######## block 1 ########
block_1/drive_strength.png
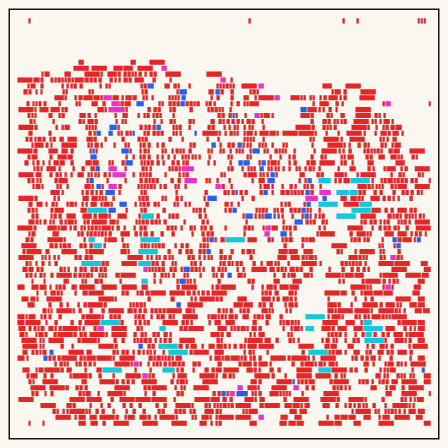

===== config.mk =====
export PLATFORM = sky130hd
export DESIGN_NAME = iq_phase_det_flat
export DESIGN_NICKNAME = d
export VERILOG_FILES = /design/src/rtl/iq_phase_det_if.sv /design/src/rtl/iq_phase_det.sv /design/src/flat_wrapper.sv
export SDC_FILE = /design/constraint.sdc
export NUM_CORES = 1
export LEC_CHECK = 0
export ABC_AREA = 1
export CORE_MARGIN = 3
export CORE_UTILIZATION = 40
export CTS_CLUSTER_SIZE = 12
export DETAILED_ROUTE_END_ITERATION = 10
export PLACE_DENSITY_LB_ADDON = 0.25
export REMOVE_ABC_BUFFERS = 1
export SYNTH_ARGS = -nofsm -noshare
export SYNTH_HDL_FRONTEND = slang
export SYNTH_SLANG_ARGS = --single-unit

===== constraint.sdc =====
create_clock -name dclk -period 9.78 [get_ports dclk]
set_input_delay 0.978 -clock dclk [delete_from_list [all_inputs] [get_ports dclk]]
set_output_delay 0.978 -clock dclk [all_outputs]
set_load 0.03 [all_outputs]

===== src/rtl/iq_phase_det_if.sv =====
// iq_phase_det_if: I/Q sample stream in, phase/frequency results out.
// mag exists only when IQ_MAG_EN is defined.
interface iq_phase_det_if;
  logic               stb;
  logic               iq;
  logic signed [17:0] dixy;
  logic [15:0]        phs;
  logic [31:0]        frq;
  logic               rdy;
  logic               fvld;
  logic               busy;
`ifdef IQ_MAG_EN
  logic [18:0]        mag;

  modport master (
    output stb, iq, dixy,
    input  phs, frq, rdy, fvld, busy, mag
  );
  modport slave (
    input  stb, iq, dixy,
    output phs, frq, rdy, fvld, busy, mag
  );
`else
  modport master (
    output stb, iq, dixy,
    input  phs, frq, rdy, fvld, busy
  );
  modport slave (
    input  stb, iq, dixy,
    output phs, frq, rdy, fvld, busy
  );
`endif
endinterface


===== src/rtl/iq_phase_det.sv =====
// iq_phase_det: I/Q phase + frequency detector, iterative vectoring CORDIC.
// Define IQ_MAG_EN to add the magnitude output mag.
module iq_phase_det #(
  parameter int ITER    = 16,
  parameter int DECLOG2 = 4
) (
  input logic           dclk,
  input logic           rst,
  iq_phase_det_if.slave bus
);
  localparam int W = 22;

  typedef enum logic [1:0] {IDLE, PRE, ROT, OUT} state_t;

  state_t             state;
  logic signed [17:0] hold_i;
  logic signed [17:0] pair_i;
  logic signed [17:0] pair_q;
  logic               hold_v;
  logic [DECLOG2-1:0] cnt;
  logic [4:0]         k;
  logic signed [W-1:0] x;
  logic signed [W-1:0] y;
  logic signed [W-1:0] ie;
  logic signed [W-1:0] qe;
  logic [15:0]        z;
  logic [15:0]        phs;
  logic [15:0]        d;
  logic [31:0]        frq;
  logic               rdy;
  logic               fvld;
  logic               busy;
  logic               have_prev;
  logic               pair;
`ifdef IQ_MAG_EN
  logic [18:0]        mag;
`endif

  function automatic logic [15:0] atan_lut(input logic [4:0] n);
    case (n)
      5'd0:    atan_lut = 16'd8192;
      5'd1:    atan_lut = 16'd4836;
      5'd2:    atan_lut = 16'd2555;
      5'd3:    atan_lut = 16'd1297;
      5'd4:    atan_lut = 16'd651;
      5'd5:    atan_lut = 16'd326;
      5'd6:    atan_lut = 16'd163;
      5'd7:    atan_lut = 16'd81;
      5'd8:    atan_lut = 16'd41;
      5'd9:    atan_lut = 16'd20;
      5'd10:   atan_lut = 16'd10;
      5'd11:   atan_lut = 16'd5;
      5'd12:   atan_lut = 16'd3;
      5'd13:   atan_lut = 16'd1;
      5'd14:   atan_lut = 16'd1;
      default: atan_lut = 16'd0;
    endcase
  endfunction

  assign pair = bus.stb & ~bus.iq & hold_v;

  // two guard LSBs below the sample, two headroom bits for CORDIC gain
  assign ie = {{(W-20){pair_i[17]}}, pair_i, 2'b00};
  assign qe = {{(W-20){pair_q[17]}}, pair_q, 2'b00};
  assign d  = z - phs;

  assign bus.phs  = phs;
  assign bus.frq  = frq;
  assign bus.rdy  = rdy;
  assign bus.fvld = fvld;
  assign bus.busy = busy;
`ifdef IQ_MAG_EN
  assign bus.mag  = mag;
`endif

  always_ff @(posedge dclk) begin
    if (rst) begin
      state     <= IDLE;
      hold_i    <= '0;
      hold_v    <= 1'b0;
      pair_i    <= '0;
      pair_q    <= '0;
      cnt       <= '0;
      k         <= '0;
      x         <= '0;
      y         <= '0;
      z         <= '0;
      phs       <= '0;
      frq       <= '0;
      rdy       <= 1'b0;
      fvld      <= 1'b0;
      busy      <= 1'b0;
      have_prev <= 1'b0;
`ifdef IQ_MAG_EN
      mag       <= '0;
`endif
    end else begin
      rdy <= 1'b0;
      if (bus.stb && bus.iq) begin
        hold_i <= bus.dixy;
        hold_v <= 1'b1;
      end else if (pair) begin
        hold_v <= 1'b0;
        cnt    <= cnt + 1'b1;
        if (cnt == '0 && state == IDLE) begin
          pair_i <= hold_i;
          pair_q <= bus.dixy;
          busy   <= 1'b1;
          state  <= PRE;
        end
      end
      case (state)
        IDLE: ;
        PRE: begin
          // fold the left half-plane onto the right, remember the pi
          if (pair_i[17]) begin
            x <= -ie;
            y <= -qe;
            z <= 16'h8000;
          end else begin
            x <= ie;
            y <= qe;
            z <= 16'h0000;
          end
          k     <= '0;
          state <= ROT;
        end
        ROT: begin
          if (y[W-1]) begin
            x <= x - (y >>> k);
            y <= y + (x >>> k);
            z <= z - atan_lut(k);
          end else begin
            x <= x + (y >>> k);
            y <= y - (x >>> k);
            z <= z + atan_lut(k);
          end
          k <= k + 1'b1;
          if (k == 5'(ITER - 1)) state <= OUT;
        end
        OUT: begin
          phs <= z;
          if (have_prev) frq <= {{16{d[15]}}, d} << (16 - DECLOG2);
          fvld      <= have_prev;
          have_prev <= 1'b1;
`ifdef IQ_MAG_EN
          mag       <= x[20:2];
`endif
          rdy   <= 1'b1;
          busy  <= 1'b0;
          state <= IDLE;
        end
        default: state <= IDLE;
      endcase
    end
  end
endmodule

===== src/flat_wrapper.sv =====
// flat-port wrapper written by rule: the top's interface ports become plain ports
module iq_phase_det_flat 
#(
  parameter int ITER    = 16,
  parameter int DECLOG2 = 4
)
  (dclk, rst, bus_stb, bus_iq, bus_dixy, bus_phs, bus_frq, bus_rdy, bus_fvld, bus_busy);
  iq_phase_det_if bus_i ();
  input logic dclk;
  input logic rst;
  input wire logic [$bits(bus_i.stb)-1:0] bus_stb;
  input wire logic [$bits(bus_i.iq)-1:0] bus_iq;
  input wire logic [$bits(bus_i.dixy)-1:0] bus_dixy;
  output wire logic [$bits(bus_i.phs)-1:0] bus_phs;
  output wire logic [$bits(bus_i.frq)-1:0] bus_frq;
  output wire logic [$bits(bus_i.rdy)-1:0] bus_rdy;
  output wire logic [$bits(bus_i.fvld)-1:0] bus_fvld;
  output wire logic [$bits(bus_i.busy)-1:0] bus_busy;
  assign bus_i.stb = bus_stb;
  assign bus_i.iq = bus_iq;
  assign bus_i.dixy = bus_dixy;
  assign bus_phs = bus_i.phs;
  assign bus_frq = bus_i.frq;
  assign bus_rdy = bus_i.rdy;
  assign bus_fvld = bus_i.fvld;
  assign bus_busy = bus_i.busy;
  iq_phase_det #(.ITER(ITER), .DECLOG2(DECLOG2)) u_core (.dclk(dclk), .rst(rst), .bus(bus_i));
endmodule

######## block 2 ########
## config.mk

```make
export PLATFORM = sky130hd
export DESIGN_NAME = fir_reload_sat
export DESIGN_NICKNAME = d
export VERILOG_FILES = /design/src/rtl/fir_reload_sat.sv
export SDC_FILE = /design/constraint.sdc
export NUM_CORES = 2
export LEC_CHECK = 0
export ABC_AREA = 1
export CORE_ASPECT_RATIO = 0.9
export CORE_MARGIN = 8
export CORE_UTILIZATION = 40
export DETAILED_ROUTE_END_ITERATION = 6
export MAX_ROUTING_LAYER = met4
export PLACE_DENSITY = 0.57
export SLEW_MARGIN = 5
export SYNTH_ARGS = -nofsm -noshare
export SYNTH_HDL_FRONTEND = slang
export SYNTH_SLANG_ARGS = --single-unit
```

## constraint.sdc

```tcl
create_clock -name aclk -period 10.45 [get_ports aclk]
set_clock_uncertainty 0.1 [all_clocks]
set_input_delay 1.5675 -clock aclk [delete_from_list [all_inputs] [get_ports aclk]]
set_output_delay 1.5675 -clock aclk [all_outputs]
set_load 0.005 [all_outputs]
```

## src/rtl/fir_reload_sat.sv

```systemverilog
// Multi-channel FIR with double-buffered coefficient reload and bank swap.
// Define FIR_RELOAD_SAT_SATURATE_EN to clamp outputs instead of wrapping.
module fir_reload_sat #(
    parameter int    C_S_DATA_TDATA_WIDTH = 16,
    parameter int    C_M_DATA_TDATA_WIDTH = 16,
    parameter int    C_RELOAD_TDATA_WIDTH = 16,
    parameter int    DATA_PATH            = 1,
    parameter int    C_NUM_TAPS           = 4,
    parameter int    C_OUT_SHIFT          = C_RELOAD_TDATA_WIDTH - 1,
    parameter string C_COEF_FILE          = ""
) (
    input  logic                                           aclk,
    input  logic                                           aresetn,
    input  logic                                           s_axis_reload_tvalid,
    input  logic                                           s_axis_reload_tlast,
    input  logic [C_RELOAD_TDATA_WIDTH-1:0]                s_axis_reload_tdata,
    input  logic                                           s_axis_config_tvalid,
    input  logic                                           s_axis_data_tvalid,
    input  logic [C_S_DATA_TDATA_WIDTH*DATA_PATH-1:0]      s_axis_data_tdata,
    output logic                                           m_axis_data_tvalid,
    output logic [C_M_DATA_TDATA_WIDTH*DATA_PATH-1:0]      m_axis_data_tdata,
    output logic                                           event_reload_err,
    output logic                                           event_config_ignored
);

    localparam int IW  = C_S_DATA_TDATA_WIDTH;
    localparam int OW  = C_M_DATA_TDATA_WIDTH;
    localparam int CW  = C_RELOAD_TDATA_WIDTH;
    localparam int DP  = DATA_PATH;
    localparam int NT  = C_NUM_TAPS;
    localparam int SH  = C_OUT_SHIFT;
    localparam int PW  = IW + CW;
    localparam int AW  = PW + $clog2(NT);
    localparam int XW  = $clog2(NT + 1);
    localparam int AX  = (NT > 1) ? $clog2(NT) : 1;
    localparam int RSH = (SH > 0) ? SH - 1 : 0;

    localparam logic signed [AW:0] RND  = (SH > 0) ? ((AW+1)'(1) <<< RSH) : '0;
    localparam logic signed [AW:0] YMAX = (AW+1)'((64'sd1 <<< (OW - 1)) - 64'sd1);
    localparam logic signed [AW:0] YMIN = -YMAX - (AW+1)'(1);

    typedef logic signed [CW-1:0] coef_t;
    typedef coef_t [NT-1:0]       bank_t;
    typedef logic signed [IW-1:0] smp_t;

    bank_t bank0 = '0;
    bank_t bank1 = '0;
    logic  sel   = 1'b0;

    logic [XW-1:0] idx;
    logic          shadow_valid;
    logic          swap;
    logic          wr_en;
    logic          tlast_ok;
    bank_t         act;

    assign swap     = s_axis_config_tvalid && shadow_valid;
    assign wr_en    = s_axis_reload_tvalid && (idx != XW'(NT));
    assign tlast_ok = (idx == XW'(NT - 1));
    assign act      = sel ? bank1 : bank0;

    always_ff @(posedge aclk or negedge aresetn) begin
        if (!aresetn) begin
            idx                  <= '0;
            shadow_valid         <= 1'b0;
            event_reload_err     <= 1'b0;
            event_config_ignored <= 1'b0;
        end else begin
            event_reload_err     <= s_axis_reload_tvalid && s_axis_reload_tlast
                                    && !tlast_ok;
            event_config_ignored <= s_axis_config_tvalid && !shadow_valid;
            if (swap) shadow_valid <= 1'b0;
            if (s_axis_reload_tvalid) begin
                if (s_axis_reload_tlast) begin
                    idx          <= '0;
                    shadow_valid <= tlast_ok;
                end else if (wr_en) begin
                    idx <= idx + 1'b1;
                end
            end
        end
    end

    always_ff @(posedge aclk) begin
        if (aresetn) begin
            if (wr_en) begin
                if (sel) bank0[idx[AX-1:0]] <= s_axis_reload_tdata;
                else     bank1[idx[AX-1:0]] <= s_axis_reload_tdata;
            end
            if (swap) sel <= ~sel;
        end
    end

    smp_t dline [DP][NT];
    logic v1;
    logic [OW*DP-1:0] y;

    always_comb begin
        logic signed [PW-1:0] p;
        logic signed [AW-1:0] acc;
        logic signed [AW:0]   rnd;
        logic signed [AW:0]   shf;
        y   = '0;
        p   = '0;
        acc = '0;
        rnd = '0;
        shf = '0;
        for (int k = 0; k < DP; k++) begin
            acc = '0;
            for (int j = 0; j < NT; j++) begin
                p   = PW'($signed(act[j])) * PW'(dline[k][j]);
                acc = acc + AW'(p);
            end
            rnd = (AW+1)'(acc) + RND;
            shf = rnd >>> SH;
`ifdef FIR_RELOAD_SAT_SATURATE_EN
            if (shf > YMAX)      shf = YMAX;
            else if (shf < YMIN) shf = YMIN;
`endif
            y[k*OW +: OW] = shf[OW-1:0];
        end
    end

    always_ff @(posedge aclk or negedge aresetn) begin
        if (!aresetn) begin
            v1                 <= 1'b0;
            m_axis_data_tvalid <= 1'b0;
            m_axis_data_tdata  <= '0;
            for (int k = 0; k < DP; k++)
                for (int j = 0; j < NT; j++)
                    dline[k][j] <= '0;
        end else begin
            v1                 <= s_axis_data_tvalid;
            m_axis_data_tvalid <= v1;
            if (v1) m_axis_data_tdata <= y;
            if (s_axis_data_tvalid) begin
                for (int k = 0; k < DP; k++) begin
                    dline[k][0] <= s_axis_data_tdata[k*IW +: IW];
                    for (int j = 1; j < NT; j++)
                        dline[k][j] <= dline[k][j-1];
                end
            end
        end
    end

endmodule

```

######## block 3 ########
[config.mk]
export PLATFORM = sky130hd
export DESIGN_NAME = pattern_bit_serializer
export DESIGN_NICKNAME = d
export VERILOG_FILES = /design/src/rtl/ser_pkg.sv /design/src/rtl/ser_shift_reg.sv /design/src/rtl/pattern_bit_serializer.sv
export SDC_FILE = /design/constraint.sdc
export NUM_CORES = 1
export LEC_CHECK = 0
export CAP_MARGIN = 5
export CORE_MARGIN = 1
export CORE_UTILIZATION = 35
export DETAILED_ROUTE_END_ITERATION = 12
export GPL_TIMING_DRIVEN = 0
export PLACE_DENSITY = 0.7
export SLEW_MARGIN = 20
export SYNTH_ARGS = -nofsm -noshare
export SYNTH_HDL_FRONTEND = slang
export SYNTH_SLANG_ARGS = --single-unit
[constraint.sdc]
create_clock -name clk -period 2.8 [get_ports clk]
set_input_delay 0.42 -clock clk [delete_from_list [all_inputs] [get_ports clk]]
set_output_delay 0.42 -clock clk [all_outputs]
set_load 0.03 [all_outputs]
[src/rtl/ser_pkg.sv]
// Shared definitions for the pattern bit serializer: FSM encoding and default word width.
// No logic; types and constants only.
// Optional parity stage is selected by macro SER_PARITY_EN (adds the PAR state).
package ser_pkg;

  // Default parallel word width used by the serializer top.
  localparam int SER_DATA_W = 8;

  // FSM encoding: IDLE=0, SHIFT=1, PAR=2 (PAR only present in the parity build).
`ifdef SER_PARITY_EN
  typedef enum logic [1:0] {
    ST_IDLE  = 2'd0,
    ST_SHIFT = 2'd1,
    ST_PAR   = 2'd2
  } ser_state_e;
`else
  typedef enum logic [1:0] {
    ST_IDLE  = 2'd0,
    ST_SHIFT = 2'd1
  } ser_state_e;
`endif

endpackage

[src/rtl/ser_shift_reg.sv]
// Load/shift register feeding the serial output; direction set by MSB_FIRST.
// Latency: the loaded word's first bit is visible on bit_out the cycle after load.
// No backpressure: load has priority over shift, shift is a plain enable.
module ser_shift_reg #(
  parameter int DATA_W    = 8,
  parameter bit MSB_FIRST = 1'b1
) (
  input  logic              clk,
  input  logic              rst,
  input  logic              load,
  input  logic              shift,
  input  logic [DATA_W-1:0] din,
  output logic              bit_out
);

  logic [DATA_W-1:0] sreg;

  // Capture a new word on load, otherwise move the next bit into the output position.
  always_ff @(posedge clk or posedge rst) begin
    if (rst) begin
      sreg <= '0;
    end else if (load) begin
      sreg <= din;
    end else if (shift) begin
      if (MSB_FIRST) sreg <= {sreg[DATA_W-2:0], 1'b0};
      else           sreg <= {1'b0, sreg[DATA_W-1:1]};
    end
  end

  assign bit_out = MSB_FIRST ? sreg[DATA_W-1] : sreg[0];

endmodule

[src/rtl/pattern_bit_serializer.sv]
// Parallel-to-serial converter feeding a downstream pattern detector; optional even parity bit (macro SER_PARITY_EN).
// Latency: first serial bit appears one cycle after the transfer edge; words stream back to back.
// Backpressure: din_ready only in IDLE or on the last serial bit; din/din_valid ignored otherwise.
module pattern_bit_serializer
  import ser_pkg::*;
#(
  parameter int DATA_W    = SER_DATA_W,
  parameter bit MSB_FIRST = 1'b1
) (
  input  logic              clk,
  input  logic              rst,
  input  logic [DATA_W-1:0] din,
  input  logic              din_valid,
  output logic              din_ready,
  output logic              out,
  output logic              out_valid,
  output logic              last
);

  localparam int            CW      = $clog2(DATA_W);
  localparam logic [CW-1:0] CNT_MAX = CW'(DATA_W - 1);

  ser_state_e    state;
  ser_state_e    state_nxt;
  logic [CW-1:0] cnt;
  logic          xfer;
  logic          shift_bit;
  logic          cnt_end;

  assign xfer    = din_valid & din_ready;
  assign cnt_end = (cnt == CNT_MAX);

  ser_shift_reg #(
    .DATA_W   (DATA_W),
    .MSB_FIRST(MSB_FIRST)
  ) u_shift_reg (
    .clk    (clk),
    .rst    (rst),
    .load   (xfer),
    .shift  (state == ST_SHIFT),
    .din    (din),
    .bit_out(shift_bit)
  );

  // State register.
  always_ff @(posedge clk or posedge rst) begin
    if (rst) state <= ST_IDLE;
    else     state <= state_nxt;
  end

  // Bit counter: restarts on every accepted word, steps once per SHIFT cycle.
  always_ff @(posedge clk or posedge rst) begin
    if (rst) begin
      cnt <= '0;
    end else if (xfer) begin
      cnt <= '0;
    end else if (state == ST_SHIFT) begin
      cnt <= cnt_end ? '0 : cnt + 1'b1;
    end
  end

`ifdef SER_PARITY_EN
  logic par_q;

  // Even parity of the accepted word, emitted after the payload.
  always_ff @(posedge clk or posedge rst) begin
    if (rst)       par_q <= 1'b0;
    else if (xfer) par_q <= ^din;
  end
`endif

  // Next-state logic: a transfer on the final bit chains straight into the next word.
  always_comb begin
    state_nxt = state;
    case (state)
      ST_IDLE: begin
        if (xfer) state_nxt = ST_SHIFT;
      end
      ST_SHIFT: begin
        if (cnt_end) begin
`ifdef SER_PARITY_EN
          state_nxt = ST_PAR;
`else
          state_nxt = xfer ? ST_SHIFT : ST_IDLE;
`endif
        end
      end
`ifdef SER_PARITY_EN
      ST_PAR: begin
        state_nxt = xfer ? ST_SHIFT : ST_IDLE;
      end
`endif
      default: state_nxt = ST_IDLE;
    endcase
  end

  // Output decode from registered state; IDLE drives zeros so the detector sees a quiet line.
  always_comb begin
    out       = 1'b0;
    out_valid = 1'b0;
    last      = 1'b0;
    case (state)
      ST_SHIFT: begin
        out       = shift_bit;
        out_valid = 1'b1;
`ifndef SER_PARITY_EN
        last      = cnt_end;
`endif
      end
`ifdef SER_PARITY_EN
      ST_PAR: begin
        out       = par_q;
        out_valid = 1'b1;
        last      = 1'b1;
      end
`endif
      default: ;
    endcase
    din_ready = ~rst & ((state == ST_IDLE) | last);
  end

endmodule

######## block 4 ########
$ cat src/rtl/vga_pkg.sv
// Shared VGA timing defaults (640x480@60) and a counter-width helper.
package vga_pkg;

  localparam int DEF_H_VISIBLE = 640;
  localparam int DEF_H_FRONT   = 16;
  localparam int DEF_H_SYNC    = 96;
  localparam int DEF_H_BACK    = 48;
  localparam int DEF_V_VISIBLE = 480;
  localparam int DEF_V_FRONT   = 10;
  localparam int DEF_V_SYNC    = 2;
  localparam int DEF_V_BACK    = 33;

  localparam int DEF_H_TOTAL = DEF_H_VISIBLE + DEF_H_FRONT + DEF_H_SYNC + DEF_H_BACK;
  localparam int DEF_V_TOTAL = DEF_V_VISIBLE + DEF_V_FRONT + DEF_V_SYNC + DEF_V_BACK;

  // Width of a counter spanning 0..n-1; never narrower than one bit.
  function automatic int cnt_w(input int n);
    return (n > 2) ? $clog2(n) : 1;
  endfunction

endpackage

$ cat src/rtl/vga_delay_line.sv
// Generic STAGES-deep, DATA_W-wide shift register with clock enable and sync reset value.
module vga_delay_line #(
  parameter int                STAGES  = 2,
  parameter int                DATA_W  = 1,
  parameter logic [DATA_W-1:0] RST_VAL = '0
) (
  input  logic              clk,
  input  logic              rst,
  input  logic              ce,
  input  logic [DATA_W-1:0] din,
  output logic [DATA_W-1:0] dout
);

  generate
    if (STAGES == 0) begin : g_pass
      assign dout = din;
    end else begin : g_shift
      logic [DATA_W-1:0] stage_q [STAGES];

      always_ff @(posedge clk) begin
        if (rst) begin
          for (int i = 0; i < STAGES; i++) stage_q[i] <= RST_VAL;
        end else if (ce) begin
          stage_q[0] <= din;
          for (int i = 1; i < STAGES; i++) stage_q[i] <= stage_q[i-1];
        end
      end

      assign dout = stage_q[STAGES-1];
    end
  endgenerate

endmodule

$ cat src/rtl/vga_timing_gen.sv
// VGA timing generator and registered RGB output stage.
// Optional vblank interrupt enabled by defining VGA_VBLANK_IRQ_EN.
module vga_timing_gen
  import vga_pkg::*;
#(
  parameter int COLOR_BITS = 3,
  parameter int CLK_DIV    = 4,
  parameter int H_VISIBLE  = DEF_H_VISIBLE,
  parameter int H_FRONT    = DEF_H_FRONT,
  parameter int H_SYNC     = DEF_H_SYNC,
  parameter int H_BACK     = DEF_H_BACK,
  parameter int V_VISIBLE  = DEF_V_VISIBLE,
  parameter int V_FRONT    = DEF_V_FRONT,
  parameter int V_SYNC     = DEF_V_SYNC,
  parameter int V_BACK     = DEF_V_BACK,
  parameter bit HS_POL     = 1'b0,
  parameter bit VS_POL     = 1'b0,
  parameter int PIPE_DELAY = 2,
  localparam int H_TOTAL   = H_VISIBLE + H_FRONT + H_SYNC + H_BACK,
  localparam int V_TOTAL   = V_VISIBLE + V_FRONT + V_SYNC + V_BACK,
  localparam int H_W       = cnt_w(H_TOTAL),
  localparam int V_W       = cnt_w(V_TOTAL)
) (
  input  logic                  CLK100MHz,
  input  logic                  rst,
  input  logic                  double_scan_req,
  input  logic [COLOR_BITS-1:0] pix_r_in,
  input  logic [COLOR_BITS-1:0] pix_g_in,
  input  logic [COLOR_BITS-1:0] pix_b_in,
  input  logic                  irq_ack,
  output logic [H_W-1:0]        pix_x,
  output logic [V_W-1:0]        pix_y,
  output logic                  pix_active,
  output logic                  pix_en,
  output logic                  line_start,
  output logic                  frame_start,
  output logic                  vga_hs,
  output logic                  vga_vs,
  output logic [COLOR_BITS-1:0] vga_r,
  output logic [COLOR_BITS-1:0] vga_g,
  output logic [COLOR_BITS-1:0] vga_b,
  output logic                  irq
);

  localparam int DIV_W    = cnt_w(CLK_DIV);
  localparam int HS_START = H_VISIBLE + H_FRONT;
  localparam int HS_END   = HS_START + H_SYNC;
  localparam int VS_START = V_VISIBLE + V_FRONT;
  localparam int VS_END   = VS_START + V_SYNC;

  logic [DIV_W-1:0] div_cnt;
  logic [H_W-1:0]   h_cnt;
  logic [V_W-1:0]   v_cnt;
  logic             mode;
  logic             h_wrap, v_wrap;

  assign pix_en = (div_cnt == DIV_W'(CLK_DIV - 1));
  assign h_wrap = (h_cnt == H_W'(H_TOTAL - 1));
  assign v_wrap = (v_cnt == V_W'(V_TOTAL - 1));

  always_ff @(posedge CLK100MHz) begin
    if (rst) begin
      div_cnt     <= '0;
      h_cnt       <= '0;
      v_cnt       <= '0;
      mode        <= 1'b0;
      line_start  <= 1'b0;
      frame_start <= 1'b0;
    end else begin
      div_cnt     <= pix_en ? '0 : div_cnt + DIV_W'(1);
      line_start  <= pix_en && h_wrap;
      frame_start <= pix_en && h_wrap && v_wrap;
      if (pix_en) begin
        h_cnt <= h_wrap ? '0 : h_cnt + H_W'(1);
        if (h_wrap) begin
          v_cnt <= v_wrap ? '0 : v_cnt + V_W'(1);
          // Doubling mode only switches on the frame wrap so a frame is never mixed.
          if (v_wrap) mode <= double_scan_req;
        end
      end
    end
  end

  assign pix_x      = mode ? (h_cnt >> 1) : h_cnt;
  assign pix_y      = mode ? (v_cnt >> 1) : v_cnt;
  assign pix_active = (int'(h_cnt) < H_VISIBLE) && (int'(v_cnt) < V_VISIBLE);

  // Stage p0: raw sync/active from the counters
  logic hs_p0, vs_p0;
  assign hs_p0 = (int'(h_cnt) >= HS_START) && (int'(h_cnt) < HS_END);
  assign vs_p0 = (int'(v_cnt) >= VS_START) && (int'(v_cnt) < VS_END);

  // Stage p1: aligned with the colour returned by the fetch pipeline
  logic hs_p1, vs_p1, act_p1;

  vga_delay_line #(
    .STAGES (PIPE_DELAY),
    .DATA_W (3),
    .RST_VAL(3'b000)
  ) u_sync_dly (
    .clk (CLK100MHz),
    .rst (rst),
    .ce  (pix_en),
    .din ({hs_p0, vs_p0, pix_active}),
    .dout({hs_p1, vs_p1, act_p1})
  );

  // Stage p2: registered, blanked pin outputs
  always_ff @(posedge CLK100MHz) begin
    if (rst) begin
      vga_hs <= ~HS_POL;
      vga_vs <= ~VS_POL;
      vga_r  <= '0;
      vga_g  <= '0;
      vga_b  <= '0;
    end else if (pix_en) begin
      vga_hs <= hs_p1 ? HS_POL : ~HS_POL;
      vga_vs <= vs_p1 ? VS_POL : ~VS_POL;
      vga_r  <= act_p1 ? pix_r_in : '0;
      vga_g  <= act_p1 ? pix_g_in : '0;
      vga_b  <= act_p1 ? pix_b_in : '0;
    end
  end

`ifdef VGA_VBLANK_IRQ_EN
  logic vblank_set;
  assign vblank_set = pix_en && h_wrap && (v_cnt == V_W'(V_VISIBLE - 1));

  // Set has priority so an ack racing the vblank edge cannot lose it.
  always_ff @(posedge CLK100MHz) begin
    if (rst)             irq <= 1'b0;
    else if (vblank_set) irq <= 1'b1;
    else if (irq_ack)    irq <= 1'b0;
  end
`else
  logic unused_irq_ack;
  assign unused_irq_ack = irq_ack;
  assign irq            = 1'b0;
`endif

endmodule

$ cat config.mk
export PLATFORM = sky130hd
export DESIGN_NAME = vga_timing_gen
export DESIGN_NICKNAME = d
export VERILOG_FILES = /design/src/rtl/vga_pkg.sv /design/src/rtl/vga_delay_line.sv /design/src/rtl/vga_timing_gen.sv
export SDC_FILE = /design/constraint.sdc
export NUM_CORES = 1
export LEC_CHECK = 0
export ABC_AREA = 1
export CORE_AREA = 8 8 72 74
export CTS_BUF_LIST = sky130_fd_sc_hd__clkbuf_16
export DETAILED_ROUTE_END_ITERATION = 10
export DIE_AREA = 0 0 80 82
export MAX_ROUTING_LAYER = met4
export PLACE_DENSITY = 0.84
export SETUP_SLACK_MARGIN = 0.3
export SLEW_MARGIN = 10
export SYNTH_ARGS = -nofsm -noshare
export SYNTH_HDL_FRONTEND = slang
export SYNTH_SLANG_ARGS = --single-unit
$ cat constraint.sdc
create_clock -name CLK100MHz -period 4 [get_ports CLK100MHz]
set_input_delay 1.2 -clock CLK100MHz [delete_from_list [all_inputs] [get_ports CLK100MHz]]
set_output_delay 1.2 -clock CLK100MHz [all_outputs]
set_load 0.02 [all_outputs]

==> notes/layouts.md <==
Pictures saved along the way, in no particular order.

Routing congestion map.
(a)
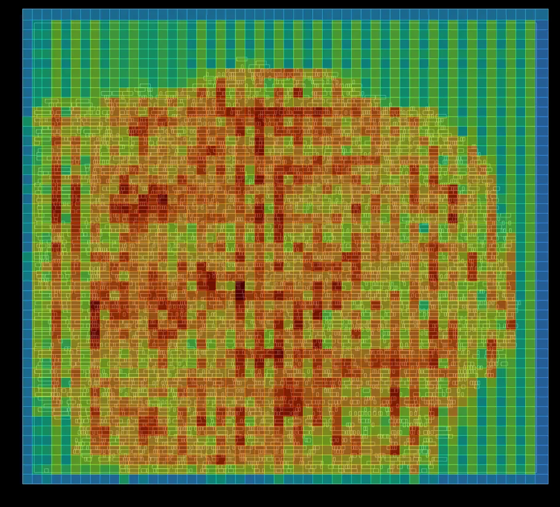
(b)
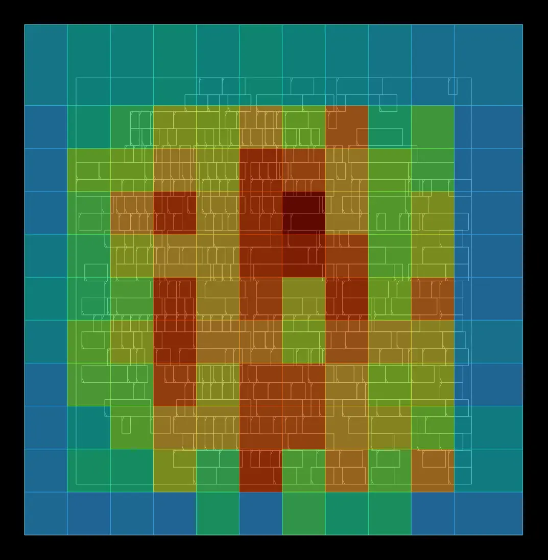
(c)
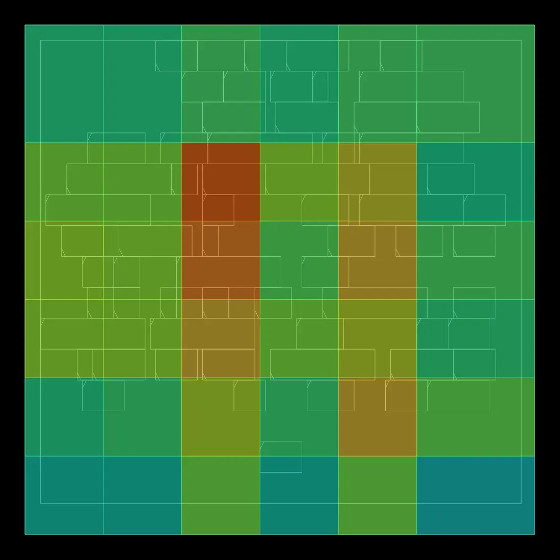
(d)
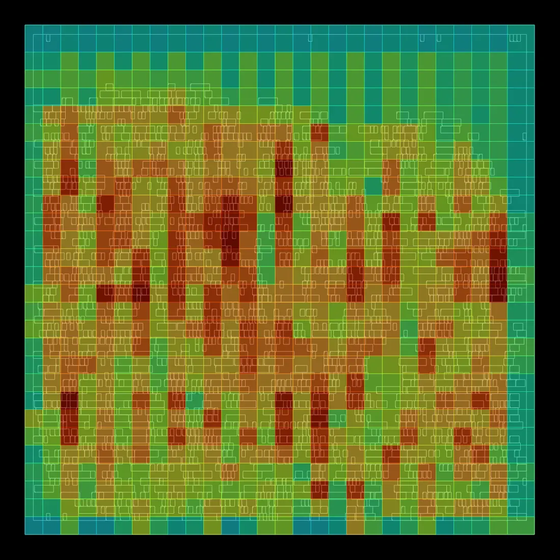
(c): block 3
(d): block 1
(b): block 4
(a): block 2
- highest utilization: (b)
- lowest track usage: (c)

block_2/wire_density.png
Scale bar: 100 um. 38 x 34 tiles, from dark purple (low) to yellow (high), scaled to the fullest tile. Values are wire area over tile area, all layers added.
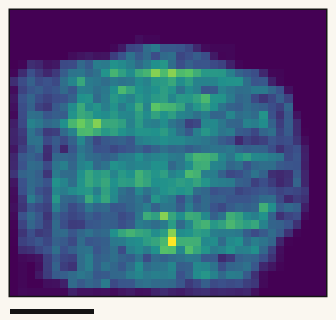
tiles over half the peak = 13%
emptiest ninth of the die = top right
nearly empty tiles = 26%
densest ninth of the die = middle

==> job_summary.md, block 2 <==
### Yosys + OpenROAD results

| Metric | Value |
|---|---|
| Vias in the first global route | about 36k |
| Final Critical Period | 10.14 ns |
| Max-slew violations | 0 |
| Synth-to-Final Area Change | 7.83% |
| Logic inverters | 1,490 |
| Cells after Synth | between 5k and 6k |
| Initial antenna violation count | 2 |
| WL/cell | between 20 and 25 um |
| Postcts setup bufs | 0 |
| Commonest cells post-synth | 1,455 x inv_1, 1,188 x fa_1, 728 x nand2_1, 633 x nor2_1, 241 x ha_1 |
| Max stage delay on crit path | between 0.9 and 1 ns |
| Endpoints failing hold | 0 |
| CTS H-tree lvls | 1 |
| Top cells, area | fa_1 51%, inv_1 12%, edfxtp_1 8.3%, ha_1 6.5%, nand2_1 5.9% |
| CP max-delay cell | fa_1 |
| Complex Gates by Area | under 10% |
| Status | finished clean |
| DR iter-0 viols | between 2k and 3k |
| Hold Buf Count CTS | 0 |
| Antenna Violating Nets Remaining | 0 |
| Final setup violation count | 0 |
| Crit path buffers/inverters | 7 |
| Design area | 50,000 um2 |
| Largest class | logic gates |
| DR vias/cell | around 5 |
| Most numerous logic cells after layout | 1,455 x inv_1, 1,188 x fa_1, 728 x nand2_1, 632 x nor2_1, 241 x ha_1 |
| Worst setup endpoint | m_axis_data_tdata[13] |
| Setup WS post-layout | 0.311 ns |
| First-pass GRT wire length | around 220,000 um |
| Syn Std Cell Area | between 40,000 and 50,000 um2 |
| Sequential share of the synthesized area | a little over an eighth |
| Max-Cap Viols | 0 |
| Worst R2R Setup Slack | ~0.31 ns |
| CP startpoint kind | flop |
| Most frequent cell on the critical path | fa_1 |
| Number of clock-tree buffers in the layout | 32 |
| XOR/XNOR Area Share | less than 1% |
| Comb area | about 34,000 um2 |
| GPL Wtd Cong | 0.990 |
| Final Non-Filler Cells | roughly 6.6k |
| Diode count | 1 |
| Top-area cell type share of the netlist area | between 50% and 60% |
| # Cells Yosys | roughly 5.0k |
| Hpwl dp | between 100,000 and 150,000 um |
| Largest area contributor in the netlist | fa_1 |
| RSZ-0062 raised after global routing | no |
| Mapped Avg Cell Area | between 9 and 10 um2 |
| CTS resizes | 1 |
| Yosys Warn Count | 0 |
[block 2: sequential cells by signal, summed over array words and instances (netlist names)]
signal	count
m_axis_data_tdata	16
v1	1
bank1	64
dline	64
sel	1
bank0	64
idx	3
event_config_ignored	1
shadow_valid	1
m_axis_data_tvalid	1
event_reload_err	1
[block 2: layer usage]
metal	share of wire, %	track usage [%]
met1	42	33.1
met2	46	37.5
met3	8.2	4.29
met4	3.2	6.37
met5	0	-
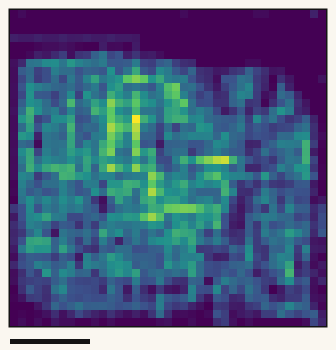
block_1/wire_density.png
Scale bar: 50 um. 39 x 39 tiles, from dark purple (low) to yellow (high), scaled to the fullest tile. Values are wire area over tile area, all layers added.
densest ninth of the die = middle
mean over tiles = 0.20
fullest tile = 0.74

block_1/port_nets.png
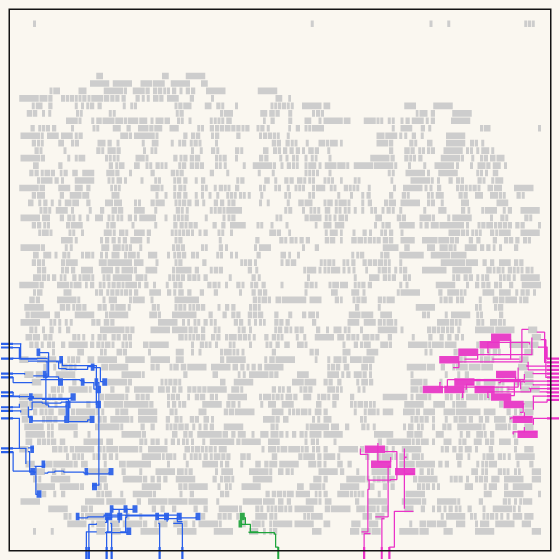
green -> `bus_iq`  # bits 1, direction input, edge bottom, end cells 2, buffers 1, wire 28.8 um
blue -> `bus_dixy`  # bits 18, direction input, edge 12 left, 6 bottom, end cells 36, buffers 18, wire 617 um
magenta -> `bus_phs`  # bits 16, direction output, edge 13 right, 3 bottom, end cells 16, buffers 16, wire 551 um
I/O pin cnt: 73
Port Buffer Count: 60

Notes on block_1/drive_strength.png above:
cyan -> drive 6 and up  # cells 32, share 1.4%
magenta -> drive 3 to 4  # cells 29, share 1.3%
blue -> drive 2  # cells 64, share 2.8%
red -> drive 1 or less  # cells 2,177, share 95%

==> job_summary.md, block 1 <==
### Yosys + OpenROAD results

| Metric | Value |
|---|---|
| Number of enable flip-flop cells | 0 |
| XOR/XNOR Area Share | roughly 4.5% |
| RSZ-0062 raised after global routing | no |
| DR WL met2 | between 20,000 and 25,000 um |
| Grt met1 use | 31.6% |
| Clk latency of the worst-skew pair | ~0.45 ns |
| GR peak layer | met2 |
| Most frequent cell on the critical path | nand2_1 |
| DR iter-0 viols | 1,150 |
| TritonCTS Buffers | 17 |
| Log Warnings | 38 |
| Most frequent cell after synthesis | nand2_1 |
| Top cells, area | dfxtp_1 24%, nand2_1 14%, ha_1 8.2%, o21ai_0 7.7%, a21oi_1 7.1% |
| Initial antenna violation count | 0 |
| Clock sinks | 176 |
| Drt pass-1 iters | 5 |
| Antenna Violating Nets Remaining | 0 |
| Worst setup endpoint | u_core.y[16] |
| Final Non-Filler Cells | between 2k and 3k |
| Yosys Warn Count | 0 |
| DR vias/cell | 5.49 |
| Max-Cap Viols | 0 |
| Design area | about 16,000 um2 |
| Max stage delay on crit path | about 0.88 ns |
| Logic inverters | roughly 250 |
| DRC errors left | 0 |
| FF/Latch Area | between 3000 and 4000 um2 |
| Uppermost routed layer | met4 |
| Total grt overflow | 0 |
| Required @ worst endpoint | between 10 and 15 ns |
| Hold Crit Class | reg -> reg |
| Hold Crit Depth | 2 |
| Hpwl dp | approximately 36,000 um |
| Yosys synthesis chip area | around 15,000 um2 |
| Synth cell types | roughly 60 |
| Finished Core Util | 44.6% |
| Vias in the first global route | about 14k |
| Area post-placement | ~15,000 um2 |
| Placed cells | 2,731 |
| Routed WL | 47,600 um |
| Worst R2R Setup Slack | 4.50 ns |
| Status | finished clean |
| Sequential share of the synthesized area | 24.2% |
| Syn Std Cell Area | ~15,000 um2 |
| Worst Setup SP | u_core.k[4] |
| # fillers | just under 4k |
| R2R cell count | 23 |
block 1: registers in the layout, indices dropped and copies added, names as in the netlist, 4 cells and up, named ones only:
| register | count |
|---|---|
| u_core.k | 5 |
| u_core.x | 22 |
| u_core.pair_i | 18 |
| u_core.bus.phs | 16 |
| u_core.z | 16 |
| u_core.y | 22 |
| u_core.bus.frq | 16 |
| u_core.hold_i | 18 |
| u_core.cnt | 4 |
| u_core.pair_q | 18 |
block_3/drive_strength.png
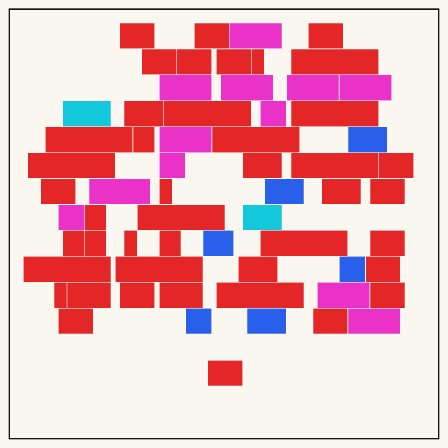
red -> drive 1 or less  # cells 43, share 68%
magenta -> drive 3 to 4  # cells 12, share 19%
blue -> drive 2  # cells 6, share 9.5%
cyan -> drive 6 and up  # cells 2, share 3.2%

block_3/cell_classes.png
Scale bar: 10 um.
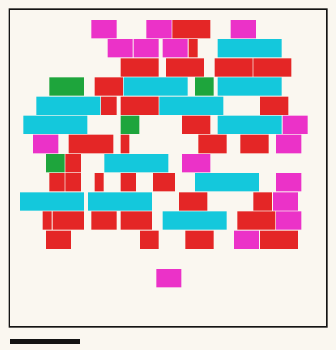
magenta -> other buffers and delay cells  # cells 15, share of their area 18%
green -> clock drivers and dummy loads  # cells 4, share of their area 4.4%
red -> all other logic  # cells 32, share of their area 40%
cyan -> flip-flops  # cells 12, share of their area 37%

==> job_summary.md, block 3 <==
### Yosys + OpenROAD results

| Metric | Value |
|---|---|
| Max-Cap Viols | 0 |
| Area post-placement | a little over 800 um2 |
| Crit Path Max Fanout | 15 |
| Most numerous logic cells after layout | 14 x clkdlybuf4s50_1, 12 x dfrtp_1, 8 x mux2_4, 4 x mux2_1 |
| Worst R2R Setup Slack | approximately 1.1 ns |
| Top cells, area | dfrtp_1 47%, mux2_4 19%, mux2_1 7.0%, mux2_2 5.3%, ha_1 3.9% |
| Clk latency of the worst-skew pair | 0.27 ns |
| WHS | 0.491 ns |
| Total negative slack | 0 ns |
| Async set-reset flop share out of synthesis | 100% |
| DR WL met2 | 475 um |
| Complex Gates by Area | less than 1% |
| First-pass GRT wire length | 1670 um |
| Initial antenna violation count | 0 |
| Ys flop type | dfrtp_1 |
| I/O pin cnt | 15 |
| Slew HR | ~63% |
| Routed WL | 1030 um |
| Simple logic cell fraction of the synthesized area | around 12% |
| Final setup violation count | 0 |
| Port Buffer Count | 14 |
| Largest net degree at the start of global routing | 16 |
| Kind of critical path | in -> out |
| Placed cells | 84 |
| Dpl ws | roughly 0.22 ns |
| FP Util | a little under two fifths |
| TritonCTS Buffers | 3 |
| Synth cell types | 18 |
| Biggest registers after layout | u_shift_reg.sreg x8, cnt x3, state x1 |
| Die W | approximately 45 um |
| Met2 GRT Util | a little under a fifth |
| WP data arrival | 2.12 ns |
| Clk buf depth | 2 |
| DRC errors left | 0 |
| Clk_skew | between 0.002 and 0.003 ns |
| CTS tree | yes |
| Crit path buffers/inverters | 3 |
| Number of enable flip-flop cells | 0 |
| Status | finished clean |
| Nets | 77 |
| Antenna Violating Nets Remaining | 0 |
## block 3: worst register-to-register path, cell delays in order (launching register included)
cell and delay [ns]:
dfrtp_1 0.41, ha_1 0.21, ha_1 0.18, nand2b_2 0.23, nand3_4 0.19, mux2_1 0.34
## block 3: final cells by class
type	instances	area share (%)
multi-input cells	31	38.5
flip-flops and latches	12	35.3
repair buffers	14	16.5
clock buffers	4	4.26
well taps	25	3.68
plain buffers	1	1.32
inverters	1	0.441
block_4/drive_strength.png
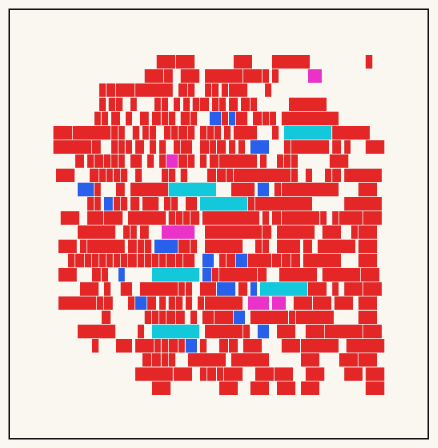
magenta -> drive 3 to 4  # cells 5, share 1.5%
cyan -> drive 6 and up  # cells 6, share 1.8%
blue -> drive 2  # cells 17, share 5.0%
red -> drive 1 or less  # cells 312, share 92%
design area: 2790 um2
Setup WS post-layout: 0.958 ns
Signal buffers: 48
Synth-to-Final Area Change: 30.8%

block_4/port_nets.png
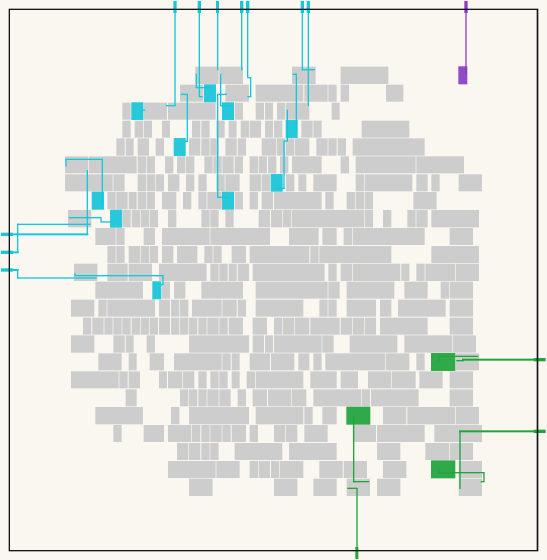
green -> `pix_b_in`  # bits 3, direction input, edge 2 right, 1 bottom, end cells 3, buffers 3, wire 70.5 um
cyan -> `pix_y`  # bits 10, direction output, edge 7 top, 3 left, end cells 10, buffers 10, wire 234 um
purple -> `irq`  # bits 1, direction output, edge top, end cells 1, buffers 0, wire 9.50 um

==> job_summary.md, block 4 <==
### Yosys + OpenROAD results

| Metric | Value |
|---|---|
| Status | finished clean |
| Logic inverters | 42 |
| WP depth | 4 |
| Log Warnings | 30 |
| # fillers | between 300 and 400 |
| Number of enable flip-flop cells | 6 |
| Total grt overflow | 0 |
| GPL Wtd Cong | between 0.8 and 0.9 |
| Number of clock-tree buffers in the layout | 6 |
| Most numerous logic cells after layout | 63 x nand2_1, 46 x clkdlybuf4s50_1, 42 x nor2_1, 38 x inv_1, 36 x dfxtp_1 |
| Clk buf depth | 2 |
| Worst setup endpoint | pix_active |
| Crit path buffers/inverters | 1 |
| Comb area | between 1000 and 1500 um2 |
| WP data arrival | 1.84 ns |
| Die ar. | around 6600 um2 |
| Most frequent cell after synthesis | nand2_1 |
| Clk_skew | 0.00603 ns |
| Worst R2R Setup Slack | roughly 2.3 ns |
| Clock sinks | roughly 42 |
| First-pass GRT wire length | just under 9000 um |
| Largest class | logic gates |
| Sequential cell count | approximately 42 |
| CTS resizes | 0 |
| CP max-delay cell | clkdlybuf4s50_1 |
| Clk latency of the worst-skew pair | 0.28 ns |
| Grt met1 use | about a fifth |
## block 4: metal layers
| layer | wire [um] | vias up |
|---|---|---|
| met5 | 0 | - |
| met4 | 72 | 0 |
| met3 | 347 | 7 |
| met2 | 2570 | 61 |
| met1 | 2280 | 951 |
| li1 | - | 1037 |
## block 4: metrics by stage
stage	worst slack [ns]	std cells	util [%]	cell area, um2
after global routing	0.847	392	67.3	2790
after floorplan	1.75	293	-	2130
after CTS	0.978	392	67.3	2790
after global placement	0.925	384	63.4	2630
final	0.958	392	67.3	2790
after detailed placement	0.890	384	63.4	2630

######## block 5 ########
**src/rtl/pc_sequencer.sv**
```systemverilog
// Program counter and fetch/decode/execute/increment phase sequencer.
// The PC is written by jump targets in EXECUTE or advanced in INCREMENT, both gated by the jump logic's enable.
module pc_sequencer #(
    parameter int unsigned     WIDTH        = 8,
    parameter logic [WIDTH-1:0] RESET_VECTOR = '0
) (
    input  logic             clock,
    input  logic             input_clear,
    input  logic             input_mem_ready,
    input  logic [WIDTH-1:0] input_mem_data,
    input  logic             input_en_pc,
    input  logic [WIDTH-1:0] input_jump_addr,
    input  logic             input_halt,
    output logic [WIDTH-1:0] output_pc,
    output logic [WIDTH-1:0] output_instr,
    output logic             output_fetch,
    output logic             output_decode,
    output logic             output_execute,
    output logic             output_increment,
    output logic             output_halted
);

    // One-hot encoding so every phase strobe is a flop bit of the state register.
    typedef enum logic [4:0] {
        ST_FETCH     = 5'b00001,
        ST_DECODE    = 5'b00010,
        ST_EXECUTE   = 5'b00100,
        ST_INCREMENT = 5'b01000,
        ST_HALT      = 5'b10000
    } state_t;

    state_t           r_state;
    logic [WIDTH-1:0] r_pc;
    logic [WIDTH-1:0] r_instr;

    always_ff @(posedge clock) begin
        if (input_clear) begin
            r_state <= ST_FETCH;
            r_pc    <= RESET_VECTOR;
            r_instr <= '0;
        end else begin
            case (r_state)
                ST_FETCH: begin
                    if (input_mem_ready) begin
                        r_instr <= input_mem_data;
                        r_state <= ST_DECODE;
                    end
                end
                ST_DECODE: begin
                    r_state <= ST_EXECUTE;
                end
                ST_EXECUTE: begin
                    // Halt wins over a jump; a taken jump skips INCREMENT.
                    if (input_halt) begin
                        r_state <= ST_HALT;
                    end else if (input_en_pc) begin
                        r_pc    <= input_jump_addr;
                        r_state <= ST_FETCH;
                    end else begin
                        r_state <= ST_INCREMENT;
                    end
                end
                ST_INCREMENT: begin
                    if (input_en_pc) begin
                        r_pc <= r_pc + WIDTH'(1);
                    end
                    r_state <= ST_FETCH;
                end
                ST_HALT: begin
                    r_state <= ST_HALT;
                end
                default: begin
                    r_state <= ST_FETCH;
                end
            endcase
        end
    end

    assign output_pc        = r_pc;
    assign output_instr     = r_instr;
    assign output_fetch     = r_state[0];
    assign output_decode    = r_state[1];
    assign output_execute   = r_state[2];
    assign output_increment = r_state[3];
    assign output_halted    = r_state[4];

endmodule

```
**config.mk**
```make
export PLATFORM = sky130hd
export DESIGN_NAME = pc_sequencer
export DESIGN_NICKNAME = d
export VERILOG_FILES = /design/src/rtl/pc_sequencer.sv
export SDC_FILE = /design/constraint.sdc
export NUM_CORES = 1
export LEC_CHECK = 0
export ABC_AREA = 1
export CORE_MARGIN = 2
export CORE_UTILIZATION = 46
export CTS_CLUSTER_SIZE = 16
export DETAILED_ROUTE_END_ITERATION = 10
export PLACE_DENSITY = 0.88
export RECOVER_POWER = 25
export SETUP_SLACK_MARGIN = 0.05
export SKIP_CTS_REPAIR_TIMING = 1
export SYNTH_ARGS = -nofsm -noshare
export SYNTH_HDL_FRONTEND = slang
export SYNTH_SLANG_ARGS = --single-unit
```
**constraint.sdc**
```tcl
create_clock -name clock -period 3.1 [get_ports clock]
set_input_delay 0.465 -clock clock [delete_from_list [all_inputs] [get_ports clock]]
set_output_delay 0.465 -clock clock [all_outputs]
set_load 0.01 [all_outputs]
```
######## block 6 ########
===== config.mk =====
export PLATFORM = sky130hd
export DESIGN_NAME = i2s_tdm_transceiver
export DESIGN_NICKNAME = d
export VERILOG_FILES = /design/src/rtl/i2s_pkg.sv /design/src/rtl/i2s_edge_sync.sv /design/src/rtl/i2s_tdm_transceiver.sv
export SDC_FILE = /design/constraint.sdc
export NUM_CORES = 1
export LEC_CHECK = 0
export CAP_MARGIN = 30
export CORE_ASPECT_RATIO = 1.25
export CORE_MARGIN = 8
export CORE_UTILIZATION = 45
export CTS_CLUSTER_SIZE = 16
export DETAILED_ROUTE_END_ITERATION = 16
export PLACE_DENSITY = 0.77
export SYNTH_ARGS = -nofsm -noshare
export SYNTH_HDL_FRONTEND = slang
export SYNTH_SLANG_ARGS = --single-unit

===== constraint.sdc =====
create_clock -name clk -period 11.7 [get_ports clk]
set_input_delay 1.17 -clock clk [delete_from_list [all_inputs] [get_ports clk]]
set_output_delay 1.17 -clock clk [all_outputs]
set_load 0.05 [all_outputs]

===== src/rtl/i2s_pkg.sv =====
// Shared types and helpers for the TDM/I2S serial audio transceiver.
//   sync_mode_t   : frame-sync flavour (DSP one-SCLK pulse or I2S 50% LRCLK)
//   frame_bits()  : serial bits per frame
//   cnt_width()   : width of a bit counter that must also hold the idle value
//   is_sample_bit : true when a slot-local bit position carries sample data
package i2s_pkg;

    typedef enum logic {
        SYNC_PULSE = 1'b0,
        SYNC_LEVEL = 1'b1
    } sync_mode_t;

    function automatic int frame_bits(input int channels, input int slot_bits);
        return channels * slot_bits;
    endfunction

    // The counters park at FRAME_BITS when idle, so they need one extra code.
    function automatic int cnt_width(input int channels, input int slot_bits);
        return $clog2(channels * slot_bits + 1);
    endfunction

    // Samples are MSB-justified: the first sample_bits positions of a slot are data.
    function automatic logic is_sample_bit(input int slot_pos, input int sample_bits);
        return (slot_pos < sample_bits);
    endfunction

endpackage


===== src/rtl/i2s_edge_sync.sv =====
// Retiming stage for the codec serial interface.
//   clk, rst            : system clock, asynchronous active-high reset
//   i_lrclk, i_sclk,
//   i_sd                : pad-registered codec signals
//   o_lrclk, o_sd       : the same signals one clk later, aligned with the strobes
//   o_sclk_rise/fall    : single-clk strobes on SCLK edges
module i2s_edge_sync (
    input  logic clk,
    input  logic rst,
    input  logic i_lrclk,
    input  logic i_sclk,
    input  logic i_sd,
    output logic o_lrclk,
    output logic o_sd,
    output logic o_sclk_rise,
    output logic o_sclk_fall
);

    logic r_lrclk;
    logic r_sclk;
    logic r_sclk_d;
    logic r_sd;

    always_ff @(posedge clk or posedge rst) begin
        if (rst) begin
            r_lrclk  <= 1'b0;
            r_sclk   <= 1'b0;
            r_sclk_d <= 1'b0;
            r_sd     <= 1'b0;
        end else begin
            r_lrclk  <= i_lrclk;
            r_sclk   <= i_sclk;
            r_sclk_d <= r_sclk;
            r_sd     <= i_sd;
        end
    end

    // lrclk and sd share the sclk register stage, so at a strobe they show
    // the values the codec presented at that SCLK edge.
    assign o_lrclk     = r_lrclk;
    assign o_sd        = r_sd;
    assign o_sclk_rise = r_sclk & ~r_sclk_d;
    assign o_sclk_fall = ~r_sclk & r_sclk_d;

endmodule


===== src/rtl/i2s_tdm_transceiver.sv =====
// Slave-mode TDM / I2S serial audio transceiver.
//   clk, rst       : system clock, asynchronous active-high reset
//   i2s_lrclk/sclk : frame sync and bit clock from the codec
//   i2s_sd_in      : ADC serial data;  i2s_sd_out : DAC serial data
//   tx_data/valid  : samples to send (slot 0 in MSBs); tx_ready = holding reg empty
//   rx_data/valid  : last complete received frame, rx_valid pulses on update
//   frame_err      : pulse when a new frame starts before the previous completed
//   underrun       : pulse when a frame starts with no TX word held
module i2s_tdm_transceiver
    import i2s_pkg::*;
#(
    parameter int CHANNELS    = 2,
    parameter int SLOT_BITS   = 32,
    parameter int SAMPLE_BITS = 24,
    parameter int SYNC_MODE   = 0
) (
    input  logic                            clk,
    input  logic                            rst,
    input  logic                            i2s_lrclk,
    input  logic                            i2s_sclk,
    input  logic                            i2s_sd_in,
    output logic                            i2s_sd_out,
    input  logic [CHANNELS*SAMPLE_BITS-1:0] tx_data,
    input  logic                            tx_valid,
    output logic                            tx_ready,
    output logic [CHANNELS*SAMPLE_BITS-1:0] rx_data,
    output logic                            rx_valid,
    output logic                            frame_err,
    output logic                            underrun
);

    localparam int FRAME_BITS = frame_bits(CHANNELS, SLOT_BITS);
    localparam int CNTW       = cnt_width(CHANNELS, SLOT_BITS);
    localparam int DW         = CHANNELS * SAMPLE_BITS;
    localparam int SLW        = $clog2(SLOT_BITS);

    logic w_lrclk, w_sd, w_sclk_rise, w_sclk_fall;
    logic w_lr_edge, w_start;

    i2s_edge_sync u_sync (
        .clk        (clk),
        .rst        (rst),
        .i_lrclk    (i2s_lrclk),
        .i_sclk     (i2s_sclk),
        .i_sd       (i2s_sd_in),
        .o_lrclk    (w_lrclk),
        .o_sd       (w_sd),
        .o_sclk_rise(w_sclk_rise),
        .o_sclk_fall(w_sclk_fall)
    );

    logic r_lr_prev;

    // DSP mode frames on the sync pulse rising; I2S frames on LRCLK falling (left first).
    assign w_lr_edge = (SYNC_MODE == int'(SYNC_LEVEL)) ? (r_lr_prev & ~w_lrclk)
                                                       : (~r_lr_prev & w_lrclk);
    assign w_start   = w_sclk_rise & w_lr_edge;

    // ---------------- receive path ----------------
    logic [CNTW-1:0] r_rx_cnt;
    logic [SLW-1:0]  r_rx_pos;
    logic [DW-1:0]   r_rx_sh;
    logic [DW-1:0]   r_rx_data;
    logic            r_rx_valid;
    logic            r_frame_err;
    logic            w_rx_take, w_rx_keep, w_rx_last;
    logic [DW-1:0]   w_rx_next;

    assign w_rx_take = w_sclk_rise & ~w_start & (r_rx_cnt < CNTW'(FRAME_BITS));
    assign w_rx_keep = is_sample_bit(int'(r_rx_pos), SAMPLE_BITS);
    assign w_rx_last = w_rx_take & (r_rx_cnt == CNTW'(FRAME_BITS - 1));
    // Only sample bits enter the shifter, so a full frame fills it exactly and
    // leftovers from a dropped short frame are pushed out.
    assign w_rx_next = w_rx_keep ? {r_rx_sh[DW-2:0], w_sd} : r_rx_sh;

    always_ff @(posedge clk or posedge rst) begin
        if (rst) begin
            r_lr_prev   <= 1'b0;
            r_rx_cnt    <= CNTW'(FRAME_BITS);
            r_rx_pos    <= '0;
            r_rx_sh     <= '0;
            r_rx_data   <= '0;
            r_rx_valid  <= 1'b0;
            r_frame_err <= 1'b0;
        end else begin
            r_rx_valid  <= 1'b0;
            r_frame_err <= 1'b0;
            if (w_sclk_rise) begin
                r_lr_prev <= w_lrclk;
            end
            if (w_start) begin
                r_frame_err <= (r_rx_cnt != '0) && (r_rx_cnt < CNTW'(FRAME_BITS));
                r_rx_cnt    <= '0;
                r_rx_pos    <= '0;
            end else if (w_rx_take) begin
                r_rx_sh  <= w_rx_next;
                r_rx_cnt <= r_rx_cnt + 1'b1;
                r_rx_pos <= (r_rx_pos == SLW'(SLOT_BITS - 1)) ? '0 : r_rx_pos + 1'b1;
                if (w_rx_last) begin
                    r_rx_data  <= w_rx_next;
                    r_rx_valid <= 1'b1;
                end
            end
        end
    end

    // ---------------- transmit path ----------------
    logic [DW-1:0]   r_hold;
    logic            r_hold_full;
    logic [DW-1:0]   r_tx_sh;
    logic [CNTW-1:0] r_tx_cnt;
    logic [SLW-1:0]  r_tx_pos;
    logic            r_sd_out;
    logic            r_underrun;
    logic            w_load, w_tx_keep;

    assign w_load    = tx_valid & ~r_hold_full;
    assign w_tx_keep = is_sample_bit(int'(r_tx_pos), SAMPLE_BITS);

    always_ff @(posedge clk or posedge rst) begin
        if (rst) begin
            r_hold      <= '0;
            r_hold_full <= 1'b0;
            r_tx_sh     <= '0;
            r_tx_cnt    <= CNTW'(FRAME_BITS);
            r_tx_pos    <= '0;
            r_sd_out    <= 1'b0;
            r_underrun  <= 1'b0;
        end else begin
            r_underrun <= 1'b0;
            if (w_start) begin
                r_tx_cnt <= '0;
                r_tx_pos <= '0;
                if (r_hold_full) begin
                    r_tx_sh     <= r_hold;
                    r_hold_full <= 1'b0;
                end else begin
                    r_tx_sh    <= '0;
                    r_underrun <= 1'b1;
                end
            end else if (w_sclk_fall) begin
                if (r_tx_cnt < CNTW'(FRAME_BITS)) begin
                    r_sd_out <= w_tx_keep ? r_tx_sh[DW-1] : 1'b0;
                    if (w_tx_keep) begin
                        r_tx_sh <= {r_tx_sh[DW-2:0], 1'b0};
                    end
                    r_tx_cnt <= r_tx_cnt + 1'b1;
                    r_tx_pos <= (r_tx_pos == SLW'(SLOT_BITS - 1)) ? '0 : r_tx_pos + 1'b1;
                end else begin
                    r_sd_out <= 1'b0;
                end
            end
            // Placed last: a load coinciding with a frame start is kept for the
            // next frame, since the start decision used the old empty state.
            if (w_load) begin
                r_hold      <= tx_data;
                r_hold_full <= 1'b1;
            end
        end
    end

    assign i2s_sd_out = r_sd_out;
    assign tx_ready   = ~r_hold_full;
    assign rx_data    = r_rx_data;
    assign rx_valid   = r_rx_valid;
    assign frame_err  = r_frame_err;
    assign underrun   = r_underrun;

endmodule


######## block 7 ########
**src/rtl/ecc_pkg.sv**
```systemverilog
// Shared constants, register map and state encoding for the ECC host controller.
// Kept apart from the controller so the core wrapper and bus glue can share the map.
package ecc_pkg;

    localparam int ECC_KEY_W = 163;
    localparam int ECC_OUT_W = 176;

    localparam logic [3:0] ADDR_G0     = 4'd0;
    localparam logic [3:0] ADDR_K0     = 4'd6;
    localparam logic [3:0] ADDR_CTRL   = 4'd12;
    localparam logic [3:0] ADDR_STATUS = 4'd13;

    typedef enum logic [1:0] {
        IDLE    = 2'd0,
        RUN     = 2'd1,
        RELEASE = 2'd2
    } ecc_host_state_t;

    function automatic logic [31:0] status_word(input logic timeout, input logic done,
                                                input logic busy);
        return {29'b0, timeout, done, busy};
    endfunction

endpackage

```
**src/rtl/ecc_host_ctrl_if.sv**
```systemverilog
// Register-bus and core-handshake signals of the ECC host controller.
// The controller connects through the slave modport; the bus/core side uses master.
interface ecc_host_ctrl_if;
    import ecc_pkg::*;

    logic                 wr_en;
    logic [3:0]           wr_addr;
    logic [31:0]          wr_data;
    logic                 rd_en;
    logic [3:0]           rd_addr;
    logic [31:0]          rd_data;
    logic                 rd_valid;
    logic                 irq;
    logic                 ecc_start;
    logic [ECC_KEY_W-1:0] ecc_g;
    logic [ECC_KEY_W-1:0] ecc_k;
    logic [ECC_OUT_W-1:0] ecc_outxa;
    logic [ECC_OUT_W-1:0] ecc_outza;
    logic                 ecc_done;

    modport slave (
        input  wr_en, wr_addr, wr_data, rd_en, rd_addr, ecc_outxa, ecc_outza, ecc_done,
        output rd_data, rd_valid, irq, ecc_start, ecc_g, ecc_k
    );

    modport master (
        output wr_en, wr_addr, wr_data, rd_en, rd_addr, ecc_outxa, ecc_outza, ecc_done,
        input  rd_data, rd_valid, irq, ecc_start, ecc_g, ecc_k
    );

endinterface

```
**src/rtl/ecc_word_mux.sv**
```systemverilog
// Selects one 32-bit read word out of a 176-bit captured result.
// Word 5 holds only the top 16 bits, zero-extended; selects above 5 read 0.
module ecc_word_mux
    import ecc_pkg::*;
(
    input  logic [ECC_OUT_W-1:0] data_i,
    input  logic [2:0]           sel_i,
    output logic [31:0]          word_o
);

    always_comb begin
        word_o = '0;
        case (sel_i)
            3'd0:    word_o = data_i[31:0];
            3'd1:    word_o = data_i[63:32];
            3'd2:    word_o = data_i[95:64];
            3'd3:    word_o = data_i[127:96];
            3'd4:    word_o = data_i[159:128];
            3'd5:    word_o = {16'b0, data_i[175:160]};
            default: word_o = '0;
        endcase
    end

endmodule

```
**src/rtl/ecc_host_ctrl.sv**
```systemverilog
// Initiator-side controller for the ECC point-multiplication core: operand loading,
// level start/done handshake, result capture, timeout recovery and register read-back.
module ecc_host_ctrl
    import ecc_pkg::*;
#(
    parameter int unsigned TIMEOUT = 4095
) (
    input  logic           clk,
    input  logic           rst_n,
    ecc_host_ctrl_if.slave bus
);

    localparam int CNT_W = (TIMEOUT > 1) ? $clog2(TIMEOUT) : 1;
    localparam logic [CNT_W-1:0] CNT_LAST = CNT_W'(TIMEOUT - 1);

    localparam logic [1:0] S_IDLE    = IDLE;
    localparam logic [1:0] S_RUN     = RUN;
    localparam logic [1:0] S_RELEASE = RELEASE;

    logic [1:0]           state_q, state_d;
    logic [CNT_W-1:0]     cnt_q, cnt_d;
    logic                 done_q, done_d;
    logic                 timeout_q, timeout_d;
    logic                 irq_q, irq_d;
    logic [ECC_KEY_W-1:0] g_q, g_d, k_q, k_d;
    logic [ECC_OUT_W-1:0] xa_q, xa_d, za_q, za_d;
    logic [31:0]          rd_data_q, rd_data_d;
    logic                 rd_valid_q;

    logic        busy, go, cnt_last;
    logic [31:0] xa_word, za_word, rd_word;

    assign busy     = (state_q != S_IDLE);
    assign go       = bus.wr_en && (bus.wr_addr == ADDR_CTRL) && bus.wr_data[0];
    assign cnt_last = (cnt_q == CNT_LAST);

    always_comb begin
        g_d = g_q;
        k_d = k_q;
        // Operands are frozen for the whole transaction; writes while busy are dropped.
        if (bus.wr_en && !busy) begin
            for (int i = 0; i < 5; i++) begin
                if (bus.wr_addr == 4'(ADDR_G0 + i)) g_d[i*32 +: 32] = bus.wr_data;
                if (bus.wr_addr == 4'(ADDR_K0 + i)) k_d[i*32 +: 32] = bus.wr_data;
            end
            if (bus.wr_addr == 4'(ADDR_G0 + 5)) g_d[162:160] = bus.wr_data[2:0];
            if (bus.wr_addr == 4'(ADDR_K0 + 5)) k_d[162:160] = bus.wr_data[2:0];
        end
    end

    always_comb begin
        state_d   = state_q;
        cnt_d     = cnt_q;
        done_d    = done_q;
        timeout_d = timeout_q;
        irq_d     = 1'b0;
        xa_d      = xa_q;
        za_d      = za_q;
        case (state_q)
            S_IDLE: begin
                if (go) begin
                    done_d    = 1'b0;
                    timeout_d = 1'b0;
                    cnt_d     = '0;
                    state_d   = S_RUN;
                end
            end
            S_RUN: begin
                if (bus.ecc_done) begin
                    xa_d    = bus.ecc_outxa;
                    za_d    = bus.ecc_outza;
                    done_d  = 1'b1;
                    irq_d   = 1'b1;
                    cnt_d   = '0;
                    state_d = S_RELEASE;
                end else if (cnt_last) begin
                    timeout_d = 1'b1;
                    irq_d     = 1'b1;
                    cnt_d     = '0;
                    state_d   = S_RELEASE;
                end else begin
                    cnt_d = cnt_q + 1'b1;
                end
            end
            S_RELEASE: begin
                // A core that never drops done must not wedge the controller.
                if (!bus.ecc_done) begin
                    state_d = S_IDLE;
                end else if (cnt_last) begin
                    timeout_d = 1'b1;
                    state_d   = S_IDLE;
                end else begin
                    cnt_d = cnt_q + 1'b1;
                end
            end
            default: state_d = S_IDLE;
        endcase
    end

    ecc_word_mux u_xa_mux (
        .data_i (xa_q),
        .sel_i  (bus.rd_addr[2:0]),
        .word_o (xa_word)
    );

    ecc_word_mux u_za_mux (
        .data_i (za_q),
        .sel_i  (3'(bus.rd_addr - ADDR_K0)),
        .word_o (za_word)
    );

    always_comb begin
        rd_word = '0;
        if (bus.rd_addr < ADDR_K0)           rd_word = xa_word;
        else if (bus.rd_addr < ADDR_CTRL)    rd_word = za_word;
        else if (bus.rd_addr == ADDR_STATUS) rd_word = status_word(timeout_q, done_q, busy);
        rd_data_d = bus.rd_en ? rd_word : rd_data_q;
    end

    always_ff @(posedge clk or negedge rst_n) begin
        if (!rst_n) begin
            state_q    <= S_IDLE;
            cnt_q      <= '0;
            done_q     <= 1'b0;
            timeout_q  <= 1'b0;
            irq_q      <= 1'b0;
            g_q        <= '0;
            k_q        <= '0;
            xa_q       <= '0;
            za_q       <= '0;
            rd_data_q  <= '0;
            rd_valid_q <= 1'b0;
        end else begin
            state_q    <= state_d;
            cnt_q      <= cnt_d;
            done_q     <= done_d;
            timeout_q  <= timeout_d;
            irq_q      <= irq_d;
            g_q        <= g_d;
            k_q        <= k_d;
            xa_q       <= xa_d;
            za_q       <= za_d;
            rd_data_q  <= rd_data_d;
            rd_valid_q <= bus.rd_en;
        end
    end

    // Start follows the state register, so an async reset drops it immediately.
    assign bus.ecc_start = (state_q == S_RUN);
    assign bus.ecc_g     = g_q;
    assign bus.ecc_k     = k_q;
    assign bus.irq       = irq_q;
    assign bus.rd_data   = rd_data_q;
    assign bus.rd_valid  = rd_valid_q;

endmodule

```
**src/flat_wrapper.sv**
```systemverilog
// flat-port wrapper written by rule: the top's interface ports become plain ports
module ecc_host_ctrl_flat import ecc_pkg::*;
#(
    parameter int unsigned TIMEOUT = 4095
)
  (clk, rst_n, bus_wr_en, bus_wr_addr, bus_wr_data, bus_rd_en, bus_rd_addr, bus_ecc_outxa, bus_ecc_outza, bus_ecc_done, bus_rd_data, bus_rd_valid, bus_irq, bus_ecc_start, bus_ecc_g, bus_ecc_k);
  ecc_host_ctrl_if bus_i ();
  input  logic clk;
  input  logic rst_n;
  input wire logic [$bits(bus_i.wr_en)-1:0] bus_wr_en;
  input wire logic [$bits(bus_i.wr_addr)-1:0] bus_wr_addr;
  input wire logic [$bits(bus_i.wr_data)-1:0] bus_wr_data;
  input wire logic [$bits(bus_i.rd_en)-1:0] bus_rd_en;
  input wire logic [$bits(bus_i.rd_addr)-1:0] bus_rd_addr;
  input wire logic [$bits(bus_i.ecc_outxa)-1:0] bus_ecc_outxa;
  input wire logic [$bits(bus_i.ecc_outza)-1:0] bus_ecc_outza;
  input wire logic [$bits(bus_i.ecc_done)-1:0] bus_ecc_done;
  output wire logic [$bits(bus_i.rd_data)-1:0] bus_rd_data;
  output wire logic [$bits(bus_i.rd_valid)-1:0] bus_rd_valid;
  output wire logic [$bits(bus_i.irq)-1:0] bus_irq;
  output wire logic [$bits(bus_i.ecc_start)-1:0] bus_ecc_start;
  output wire logic [$bits(bus_i.ecc_g)-1:0] bus_ecc_g;
  output wire logic [$bits(bus_i.ecc_k)-1:0] bus_ecc_k;
  assign bus_i.wr_en = bus_wr_en;
  assign bus_i.wr_addr = bus_wr_addr;
  assign bus_i.wr_data = bus_wr_data;
  assign bus_i.rd_en = bus_rd_en;
  assign bus_i.rd_addr = bus_rd_addr;
  assign bus_i.ecc_outxa = bus_ecc_outxa;
  assign bus_i.ecc_outza = bus_ecc_outza;
  assign bus_i.ecc_done = bus_ecc_done;
  assign bus_rd_data = bus_i.rd_data;
  assign bus_rd_valid = bus_i.rd_valid;
  assign bus_irq = bus_i.irq;
  assign bus_ecc_start = bus_i.ecc_start;
  assign bus_ecc_g = bus_i.ecc_g;
  assign bus_ecc_k = bus_i.ecc_k;
  ecc_host_ctrl #(.TIMEOUT(TIMEOUT)) u_core (.clk(clk), .rst_n(rst_n), .bus(bus_i));
endmodule
```
**config.mk**
```make
export PLATFORM = sky130hd
export DESIGN_NAME = ecc_host_ctrl_flat
export DESIGN_NICKNAME = d
export VERILOG_FILES = /design/src/rtl/ecc_pkg.sv /design/src/rtl/ecc_host_ctrl_if.sv /design/src/rtl/ecc_word_mux.sv /design/src/rtl/ecc_host_ctrl.sv /design/src/flat_wrapper.sv
export SDC_FILE = /design/constraint.sdc
export NUM_CORES = 1
export LEC_CHECK = 0
export CAP_MARGIN = 20
export CORE_AREA = 2 2 297 299
export DETAILED_ROUTE_END_ITERATION = 10
export DIE_AREA = 0 0 299 301
export SYNTH_ARGS = -nofsm -noshare
export SYNTH_HDL_FRONTEND = slang
export SYNTH_SLANG_ARGS = --single-unit
```
**constraint.sdc**
```tcl
create_clock -name clk -period 3.6 [get_ports clk]
set_input_delay 0.54 -clock clk [delete_from_list [all_inputs] [get_ports clk]]
set_output_delay 0.54 -clock clk [all_outputs]
set_load 0.005 [all_outputs]
```
block_5/final_congestion.png
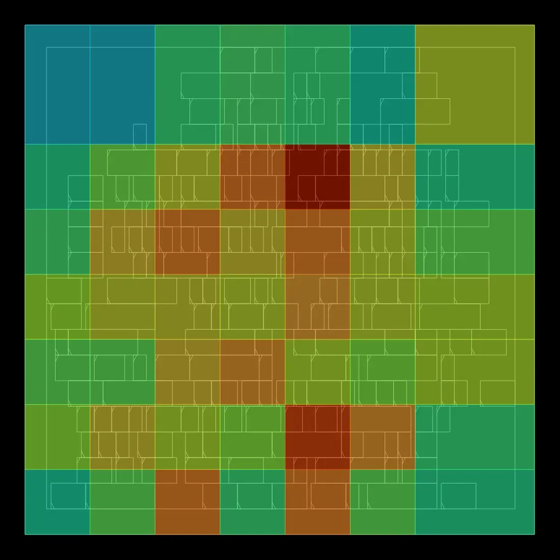
grt met3 use: 3.06%
Finished Core Util: 64.5%
grt met1 use: 24.9%
WL/cell: 12.4 um

==> job_summary.md, block 5 <==
### Yosys + OpenROAD results

| Metric | Value |
|---|---|
| Root buffer cell | clkbuf_4 |
| DR vias/cell | between 5 and 6 |
| R2R cell count | 8 |
| Sequential cell count | 21 |
| Fmax | ~460 MHz |
| Seq area share | about 27% |
| Synth cell types | 30 |
| Static Leak | about 0.6 nW |
| Mapped Avg Cell Area | 7.25 um2 |
| Status | finished clean |
| Pint | ~0.00039 W |
| Final Critical Period | around 2.2 ns |
| Top pwr grp | sequential cells |
| Largest net degree at the start of global routing | 18 |
| Number of clock-tree buffers in the layout | 3 |
| Commonest Layout Cell | clkdlybuf4s50_1 |
| Total negative slack | 0 ns |
| Cells after Synth | 159 |
| Signal buffers | slightly above 40 |
| Peak VDD IR | roughly 0.32 mV |
| Worst R2R Setup Slack | between 0.9 and 1 ns |
| Met3 routed WL | approximately 95 um |
| Hold EP | output_instr[2] |
| Logic share of the area | 37.2% |
| Uppermost routed layer | met4 |
| Final clock-cell share | approximately 1.9% |
| Nature of the critical path endpoint | flop |
| Die W | 54.1 um |
| R2r endpoint | output_pc[4] |
| Logic inverters | 23 |
| Cell Rows | 18 |
| Synth Area in Adders | roughly 1.1% |
| Max-Cap Viols | 0 |
| DR iter-0 viols | 29 |
| FP Util | a little under half |
| Yosys synthesis chip area | between 1000 and 1500 um2 |
| I/O pin cnt | 42 |
==> block 5: critical path: stages, from the launching register on <==
cell and delay [ns]:
dfxtp_1 0.35, nor2_1 0.37, nand2_1 0.22, nor2_1 0.58, nand2_4 0.09, nand2_1 0.24, o21ai_1 0.11, nand2_1 0.07
nor2_1 0.05
==> block 5: cells in the mapped netlist (all sizes together) <==
cell / n
a21oi: 15
xor2: 1
dfxtp: 21
nand3: 10
o21bai: 1
nand2: 40
ha: 1
nand3b: 1
o2111ai: 1
buf: 2
nand4: 6
nor3: 2
o21ai: 15
inv: 23
nor2: 18
a21boi: 1
or2: 1
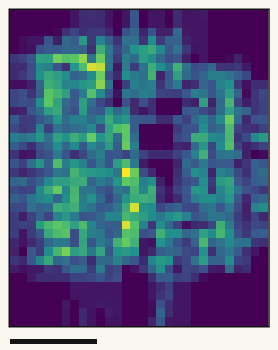
block_6/wire_density.png
Scale bar: 50 um. 30 x 36 tiles, from dark purple (low) to yellow (high), scaled to the fullest tile. Values are wire area over tile area, all layers added.
densest ninth of the die = left middle
mean over tiles = 0.11
nearly empty tiles = 20%
fullest tile = 0.43
tiles over half the peak = 14%

block_6/cell_classes.png
Scale bar: 50 um.
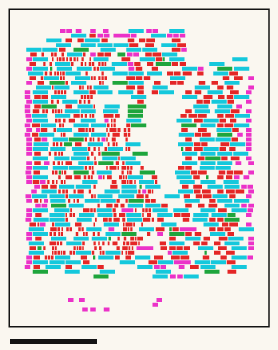
red -> all other logic  # cells 495, share of their area 34%
magenta -> other buffers and delay cells  # cells 118, share of their area 11%
cyan -> flip-flops  # cells 226, share of their area 49%
green -> clock drivers and dummy loads  # cells 41, share of their area 6.7%

==> job_summary.md, block 6 <==
### Yosys + OpenROAD results

| Metric | Value |
|---|---|
| Signal buffers | between 100 and 150 |
| Dominant comb cell | multiplexers |
| Synth cell types | roughly 46 |
| Combinational share of power | roughly 17% |
| WP data arrival | about 1.7 ns |
| # fillers | around 1.8k |
| Root buffer cell | clkbuf_16 |
| Measured slew at the worst slew-check pin | between 0.6 and 0.7 ns |
| FF/Latch Area | around 5700 um2 |
| Initial antenna violation count | 0 |
| Clk_skew | between 0.015 and 0.02 ns |
| Final Non-Filler Cells | roughly 1.2k |
| CP startpoint kind | flop |
| Max-Cap Viols | 0 |
| I/O pin cnt | between 100 and 150 |
| Slew HR | ~56% |
| DR iter-0 viols | between 200 and 300 |
| Met3 routed WL | 954 um |
| Antenna Violating Nets Remaining | 0 |
| Status | finished clean |
| Synth-to-Final Area Change | 20.8% |
| Nets | approximately 930 |
| Worst r2r src | r_rx_pos[4] |
| Vias | 6,160 |
| Hold Crit Depth | 0 |
| Static Leak | roughly 5.4 nW |
| Final setup violation count | 0 |
| Worst R2R Setup Slack | roughly 9.3 ns |
| Max stage delay on crit path | just under 0.8 ns |
| Well Taps | about 280 |
| Worst Setup SP | r_hold_full |
| Log Warnings | 27 |
| Clk latency of the worst-skew pair | roughly 0.51 ns |
| Synthesized net count | 835 |
| Port Buffer Count | 106 |
| Grt met1 use | roughly 17% |
| Routed WL | around 19,000 um |
| Largest class | flip-flops and latches |
| R2r endpoint | r_rx_sh[47] |
| Postcts setup bufs | 0 |
[block 6: metrics by stage]
stage | instance area [um2] | util [%] | total power (W) | hold WS, ns | setup WS (ns)
6_report | 12000 | 55.5 | 0.00218 | 0.474 | 8.80
5_1_grt | 12000 | 55.5 | 0.00231 | 0.501 | 8.75
4_1_cts | 11900 | 55.2 | 0.00221 | 0.482 | 8.73
3_5_place_dp | 11200 | 51.6 | 0.00145 | 0.464 | 8.20
3_3_place_gp | 11100 | 51.3 | 0.00143 | 0.465 | 8.22
2_1_floorplan | 9930 | - | 0.00135 | 0.422 | 4.34
block_7/drive_strength.png
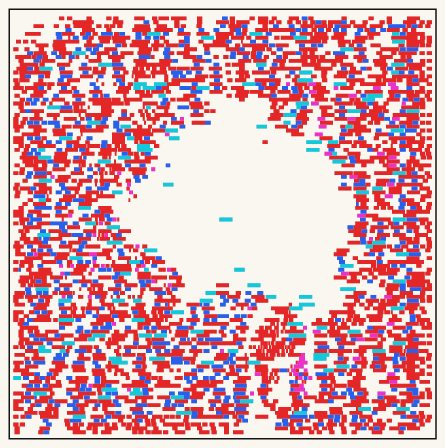
cyan -> drive 6 and up  # cells 133, share 4.6%
magenta -> drive 3 to 4  # cells 85, share 3.0%
blue -> drive 2  # cells 668, share 23%
red -> drive 1 or less  # cells 1,986, share 69%

block_7/port_nets.png
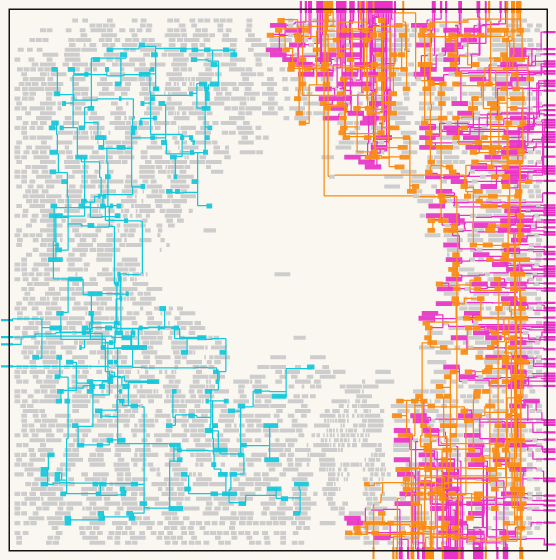
cyan -> `bus_rd_addr`  # bits 4, direction input, edge left, end cells 209, buffers 12, wire 3,570 um
magenta -> `bus_ecc_k`  # bits 163, direction output, edge 90 right, 46 top, 27 bottom, end cells 163, buffers 163, wire 7,080 um
orange -> `bus_wr_data`  # bits 32, direction input, edge 17 top, 15 bottom, end cells 327, buffers 33, wire 7,020 um

==> job_summary.md, block 7 <==
### Yosys + OpenROAD results

| Metric | Value |
|---|---|
| P_seq | between 0.01 and 0.015 W |
| Post-layout period usage | between 70% and 80% |
| FF/Latch Area | ~18,000 um2 |
| Share of layout cells above drive strength 1 | 30.8% |
| Total negative slack | 0 ns |
| Worst r2r src | u_core.state_q[1] |
| CTS resizes | 0 |
| Diode count | 14 |
| Largest net degree at the start of global routing | 106 |
| Comb area | around 12,000 um2 |
| Cell Rows | 108 |
| CP max-delay cell | or3_2 |
| WHS | -0.0125 ns |
| Endpoints failing hold | 15 |
| Dominant comb cell | multiplexers |
| Die height | ~300 um |
| Die W | about 300 um |
| Measured slew at the worst slew-check pin | between 1 and 1.5 ns |
| Status | finished with violations |
| Synth Area in Adders | 0.368% |
| Failing checks | negative hold slack |
| Port Buffer Count | 757 |
| Final setup violation count | 0 |
| Final Critical Period | 2.74 ns |
| Sequential share of power | approximately two fifths |
| Simple logic cell fraction of the synthesized area | roughly 2.4% |
| Biggest registers after layout | u_core.xa_q x176, u_core.za_q x176 |
| Clk. pwr | around 0.0087 W |
| Pint | approximately 0.025 W |
| Max-slew violations | 0 |
| Most frequent cell after synthesis | dfrtp_1 |
| Placed cells | just under 4k |
## block 7: per-stage QoR
| step | total power [W] | cell area (um2) | utilization, % |
|---|---|---|---|
| 6_report | 0.0346 | 42500 | 49.1 |
| 2_1_floorplan | 0.0195 | 30600 | - |
| 5_1_grt | 0.0365 | 42500 | 49.1 |
| 4_1_cts | 0.0350 | 42400 | 49.1 |
| 3_5_place_dp | 0.0261 | 39600 | 45.8 |
| 3_3_place_gp | 0.0257 | 39600 | 45.8 |
## block 7: per-layer routing
layer,track usage (%),routed length [um]
met4,7.36,2650
met5,0,228
met1,27.0,40800
met3,7.18,8160
met2,36.0,48500

######## block 8 ########
block_8/port_nets.png
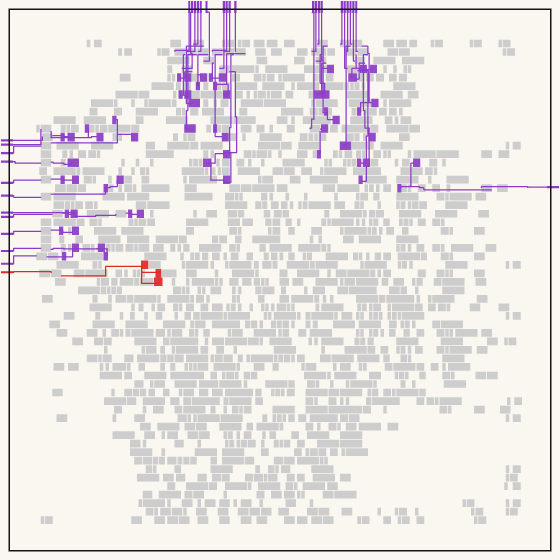

[src/rtl/ins_fetch_ctrl.sv]
// ins_fetch_ctrl: instruction fetch front end with a 2-entry instruction queue.
//
// The fetch PC drives the instruction memory address directly. The memory
// returns data one cycle after the address is sampled. Each fetched word is
// captured with its PC into a 2-entry queue and presented to the consumer
// with a valid/ready handshake. A redirect reloads the PC, flushes the queue
// and drops any in-flight fetch. While halt is high, no new fetches are issued.
//
// Optional feature (macro FETCH_PERF_CNT_EN): when defined, fetch_count counts
// accepted instructions (wrapping). When undefined, fetch_count is tied to 0.
//
// Ports:
//   clock          in   single clock, rising edge
//   reset          in   synchronous active-high reset
//   mem_addr       out  [31:0] word address to instruction memory
//   mem_data       in   [31:0] memory data for the address of the previous edge
//   redirect_valid in   one-cycle PC change request
//   redirect_pc    in   [31:0] new fetch address
//   halt           in   level; blocks new fetches while high
//   ins_valid      out  queue head holds a valid instruction
//   ins_ready      in   consumer accepts the head when high with ins_valid
//   ins_data       out  [31:0] instruction word at queue head
//   ins_pc         out  [31:0] word address of ins_data
//   fetch_count    out  [31:0] accepted instruction count (0 when feature is off)
//
// state  | meaning
// RUN    | fetches may be issued
// HALTED | no new fetches; an in-flight fetch still lands in the queue

module ins_fetch_ctrl #(
  parameter logic [31:0] RESET_PC = 32'h0000_0000
) (
  input  logic        clock,
  input  logic        reset,
  output logic [31:0] mem_addr,
  input  logic [31:0] mem_data,
  input  logic        redirect_valid,
  input  logic [31:0] redirect_pc,
  input  logic        halt,
  output logic        ins_valid,
  input  logic        ins_ready,
  output logic [31:0] ins_data,
  output logic [31:0] ins_pc,
  output logic [31:0] fetch_count
);

  typedef enum logic {
    RUN    = 1'b0,
    HALTED = 1'b1
  } state_t;

  state_t      state;
  logic [31:0] pc;
  logic        inflight;
  logic [31:0] inflight_pc;

  // Queue slot 0 is always the head, so the outputs come straight off registers.
  logic        v0, v1;
  logic [31:0] d0, p0, d1, p1;

  logic        pop;
  logic        issue;
  logic [1:0]  occ_after;

  logic        nv0, nv1;
  logic [31:0] nd0, np0, nd1, np1;

  assign mem_addr  = pc;
  assign ins_valid = v0;
  assign ins_data  = d0;
  assign ins_pc    = p0;

  assign pop = v0 & ins_ready;

  // Occupancy after this edge counting the landing in-flight word; a new issue
  // is only allowed if it will still have a free slot when it lands.
  assign occ_after = {1'b0, v0} + {1'b0, v1} + {1'b0, inflight} - {1'b0, pop};

  assign issue = (state == RUN) && !halt && !redirect_valid && (occ_after < 2'd2);

  always_comb begin
    nv0 = v0;
    nv1 = v1;
    nd0 = d0;
    np0 = p0;
    nd1 = d1;
    np1 = p1;
    if (pop) begin
      nv0 = v1;
      nd0 = d1;
      np0 = p1;
      nv1 = 1'b0;
    end
    if (inflight) begin
      if (!nv0) begin
        nv0 = 1'b1;
        nd0 = mem_data;
        np0 = inflight_pc;
      end else begin
        nv1 = 1'b1;
        nd1 = mem_data;
        np1 = inflight_pc;
      end
    end
  end

  always_ff @(posedge clock) begin
    if (reset) begin
      state       <= RUN;
      pc          <= RESET_PC;
      inflight    <= 1'b0;
      inflight_pc <= 32'h0;
      v0          <= 1'b0;
      v1          <= 1'b0;
      d0          <= 32'h0;
      p0          <= 32'h0;
      d1          <= 32'h0;
      p1          <= 32'h0;
    end else begin
      state <= halt ? HALTED : RUN;
      if (redirect_valid) begin
        // Flush wins over pop and over the landing in-flight word.
        pc       <= redirect_pc;
        inflight <= 1'b0;
        v0       <= 1'b0;
        v1       <= 1'b0;
      end else begin
        if (issue) begin
          pc <= pc + 32'd1;
        end
        inflight    <= issue;
        inflight_pc <= pc;
        v0          <= nv0;
        v1          <= nv1;
        d0          <= nd0;
        p0          <= np0;
        d1          <= nd1;
        p1          <= np1;
      end
    end
  end

`ifdef FETCH_PERF_CNT_EN
  logic [31:0] fetch_cnt_q;

  // An accept in a redirect cycle still counts.
  always_ff @(posedge clock) begin
    if (reset) begin
      fetch_cnt_q <= 32'h0;
    end else if (pop) begin
      fetch_cnt_q <= fetch_cnt_q + 32'd1;
    end
  end

  assign fetch_count = fetch_cnt_q;
`else
  assign fetch_count = 32'h0;
`endif

endmodule

[config.mk]
export PLATFORM = sky130hd
export DESIGN_NAME = ins_fetch_ctrl
export DESIGN_NICKNAME = d
export VERILOG_FILES = /design/src/rtl/ins_fetch_ctrl.sv
export SDC_FILE = /design/constraint.sdc
export NUM_CORES = 1
export LEC_CHECK = 0
export CORE_MARGIN = 8
export CORE_UTILIZATION = 35
export CTS_CLUSTER_SIZE = 8
export DETAILED_ROUTE_END_ITERATION = 8
export GPL_TIMING_DRIVEN = 0
export PLACE_DENSITY = 0.67
export SYNTH_ARGS = -nofsm -noshare
export SYNTH_HDL_FRONTEND = slang
export SYNTH_SLANG_ARGS = --single-unit
[constraint.sdc]
create_clock -name clock -period 3.44 [get_ports clock]
set_input_delay 0.516 -clock clock [delete_from_list [all_inputs] [get_ports clock]]
set_output_delay 0.516 -clock clock [all_outputs]
set_load 0.02 [all_outputs]
######## block 9 ########
**src/rtl/keypad_entry.sv**
```systemverilog
// Keypad entry buffer: turns scanner key events into a BCD number with
// clear/backspace/enter editing and hands the committed value downstream via valid/ready.
module keypad_entry #(
    parameter int unsigned DIGITS    = 4,
    parameter logic [5:0]  KEY_CLEAR = 6'h0A,
    parameter logic [5:0]  KEY_ENTER = 6'h0B,
    parameter logic [5:0]  KEY_BKSP  = 6'h0C
) (
    input  logic                  clk,
    input  logic                  rst_n,
    input  logic [5:0]            key_code,
    input  logic                  key_ena,
    input  logic                  entry_ready,
    output logic [4*DIGITS-1:0]   disp_bcd,
    output logic [3:0]            digit_cnt,
    output logic [4*DIGITS-1:0]   entry_value,
    output logic                  entry_valid,
    output logic                  key_err
);

    localparam int unsigned W       = 4 * DIGITS;
    localparam logic [3:0]  MAX_CNT = 4'(DIGITS);

    // Handshake: entry_value is offered while entry_valid=1 and is consumed on the
    // rising edge where entry_ready=1; entry_value never changes while entry_valid=1.
    typedef enum logic {
        ENTRY = 1'b0,
        HOLD  = 1'b1
    } state_t;

    state_t         state, state_nxt;
    logic           ena_q;
    logic [W-1:0]   buf_q, buf_nxt;
    logic [3:0]     cnt_q, cnt_nxt;
    logic [W-1:0]   value_q, value_nxt;
    logic           valid_q, valid_nxt;
    logic           err_q, err_nxt;

    logic           key_event;
    logic           is_digit;

    // One event per press: rising edge of the level-style Data_ena.
    assign key_event = key_ena & ~ena_q;
    assign is_digit  = (key_code <= 6'h09);

    always_comb begin
        state_nxt = state;
        buf_nxt   = buf_q;
        cnt_nxt   = cnt_q;
        value_nxt = value_q;
        valid_nxt = valid_q;
        err_nxt   = 1'b0;

        unique case (state)
            ENTRY: begin
                if (key_event) begin
                    if (is_digit) begin
                        if (cnt_q < MAX_CNT) begin
                            buf_nxt = (buf_q << 4) | W'(key_code[3:0]);
                            cnt_nxt = cnt_q + 4'd1;
                        end else begin
                            err_nxt = 1'b1;
                        end
                    end else if (key_code == KEY_CLEAR) begin
                        buf_nxt = '0;
                        cnt_nxt = 4'd0;
                    end else if (key_code == KEY_BKSP) begin
                        if (cnt_q != 4'd0) begin
                            buf_nxt = buf_q >> 4;
                            cnt_nxt = cnt_q - 4'd1;
                        end
                    end else if (key_code == KEY_ENTER) begin
                        if (cnt_q != 4'd0) begin
                            value_nxt = buf_q;
                            valid_nxt = 1'b1;
                            state_nxt = HOLD;
                        end else begin
                            err_nxt = 1'b1;
                        end
                    end
                end
            end
            HOLD: begin
                // Keys are never queued while waiting for the consumer.
                if (key_event) begin
                    err_nxt = 1'b1;
                end
                if (entry_ready) begin
                    valid_nxt = 1'b0;
                    buf_nxt   = '0;
                    cnt_nxt   = 4'd0;
                    state_nxt = ENTRY;
                end
            end
            default: begin
                state_nxt = ENTRY;
            end
        endcase
    end

    // ena_q resets high so a key held through reset release is not an event.
    always_ff @(posedge clk or negedge rst_n) begin
        if (!rst_n) begin
            state   <= ENTRY;
            ena_q   <= 1'b1;
            buf_q   <= '0;
            cnt_q   <= 4'd0;
            value_q <= '0;
            valid_q <= 1'b0;
            err_q   <= 1'b0;
        end else begin
            state   <= state_nxt;
            ena_q   <= key_ena;
            buf_q   <= buf_nxt;
            cnt_q   <= cnt_nxt;
            value_q <= value_nxt;
            valid_q <= valid_nxt;
            err_q   <= err_nxt;
        end
    end

    assign disp_bcd    = buf_q;
    assign digit_cnt   = cnt_q;
    assign entry_value = value_q;
    assign entry_valid = valid_q;
    assign key_err     = err_q;

endmodule

```
**config.mk**
```make
export PLATFORM = sky130hd
export DESIGN_NAME = keypad_entry
export DESIGN_NICKNAME = d
export VERILOG_FILES = /design/src/rtl/keypad_entry.sv
export SDC_FILE = /design/constraint.sdc
export NUM_CORES = 1
export LEC_CHECK = 0
export CAP_MARGIN = 15
export CORE_MARGIN = 4
export CORE_UTILIZATION = 50
export DETAILED_ROUTE_END_ITERATION = 10
export GPL_TIMING_DRIVEN = 0
export PLACE_DENSITY_LB_ADDON = 0.15
export SLEW_MARGIN = 10
export SYNTH_ARGS = -nofsm -noshare
export SYNTH_HDL_FRONTEND = slang
export SYNTH_SLANG_ARGS = --single-unit
```
**constraint.sdc**
```tcl
create_clock -name clk -period 3.65 [get_ports clk]
set_clock_uncertainty 0.15 [all_clocks]
set_input_delay 0.365 -clock clk [delete_from_list [all_inputs] [get_ports clk]]
set_output_delay 0.365 -clock clk [all_outputs]
set_load 0.02 [all_outputs]
```
######## block 10 ########
`src/rtl/pc_fetch_unit_pkg.sv`:
```
// pc_fetch_unit_pkg: fetch FSM encoding, predictor constants and counter update helper
package pc_fetch_unit_pkg;

    typedef enum logic [1:0] {BOOT, FETCH, WAIT} fetch_state_t;

    localparam logic [1:0]  CTR_RESET   = 2'b01;
    localparam logic [31:0] INSTR_BYTES = 32'd4;

    function automatic logic [1:0] ctr_next(input logic [1:0] c, input logic taken);
        return taken ? ((c == 2'b11) ? c : c + 2'b01) : ((c == 2'b00) ? c : c - 2'b01);
    endfunction

endpackage

```
`src/rtl/bimodal_pht.sv`:
```
// bimodal_pht: table of 2-bit saturating direction counters, read combinationally, updated at the edge
module bimodal_pht
    import pc_fetch_unit_pkg::*;
#(
    parameter int ENTRIES = 16,
    parameter int IW      = $clog2(ENTRIES)
) (
    input  logic          clk,
    input  logic          rstn,
    input  logic [IW-1:0] rd_idx,
    output logic [1:0]    rd_ctr,
    input  logic          upd_en,
    input  logic [IW-1:0] upd_idx,
    input  logic          taken
);

    logic [1:0] ctr [ENTRIES];

    // the read sees the registered value, so a same-entry update lands after the lookup
    assign rd_ctr = ctr[rd_idx];

    always_ff @(posedge clk or negedge rstn) begin
        if (!rstn) begin
            for (int i = 0; i < ENTRIES; i++) ctr[i] <= CTR_RESET;
        end else if (upd_en) begin
            ctr[upd_idx] <= ctr_next(ctr[upd_idx], taken);
        end
    end

endmodule

```
`src/rtl/pc_fetch_unit.sv`:
```
// pc_fetch_unit: fetch PC generation with BTB/bimodal prediction, memory-wait FSM and mispredict redirect
module pc_fetch_unit
    import pc_fetch_unit_pkg::*;
#(
    parameter logic [31:0] RESET_PC    = 32'h0000_0000,
    parameter int          PHT_ENTRIES = 16
) (
    input  logic        clk,
    input  logic        rstn,
    input  logic        stall,
    input  logic        imem_ready,
    input  logic        btb_hit,
    input  logic [31:0] btb_target,
    input  logic        ex_valid,
    input  logic        ex_is_branch,
    input  logic        ex_taken,
    input  logic [31:0] ex_target,
    input  logic [31:0] ex_pc,
    input  logic        ex_pred_taken,
    output logic [31:0] pc,
    output logic        imem_req,
    output logic        if_valid,
    output logic [31:0] if_pc,
    output logic        if_pred_taken,
    output logic        flush,
    output logic [31:0] mispredict_cnt
);

    localparam int IW = $clog2(PHT_ENTRIES);

    fetch_state_t state, state_nx;
    logic [1:0]   rd_ctr;
    logic [31:0]  pc_nx;
    logic         pred_taken, ex_upd, mispredict, fetch_ok;

    assign ex_upd     = ex_valid & ex_is_branch;
    assign mispredict = ex_upd & (ex_taken != ex_pred_taken);
    assign flush      = mispredict;
    assign pred_taken = btb_hit & rd_ctr[1];
    assign imem_req   = state != BOOT;
    assign fetch_ok   = imem_ready & (state != BOOT);

    bimodal_pht #(.ENTRIES(PHT_ENTRIES)) u_pht (
        .clk     (clk),
        .rstn    (rstn),
        .rd_idx  (pc[IW+1:2]),
        .rd_ctr  (rd_ctr),
        .upd_en  (ex_upd),
        .upd_idx (ex_pc[IW+1:2]),
        .taken   (ex_taken)
    );

    // an outstanding fetch (ready low) holds pc exactly like a hazard stall
    always_comb begin
        pc_nx    = mispredict ? (ex_taken ? ex_target : ex_pc + INSTR_BYTES)
                 : (stall || !fetch_ok) ? pc
                 : pred_taken ? btb_target : pc + INSTR_BYTES;
        state_nx = (state == BOOT) ? FETCH
                 : (state == FETCH) ? ((!imem_ready && !mispredict) ? WAIT : FETCH)
                 : (imem_ready ? FETCH : WAIT);
    end

    always_ff @(posedge clk or negedge rstn) begin
        if (!rstn) begin
            state          <= BOOT;
            pc             <= RESET_PC;
            mispredict_cnt <= '0;
        end else begin
            state          <= state_nx;
            pc             <= pc_nx;
            mispredict_cnt <= mispredict_cnt + {31'd0, mispredict};
        end
    end

    always_ff @(posedge clk or negedge rstn) begin
        if (!rstn) begin
            if_valid      <= 1'b0;
            if_pc         <= '0;
            if_pred_taken <= 1'b0;
        end else if (mispredict) begin
            if_valid <= 1'b0;
        end else if (!stall) begin
            if_valid <= fetch_ok;
            if (fetch_ok) begin
                if_pc         <= pc;
                if_pred_taken <= pred_taken;
            end
        end
    end

endmodule

```
`config.mk`:
```
export PLATFORM = sky130hd
export DESIGN_NAME = pc_fetch_unit
export DESIGN_NICKNAME = d
export VERILOG_FILES = /design/src/rtl/pc_fetch_unit_pkg.sv /design/src/rtl/bimodal_pht.sv /design/src/rtl/pc_fetch_unit.sv
export SDC_FILE = /design/constraint.sdc
export NUM_CORES = 1
export LEC_CHECK = 0
export CAP_MARGIN = 20
export CORE_ASPECT_RATIO = 1.4
export CORE_UTILIZATION = 35
export CTS_CLUSTER_SIZE = 14
export DETAILED_ROUTE_END_ITERATION = 7
export PLACE_DENSITY = 0.61
export SETUP_SLACK_MARGIN = 0.2
export SLEW_MARGIN = 10
export SYNTH_ARGS = -nofsm -noshare
export SYNTH_HDL_FRONTEND = slang
export SYNTH_SLANG_ARGS = --single-unit
```
`constraint.sdc`:
```
create_clock -name clk -period 2.5 [get_ports clk]
set_input_delay 0.5 -clock clk [delete_from_list [all_inputs] [get_ports clk]]
set_output_delay 0.5 -clock clk [all_outputs]
set_load 0.02 [all_outputs]
```
######## block 11 ########
**src/rtl/store_drain_buffer.sv**
```systemverilog
`default_nettype none
//------------------------------------------------------------------------------
// store_drain_buffer: FIFO of retired stores, drained one at a time to the D-cache.
// Revision: 1.0
//------------------------------------------------------------------------------
module store_drain_buffer #(
    parameter int  N_IN     = 2,
    parameter int  DEPTH    = 4,
    parameter int  XLEN     = 32,
    parameter int  DEPTH_SQ = 8,
    localparam int POS_W    = $clog2(DEPTH_SQ) + 1
) (
    input  logic                           clock,
    input  logic                           reset,
    input  logic [N_IN-1:0]                ret_valid,
    input  logic [N_IN-1:0][XLEN-1:0]      ret_addr,
    input  logic [N_IN-1:0][XLEN-1:0]      ret_data,
    input  logic [N_IN-1:0][1:0]           ret_size,
    input  logic [N_IN-1:0][POS_W-1:0]     ret_pos,
    output logic                           ret_stall,
    output logic                           wr_req,
    output logic [XLEN-1:0]                wr_addr,
    output logic [XLEN-1:0]                wr_data,
    output logic [3:0]                     wr_mask,
    input  logic                           wr_ack,
    output logic                           done_valid,
    output logic [XLEN-1:0]                done_addr,
    output logic [POS_W-1:0]               done_pos,
    output logic                           overflow
);

    localparam int               IDX_W   = $clog2(DEPTH);
    localparam int               PTR_W   = IDX_W + 1;
    localparam logic [PTR_W-1:0] DEPTH_C = PTR_W'(DEPTH);
    localparam logic [PTR_W-1:0] N_IN_C  = PTR_W'(N_IN);
    localparam logic [PTR_W-1:0] ONE_C   = PTR_W'(1);

    localparam logic [1:0] S_IDLE  = 2'd0;
    localparam logic [1:0] S_ISSUE = 2'd1;
    localparam logic [1:0] S_WAIT  = 2'd2;

    localparam logic [1:0] SZ_BYTE = 2'd0;
    localparam logic [1:0] SZ_HALF = 2'd1;

    logic [XLEN-1:0]  addr_q [DEPTH];
    logic [XLEN-1:0]  data_q [DEPTH];
    logic [1:0]       size_q [DEPTH];
    logic [POS_W-1:0] pos_q  [DEPTH];

    logic [1:0]       state_q, state_d;
    logic [PTR_W-1:0] wr_ptr_q, wr_ptr_d;
    logic [PTR_W-1:0] rd_ptr_q, rd_ptr_d;
    logic             done_valid_q;
    logic [XLEN-1:0]  done_addr_q;
    logic [POS_W-1:0] done_pos_q;
    logic             overflow_q;

    logic [PTR_W-1:0]            used, free, used_d, n_push;
    logic [N_IN-1:0]             slot_acc;
    logic [N_IN-1:0][IDX_W-1:0]  slot_idx;
    logic                        drop, pop;
    logic [IDX_W-1:0]            head;
    logic [1:0]                  lane;
    logic [3:0]                  mask;

    // Extra MSB on the pointers makes the difference equal the occupancy, including full.
    assign used      = wr_ptr_q - rd_ptr_q;
    assign free      = DEPTH_C - used;
    assign ret_stall = (free < N_IN_C);
    assign head      = rd_ptr_q[IDX_W-1:0];

    // Compact valid slots onto the tail; anything past the free space is lost.
    always_comb begin
        n_push   = '0;
        drop     = 1'b0;
        slot_acc = '0;
        slot_idx = '0;
        for (int i = 0; i < N_IN; i++) begin
            slot_idx[i] = IDX_W'(wr_ptr_q + n_push);
            if (ret_valid[i]) begin
                if (n_push < free) begin
                    slot_acc[i] = 1'b1;
                    n_push      = n_push + ONE_C;
                end else begin
                    drop = 1'b1;
                end
            end
        end
    end

    assign pop      = (state_q != S_IDLE) && wr_ack;
    assign wr_ptr_d = wr_ptr_q + n_push;
    assign rd_ptr_d = rd_ptr_q + {{(PTR_W-1){1'b0}}, pop};
    assign used_d   = wr_ptr_d - rd_ptr_d;

    always_ff @(posedge clock) begin
        for (int i = 0; i < N_IN; i++) begin
            if (slot_acc[i]) begin
                addr_q[slot_idx[i]] <= ret_addr[i];
                data_q[slot_idx[i]] <= ret_data[i];
                size_q[slot_idx[i]] <= ret_size[i];
                pos_q[slot_idx[i]]  <= ret_pos[i];
            end
        end
    end

    always_ff @(posedge clock or posedge reset) begin
        if (reset) begin
            state_q      <= S_IDLE;
            wr_ptr_q     <= '0;
            rd_ptr_q     <= '0;
            done_valid_q <= 1'b0;
            done_addr_q  <= '0;
            done_pos_q   <= '0;
            overflow_q   <= 1'b0;
        end else begin
            state_q      <= state_d;
            wr_ptr_q     <= wr_ptr_d;
            rd_ptr_q     <= rd_ptr_d;
            done_valid_q <= pop;
            if (pop) begin
                done_addr_q <= addr_q[head];
                done_pos_q  <= pos_q[head];
            end
            if (drop) begin
                overflow_q <= 1'b1;
            end
        end
    end

    // Next state looks at post-update occupancy so a fresh entry issues the following cycle.
    always_comb begin
        state_d = state_q;
        case (state_q)
            S_IDLE: begin
                if (used_d != '0) begin
                    state_d = S_ISSUE;
                end
            end
            S_ISSUE, S_WAIT: begin
                if (wr_ack) begin
                    state_d = (used_d != '0) ? S_ISSUE : S_IDLE;
                end else begin
                    state_d = S_WAIT;
                end
            end
            default: state_d = S_IDLE;
        endcase
    end

    always_comb begin
        lane = 2'b00;
        mask = 4'b1111;
        case (size_q[head])
            SZ_BYTE: begin
                lane = addr_q[head][1:0];
                mask = 4'b0001 << lane;
            end
            SZ_HALF: begin
                lane = {addr_q[head][1], 1'b0};
                mask = 4'b0011 << lane;
            end
            default: begin
                lane = 2'b00;
                mask = 4'b1111;
            end
        endcase
        wr_req  = (state_q != S_IDLE);
        wr_addr = wr_req ? {addr_q[head][XLEN-1:2], 2'b00} : '0;
        wr_data = wr_req ? (data_q[head] << {lane, 3'b000}) : '0;
        wr_mask = wr_req ? mask : 4'b0000;
    end

    assign done_valid = done_valid_q;
    assign done_addr  = done_addr_q;
    assign done_pos   = done_pos_q;
    assign overflow   = overflow_q;

endmodule
`default_nettype wire

```
**config.mk**
```make
export PLATFORM = sky130hd
export DESIGN_NAME = store_drain_buffer
export DESIGN_NICKNAME = d
export VERILOG_FILES = /design/src/rtl/store_drain_buffer.sv
export SDC_FILE = /design/constraint.sdc
export NUM_CORES = 1
export LEC_CHECK = 0
export ABC_CLOCK_PERIOD_IN_PS = 14200
export CORE_MARGIN = 2
export CORE_UTILIZATION = 35
export CTS_CLUSTER_SIZE = 10
export DETAILED_ROUTE_END_ITERATION = 10
export PLACE_DENSITY = 0.61
export SYNTH_ARGS = -nofsm -noshare
export SYNTH_HDL_FRONTEND = slang
export SYNTH_SLANG_ARGS = --single-unit
```
**constraint.sdc**
```tcl
create_clock -name clock -period 14.2 [get_ports clock]
set_clock_uncertainty 0.2 [all_clocks]
set_input_delay 1.42 -clock clock [delete_from_list [all_inputs] [get_ports clock]]
set_output_delay 1.42 -clock clock [all_outputs]
set_load 0.01 [all_outputs]
```
block_9/wire_density.png
Scale bar: 20 um. 14 x 14 tiles, from dark purple (low) to yellow (high), scaled to the fullest tile. Values are wire area over tile area, all layers added.
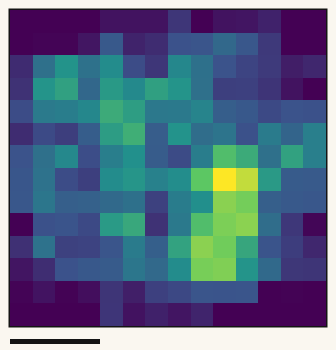
nearly empty tiles = 15%
mean over tiles = 0.14
fullest tile = 0.49
tiles over half the peak = 17%
WL/cell: 17.1 um
Total GRT Usage: 19.0%

==> job_summary.md, block 9 <==
### Yosys + OpenROAD results

| Metric | Value |
|---|---|
| Met2 GRT Util | 31.4% |
| Pint | 0.00108 W |
| Antenna Violating Nets Remaining | 0 |
| Grt met3 use | 4.89% |
| Vias in the first global route | about 1.5k |
| Hold Buf Count CTS | 1 |
| Share of layout cells above drive strength 1 | between 20% and 30% |
| Synthesized net count | ~170 |
| FP Util | a little over half |
| Post-layout period usage | 72.0% |
| Logic inverters | 10 |
| Largest area contributor in the netlist | dfrtp_1 |
| Final clock-cell share | about 4% |
| Total grt overflow | 0 |
| Non-clk buf share | 20.3% |
| Final setup violation count | 0 |
| P_comb | about 0.00065 W |
| Commonest cells post-synth | 39 x dfrtp_1, 22 x mux2_2, 12 x a22o_1, 10 x inv_1, 8 x nand2_1 |
| Cell Rows | 22 |
| Die ar. | a little under 5000 um2 |
| Required @ worst endpoint | roughly 3.7 ns |
| Synth Area in Adders | 1.92% |
| R2R cell count | 8 |
| Seq area share | 38.3% |
| Max stage delay on crit path | between 0.5 and 0.6 ns |
| Metal-1 WL | 1920 um |
| Log Warnings | 28 |
| Signal buffers | roughly 54 |
| Ys flop type | dfrtp_1 |
| Met3 routed WL | 266 um |
| Routed WL | 4420 um |
| DR WL met2 | approximately 2100 um |
| R2r endpoint | disp_bcd[11] |
| Crit path buffers/inverters | 2 |
| Uppermost routed layer | met4 |
| I/O pin cnt | 48 |
| Static Leak | approximately 1.2 nW |
| Total negative slack | 0 ns |
| Top-area cell type share of the netlist area | roughly 50% |
| Peak VDD IR | around 0.32 mV |
| Top cells, area | dfrtp_1 50%, mux2_2 13%, a22o_1 5.4%, mux2_1 3.5%, mux2i_1 2.1% |
| Mapped Avg Cell Area | about 13 um2 |
| PD cells | approximately 640 nW/um2 |
| Hpwl dp | roughly 3300 um |
| CORE AREA | 3720 um2 |
| Most numerous logic cells after layout | 46 x clkdlybuf4s50_1, 39 x dfrtp_1, 22 x mux2_2, 12 x a22o_1, 10 x inv_1 |
| Cells after Synth | roughly 150 |
| Largest net degree at the start of global routing | 32 |
| Initial antenna violation count | 0 |
| WHS | approximately 0.33 ns |
| Syn Std Cell Area | around 2000 um2 |
| Status | finished clean |
| Diode count | 0 |
| First-pass GRT wire length | roughly 7600 um |
| Grt met1 use | 24.4% |
| Comb area | 876 um2 |
| Clk latency of the worst-skew pair | 0.29 ns |
## block 9: metrics by stage
stage	cells	cell area, um2	setup slack [ns]	power [W]	utilization (%)
after floorplan	153	1950	1.28	0.00102	-
after global placement	248	2480	0.757	0.00130	66.8
after detailed placement	249	2500	0.687	0.00133	67.2
after CTS	258	2620	0.979	0.00169	70.4
after global routing	258	2620	0.898	0.00178	70.4
final	258	2620	1.02	0.00168	70.4
## block 9: flip-flops by register name (all words and copies together), names as in the netlist
name,count
disp_bcd,16
entry_value,16
digit_cnt,4
ena_q,1
entry_valid,1
key_err,1
state,1
block_8/drive_strength.png
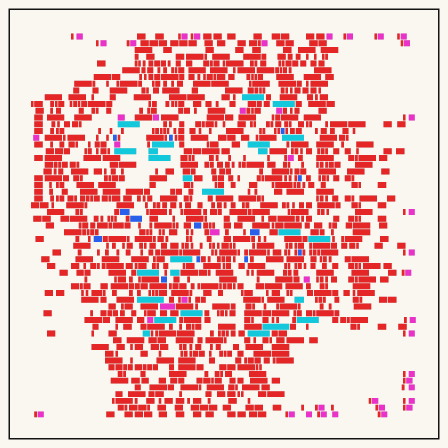
blue -> drive 2  # cells 13, share 1.0%
cyan -> drive 6 and up  # cells 25, share 2.0%
magenta -> drive 3 to 4  # cells 43, share 3.4%
red -> drive 1 or less  # cells 1,178, share 94%

block_8/final_congestion.png
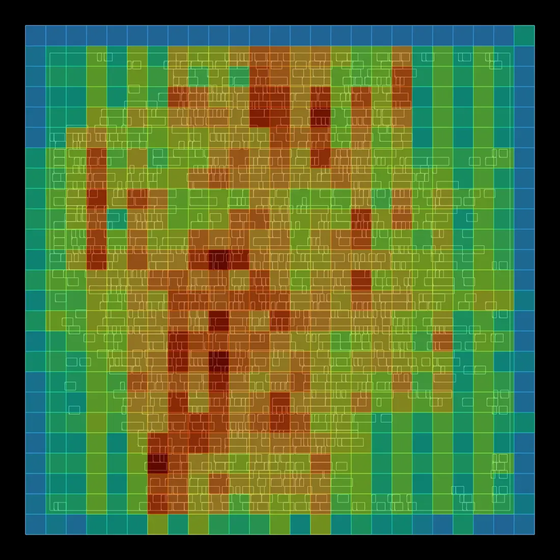
met2 GRT Util: 29.1%
grt met1 use: 22.4%

## Picture notes: block_8/port_nets.png
purple -> `mem_data`  # bits 32, direction input, edge 20 top, 11 left, 1 right, end cells 64, buffers 32, wire 1,170 um
red -> `halt`  # bits 1, direction input, edge left, end cells 3, buffers 1, wire 59.4 um

==> job_summary.md, block 8 <==
### Yosys + OpenROAD results

| Metric | Value |
|---|---|
| Sequential share of power | 47.4% |
| Overall power | just over 0.005 W |
| Combinational Gates | around 740 |
| Non-clk buf share | about a fifth |
| R2R cell count | 11 |
| Total negative slack | 0 ns |
| Well Taps | 324 |
| Endpoints failing hold | 0 |
| Die W | 173 um |
| # fillers | 2,416 |
| Measured slew at the worst slew-check pin | 1.01 ns |
| Die height | 173 um |
| I/O pin cnt | around 200 |
| Initial antenna violation count | 2 |
| Hold path start | p1[29] |
| Final Non-Filler Cells | 1,584 |
| Dpl ws | -0.424 ns |
| CTS resizes | 0 |
| Metal-1 WL | roughly 12,000 um |
| Status | finished clean |
| Worst Setup SP | ins_ready |
| Clk buf depth | 2 |
| Hold Buf Count CTS | 0 |
| Clock sinks | ~200 |
| Max-Cap Viols | 0 |
| Clk latency of the worst-skew pair | 0.43 ns |
| Total GRT Usage | between 10% and 20% |
| Setup WS post-layout | roughly 0.31 ns |
| Grt met3 use | between 4 and 5% |
| Logic share of the area | around 37% |
| Antenna Violating Nets Remaining | 0 |
| DRC errors left | 0 |
| DR vias/cell | 5.00 |
| Required @ worst endpoint | 3.80 ns |
| Met3 routed WL | approximately 1800 um |
| Number of enable flip-flop cells | 0 |
| P_seq | ~0.0024 W |
| TritonCTS Buffers | 17 |
| Complex Gates by Area | about a fifth |
| Worst setup endpoint | mem_addr[22] |
## block 8: cells in the final DEF (no fill, tap or decap), types with 5 or more instances in the layout
master           instances
clkbuf_16               17
buf_2                    6
and3_1                   6
buf_4                   33
a31oi_1                  7
inv_1                    6
conb_1                  32
dfxtp_1                196
nand3_1                  8
nand2_1                155
a311oi_1                 5
nor2_1                 122
or4_1                    6
clkbuf_1                75
nor2b_1                 10
nand4_1                 10
nor4_1                  10
mux2i_1                 23
clkinvlp_4               7
clkdlybuf4s50_1        164
xor2_1                   7
a211oi_1                81
nand2b_1                65
o31ai_1                 69
a21oi_1                 81
nor3_1                   6
xnor2_1                 10
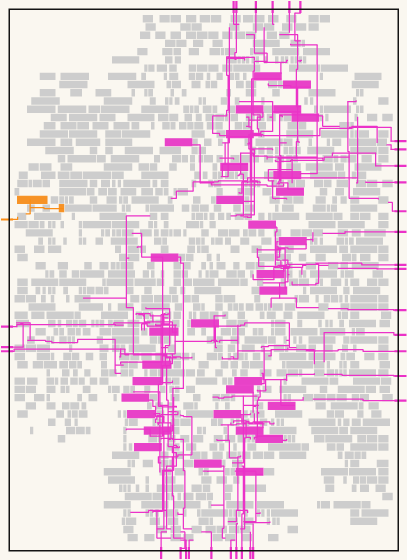
block_10/port_nets.png
magenta -> `pc`  # bits 32, direction output, edge 13 right, 10 bottom, 6 top, 3 left, end cells 32, buffers 50, wire 3,070 um
orange -> `ex_pred_taken`  # bits 1, direction input, edge left, end cells 2, buffers 1, wire 20.4 um
I/O pin cnt: 205
Port Buffer Count: 204

==> job_summary.md, block 10 <==
### Yosys + OpenROAD results

| Metric | Value |
|---|---|
| Non-clk buf share | 26.7% |
| Sequential cell count | around 130 |
| # Cells Yosys | 856 |
| Simple logic cell fraction of the synthesized area | a little under a quarter |
| Largest class | logic gates |
| Required @ worst endpoint | 2.82 ns |
| Signal buffers | 344 |
| Combinational Gates | 659 |
| PD cells | 894 nW/um2 |
| DRC errors left | 0 |
| Finished Core Util | 54.6% |
| Final clock-cell share | roughly 5% |
| Root buffer cell | clkbuf_16 |
| Area post-placement | approximately 11,000 um2 |
| CP startpoint kind | flop |
| Clk. pwr | ~0.0025 W |
| Hold Buf Count CTS | 0 |
| Routed WL | between 20,000 and 30,000 um |
| R2R cell count | 8 |
| Dominant comb cell | simple AND/OR/NAND/NOR gates |
| Post-layout period usage | 93.1% |
| Crit path buffers/inverters | 2 |
| Clk latency of the worst-skew pair | 0.43 ns |
| R2r endpoint | pc[24] |
| Antenna Violating Nets Remaining | 0 |
| Number of clock-tree buffers in the layout | 18 |
| DR vias/cell | just over 5 |
| Synth cell types | between 60 and 70 |
| Comb area | roughly 4400 um2 |
| Total negative slack | 0 ns |
| Synth Area in Adders | between 1 and 1.5% |
| Most frequent cell after synthesis | nand2_1 |
| Clk_skew | between 0.01 and 0.015 ns |
| Static Leak | approximately 5.2 nW |
| Sw Share | roughly 38% |
| DR iter-0 viols | roughly 410 |
| FP Util | a little over a third |
| Max-slew violations | 0 |
| Final Critical Period | 2.33 ns |
| Status | finished clean |
| CTS H-tree lvls | 4 |
| WP data arrival | 2.65 ns |
| Largest area contributor in the netlist | dfrtp_1 |
| Nets | between 1k and 1.5k |
| Final setup violation count | 0 |
| CORE AREA | 21,800 um2 |
| Die ar. | around 23,000 um2 |
| Sequential share of power | roughly 32% |
| CTS tree | yes |
| Measured slew at the worst slew-check pin | approximately 0.58 ns |
| Vias | about 7.6k |
| Total grt overflow | 0 |
| Syn Std Cell Area | between 7000 and 8000 um2 |
| Crit Path Max Fanout | 13 |
| Synthesized net count | between 900 and 1k |
| Worst setup endpoint | pc[24] |
| Ys flops | between 100 and 150 |
| WHS | between 0.03 and 0.04 ns |
| GPL Wtd Cong | approximately 0.97 |
| Well Taps | 297 |
| Crit-path cells | mux2_4 > o22a_1 > and4b_2 > buf_4 > or2_4 > buf_12 > mux2i_1 > a221o_1 |
| Cell Rows | approximately 64 |
| Fmax | 430 MHz |
## block 10: per-layer routing
metal | vias to the layer above | GRT usage [%] | part of all wire, %
met5 | - | 0 | 0
met4 | 0 | 9.95 | 3.3
met3 | 51 | 5.58 | 4.7
met2 | 245 | 44.3 | 51
met1 | 3641 | 30.2 | 41
li1 | 3660 | - | -
## block 10: flip-flops by register name (all words and copies together) (netlist names)
register        count
mispredict_cnt     32
if_valid            1
if_pred_taken       1
pc                 32
state               2
if_pc              32
u_pht.ctr          32
block_11/drive_strength.png
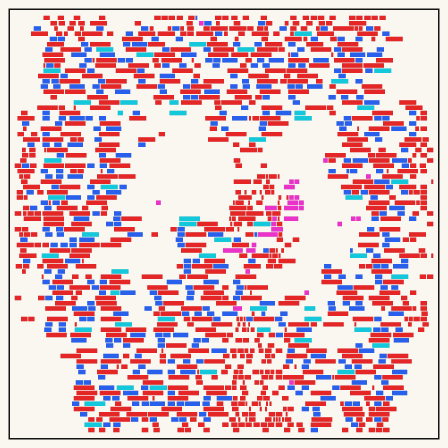
blue -> drive 2  # cells 387, share 31%
cyan -> drive 6 and up  # cells 49, share 3.9%
red -> drive 1 or less  # cells 778, share 63%
magenta -> drive 3 to 4  # cells 29, share 2.3%

==> job_summary.md, block 11 <==
### Yosys + OpenROAD results

| Metric | Value |
|---|---|
| Status | finished clean |
| Combinational share of power | ~52% |
| Endpoints failing hold | 0 |
| DRC errors left | 0 |
| WHS | between 0.2 and 0.3 ns |
| Overall power | ~0.0063 W |
| Postcts setup bufs | 0 |
| Hold Crit Class | reg -> reg |
| Dpl ws | approximately 7.9 ns |
| Top-area cell type share of the netlist area | about half |
| P_seq | ~0.0020 W |
| Finished Core Util | 44.9% |
| Sequential share of the synthesized area | approximately three fifths |
| Simple logic cell fraction of the synthesized area | between 3 and 4% |
| Antenna Violating Nets Remaining | 0 |
| Cell Rows | 79 |
| Yosys synthesis chip area | 16,400 um2 |
| Post-layout period usage | ~47% |
| Worst Setup SP | rd_ptr_q[0] |
| DR vias/cell | slightly above 5 |
| Drt pass-1 iters | 6 |
| Hold EP | overflow |
| Worst R2R Setup Slack | ~8.1 ns |
| XOR/XNOR Area Share | less than 1% |
| Commonest cells post-synth | 310 x mux2_2, 280 x edfxtp_1, 70 x mux4_2, 46 x dfrtp_1 |
| WP depth | 6 |
| Peak VDD IR | ~0.19 mV |
| Placed cells | roughly 1.8k |
| Design area | roughly 21,000 um2 |
| Total negative slack | 0 ns |
| Clk buf depth | 3 |
| Final Non-Filler Cells | 1,851 |
| Number of enable flip-flop cells | ~280 |
| WL/cell | around 24 um |
| Measured slew at the worst slew-check pin | 0.990 ns |
| Pint | 0.00398 W |
| Root buffer cell | clkbuf_16 |
| Clock slew at reported path FFs | 0.06 ns |
| Yosys Warn Count | 0 |
| Most numerous logic cells after layout | 310 x mux2_2, 280 x edfxtp_1, 250 x clkdlybuf4s50_1, 70 x mux4_2, 44 x dfrtp_1 |
| CTS tree | yes |
| DR iter-0 viols | ~560 |
| Routed WL | about 44,000 um |
| Mapped Avg Cell Area | 17.0 um2 |
| Top pwr grp | combinational cells |
| Hold path start | overflow |
| Max stage delay on crit path | 0.89 ns |
-- block 11: metal layers --
layer  global-route usage [%]  share of wire, %  up-vias
met3                     3.71               4.7       62
met4                     5.15               2.2        4
met1                     24.2                44     4916
li1                         -                 -     4318
met2                     29.4                49      190
met5                        0             0.046        -
-- block 11: area by class of cell --
class / count / share of cell area, %
inverters: 17 / 0.307
clock buffers: 66 / 5.48
well taps: 607 / 3.65
flip-flops and latches: 326 / 46.0
multi-input cells: 556 / 31.3
diodes: 1 / 0.0120
clock inverters: 9 / 0.577
repair buffers: 269 / 12.7

==> notes/layouts.md <==
Pictures saved along the way, in no particular order.

Placed cells, one colour a class.
Plate I
Scale bar: 50 um.
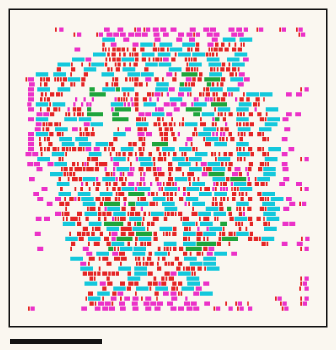
Plate II
Scale bar: 20 um.
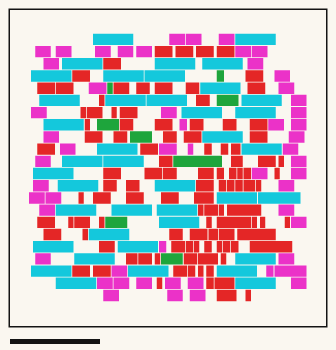
Plate III
Scale bar: 50 um.
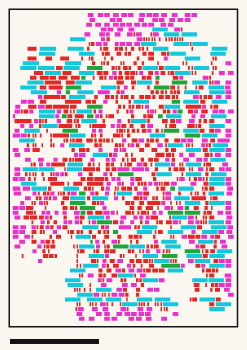
Plate IV
Scale bar: 50 um.
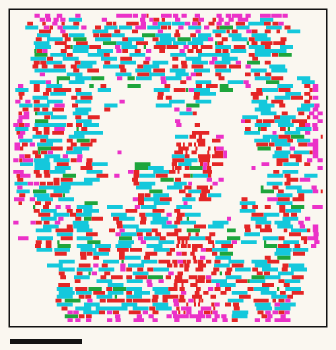
| from | picture |
|---|---|
| block 11 | Plate IV |
| block 9 | Plate II |
| block 10 | Plate III |
| block 8 | Plate I |
Of these, fewest sequential cells: Plate II

Key to Plate I:
cyan -> flip-flops  # cells 196, share of their area 36%
green -> clock drivers and dummy loads  # cells 32, share of their area 5.5%
magenta -> other buffers and delay cells  # cells 282, share of their area 20%
red -> all other logic  # cells 749, share of their area 38%



==> gallery <==
Wiring heat map.
panel A
Scale bar: 20 um. 11 x 11 tiles, from dark purple (low) to yellow (high), scaled to the fullest tile. Values are wire area over tile area, all layers added.
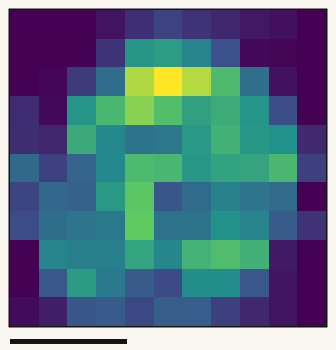
panel B
Scale bar: 10 um. 9 x 9 tiles, from dark purple (low) to yellow (high), scaled to the fullest tile. Values are wire area over tile area, all layers added.
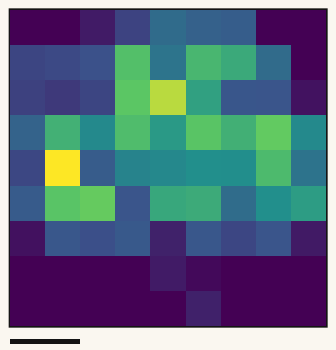
panel C
Scale bar: 50 um. 22 x 22 tiles, from dark purple (low) to yellow (high), scaled to the fullest tile. Values are wire area over tile area, all layers added.
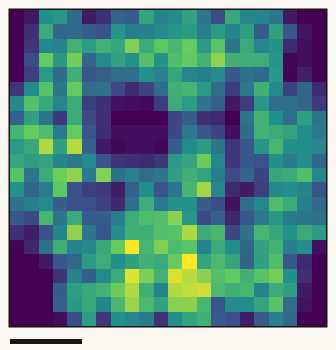
panel D
Scale bar: 20 um. 16 x 16 tiles, from dark purple (low) to yellow (high), scaled to the fullest tile. Values are wire area over tile area, all layers added.
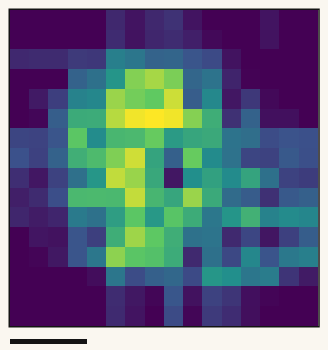
panel E
Scale bar: 50 um. 26 x 36 tiles, from dark purple (low) to yellow (high), scaled to the fullest tile. Values are wire area over tile area, all layers added.
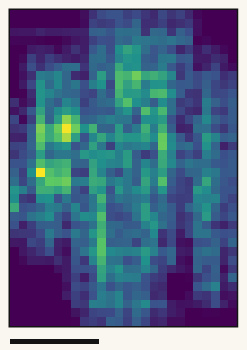
panel F
Scale bar: 50 um. 35 x 35 tiles, from dark purple (low) to yellow (high), scaled to the fullest tile. Values are wire area over tile area, all layers added.
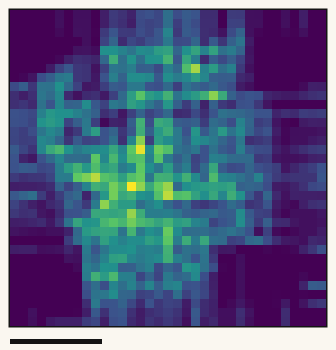
For block 11, see panel C.
For block 10, see panel E.
For block 3, see panel B.
For block 4, see panel D.
For block 8, see panel F.
For block 5, see panel A.
The one with the smallest die is panel B.
The one with the largest die is panel C.


==> gallery <==
Routing congestion map.
shot_01.png
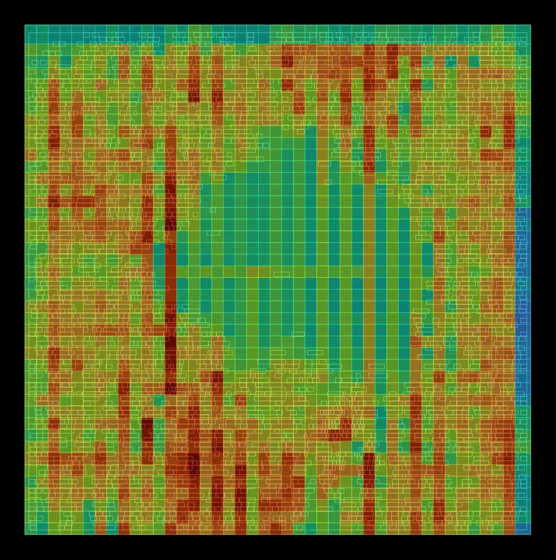
shot_02.png
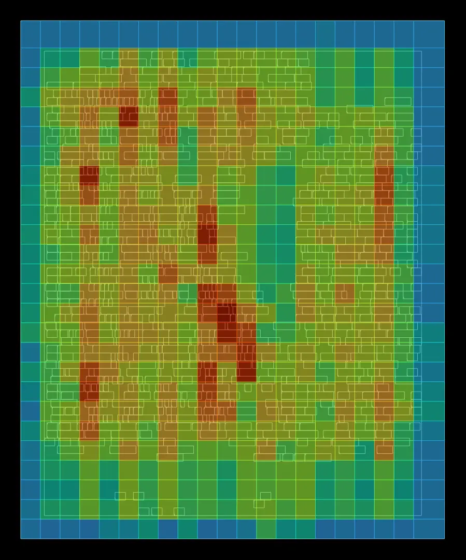
shot_03.png
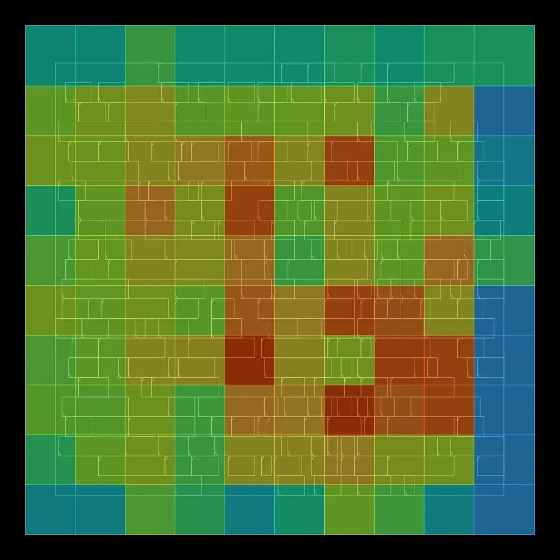
shot_04.png
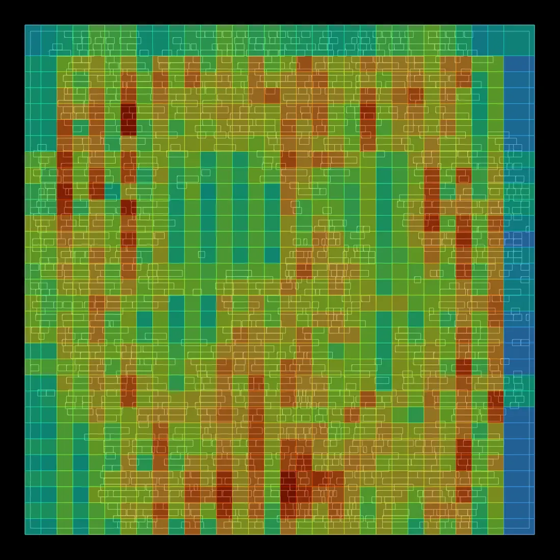
shot_05.png
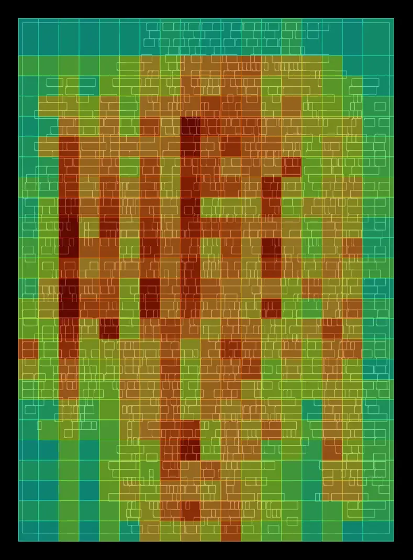
shot_05.png -> block 10
shot_01.png -> block 7
shot_04.png -> block 11
shot_02.png -> block 6
shot_03.png -> block 9
Of these, lowest track usage: shot_02.png

Power figures rest on the tool's default switching activity, not on a simulated workload.
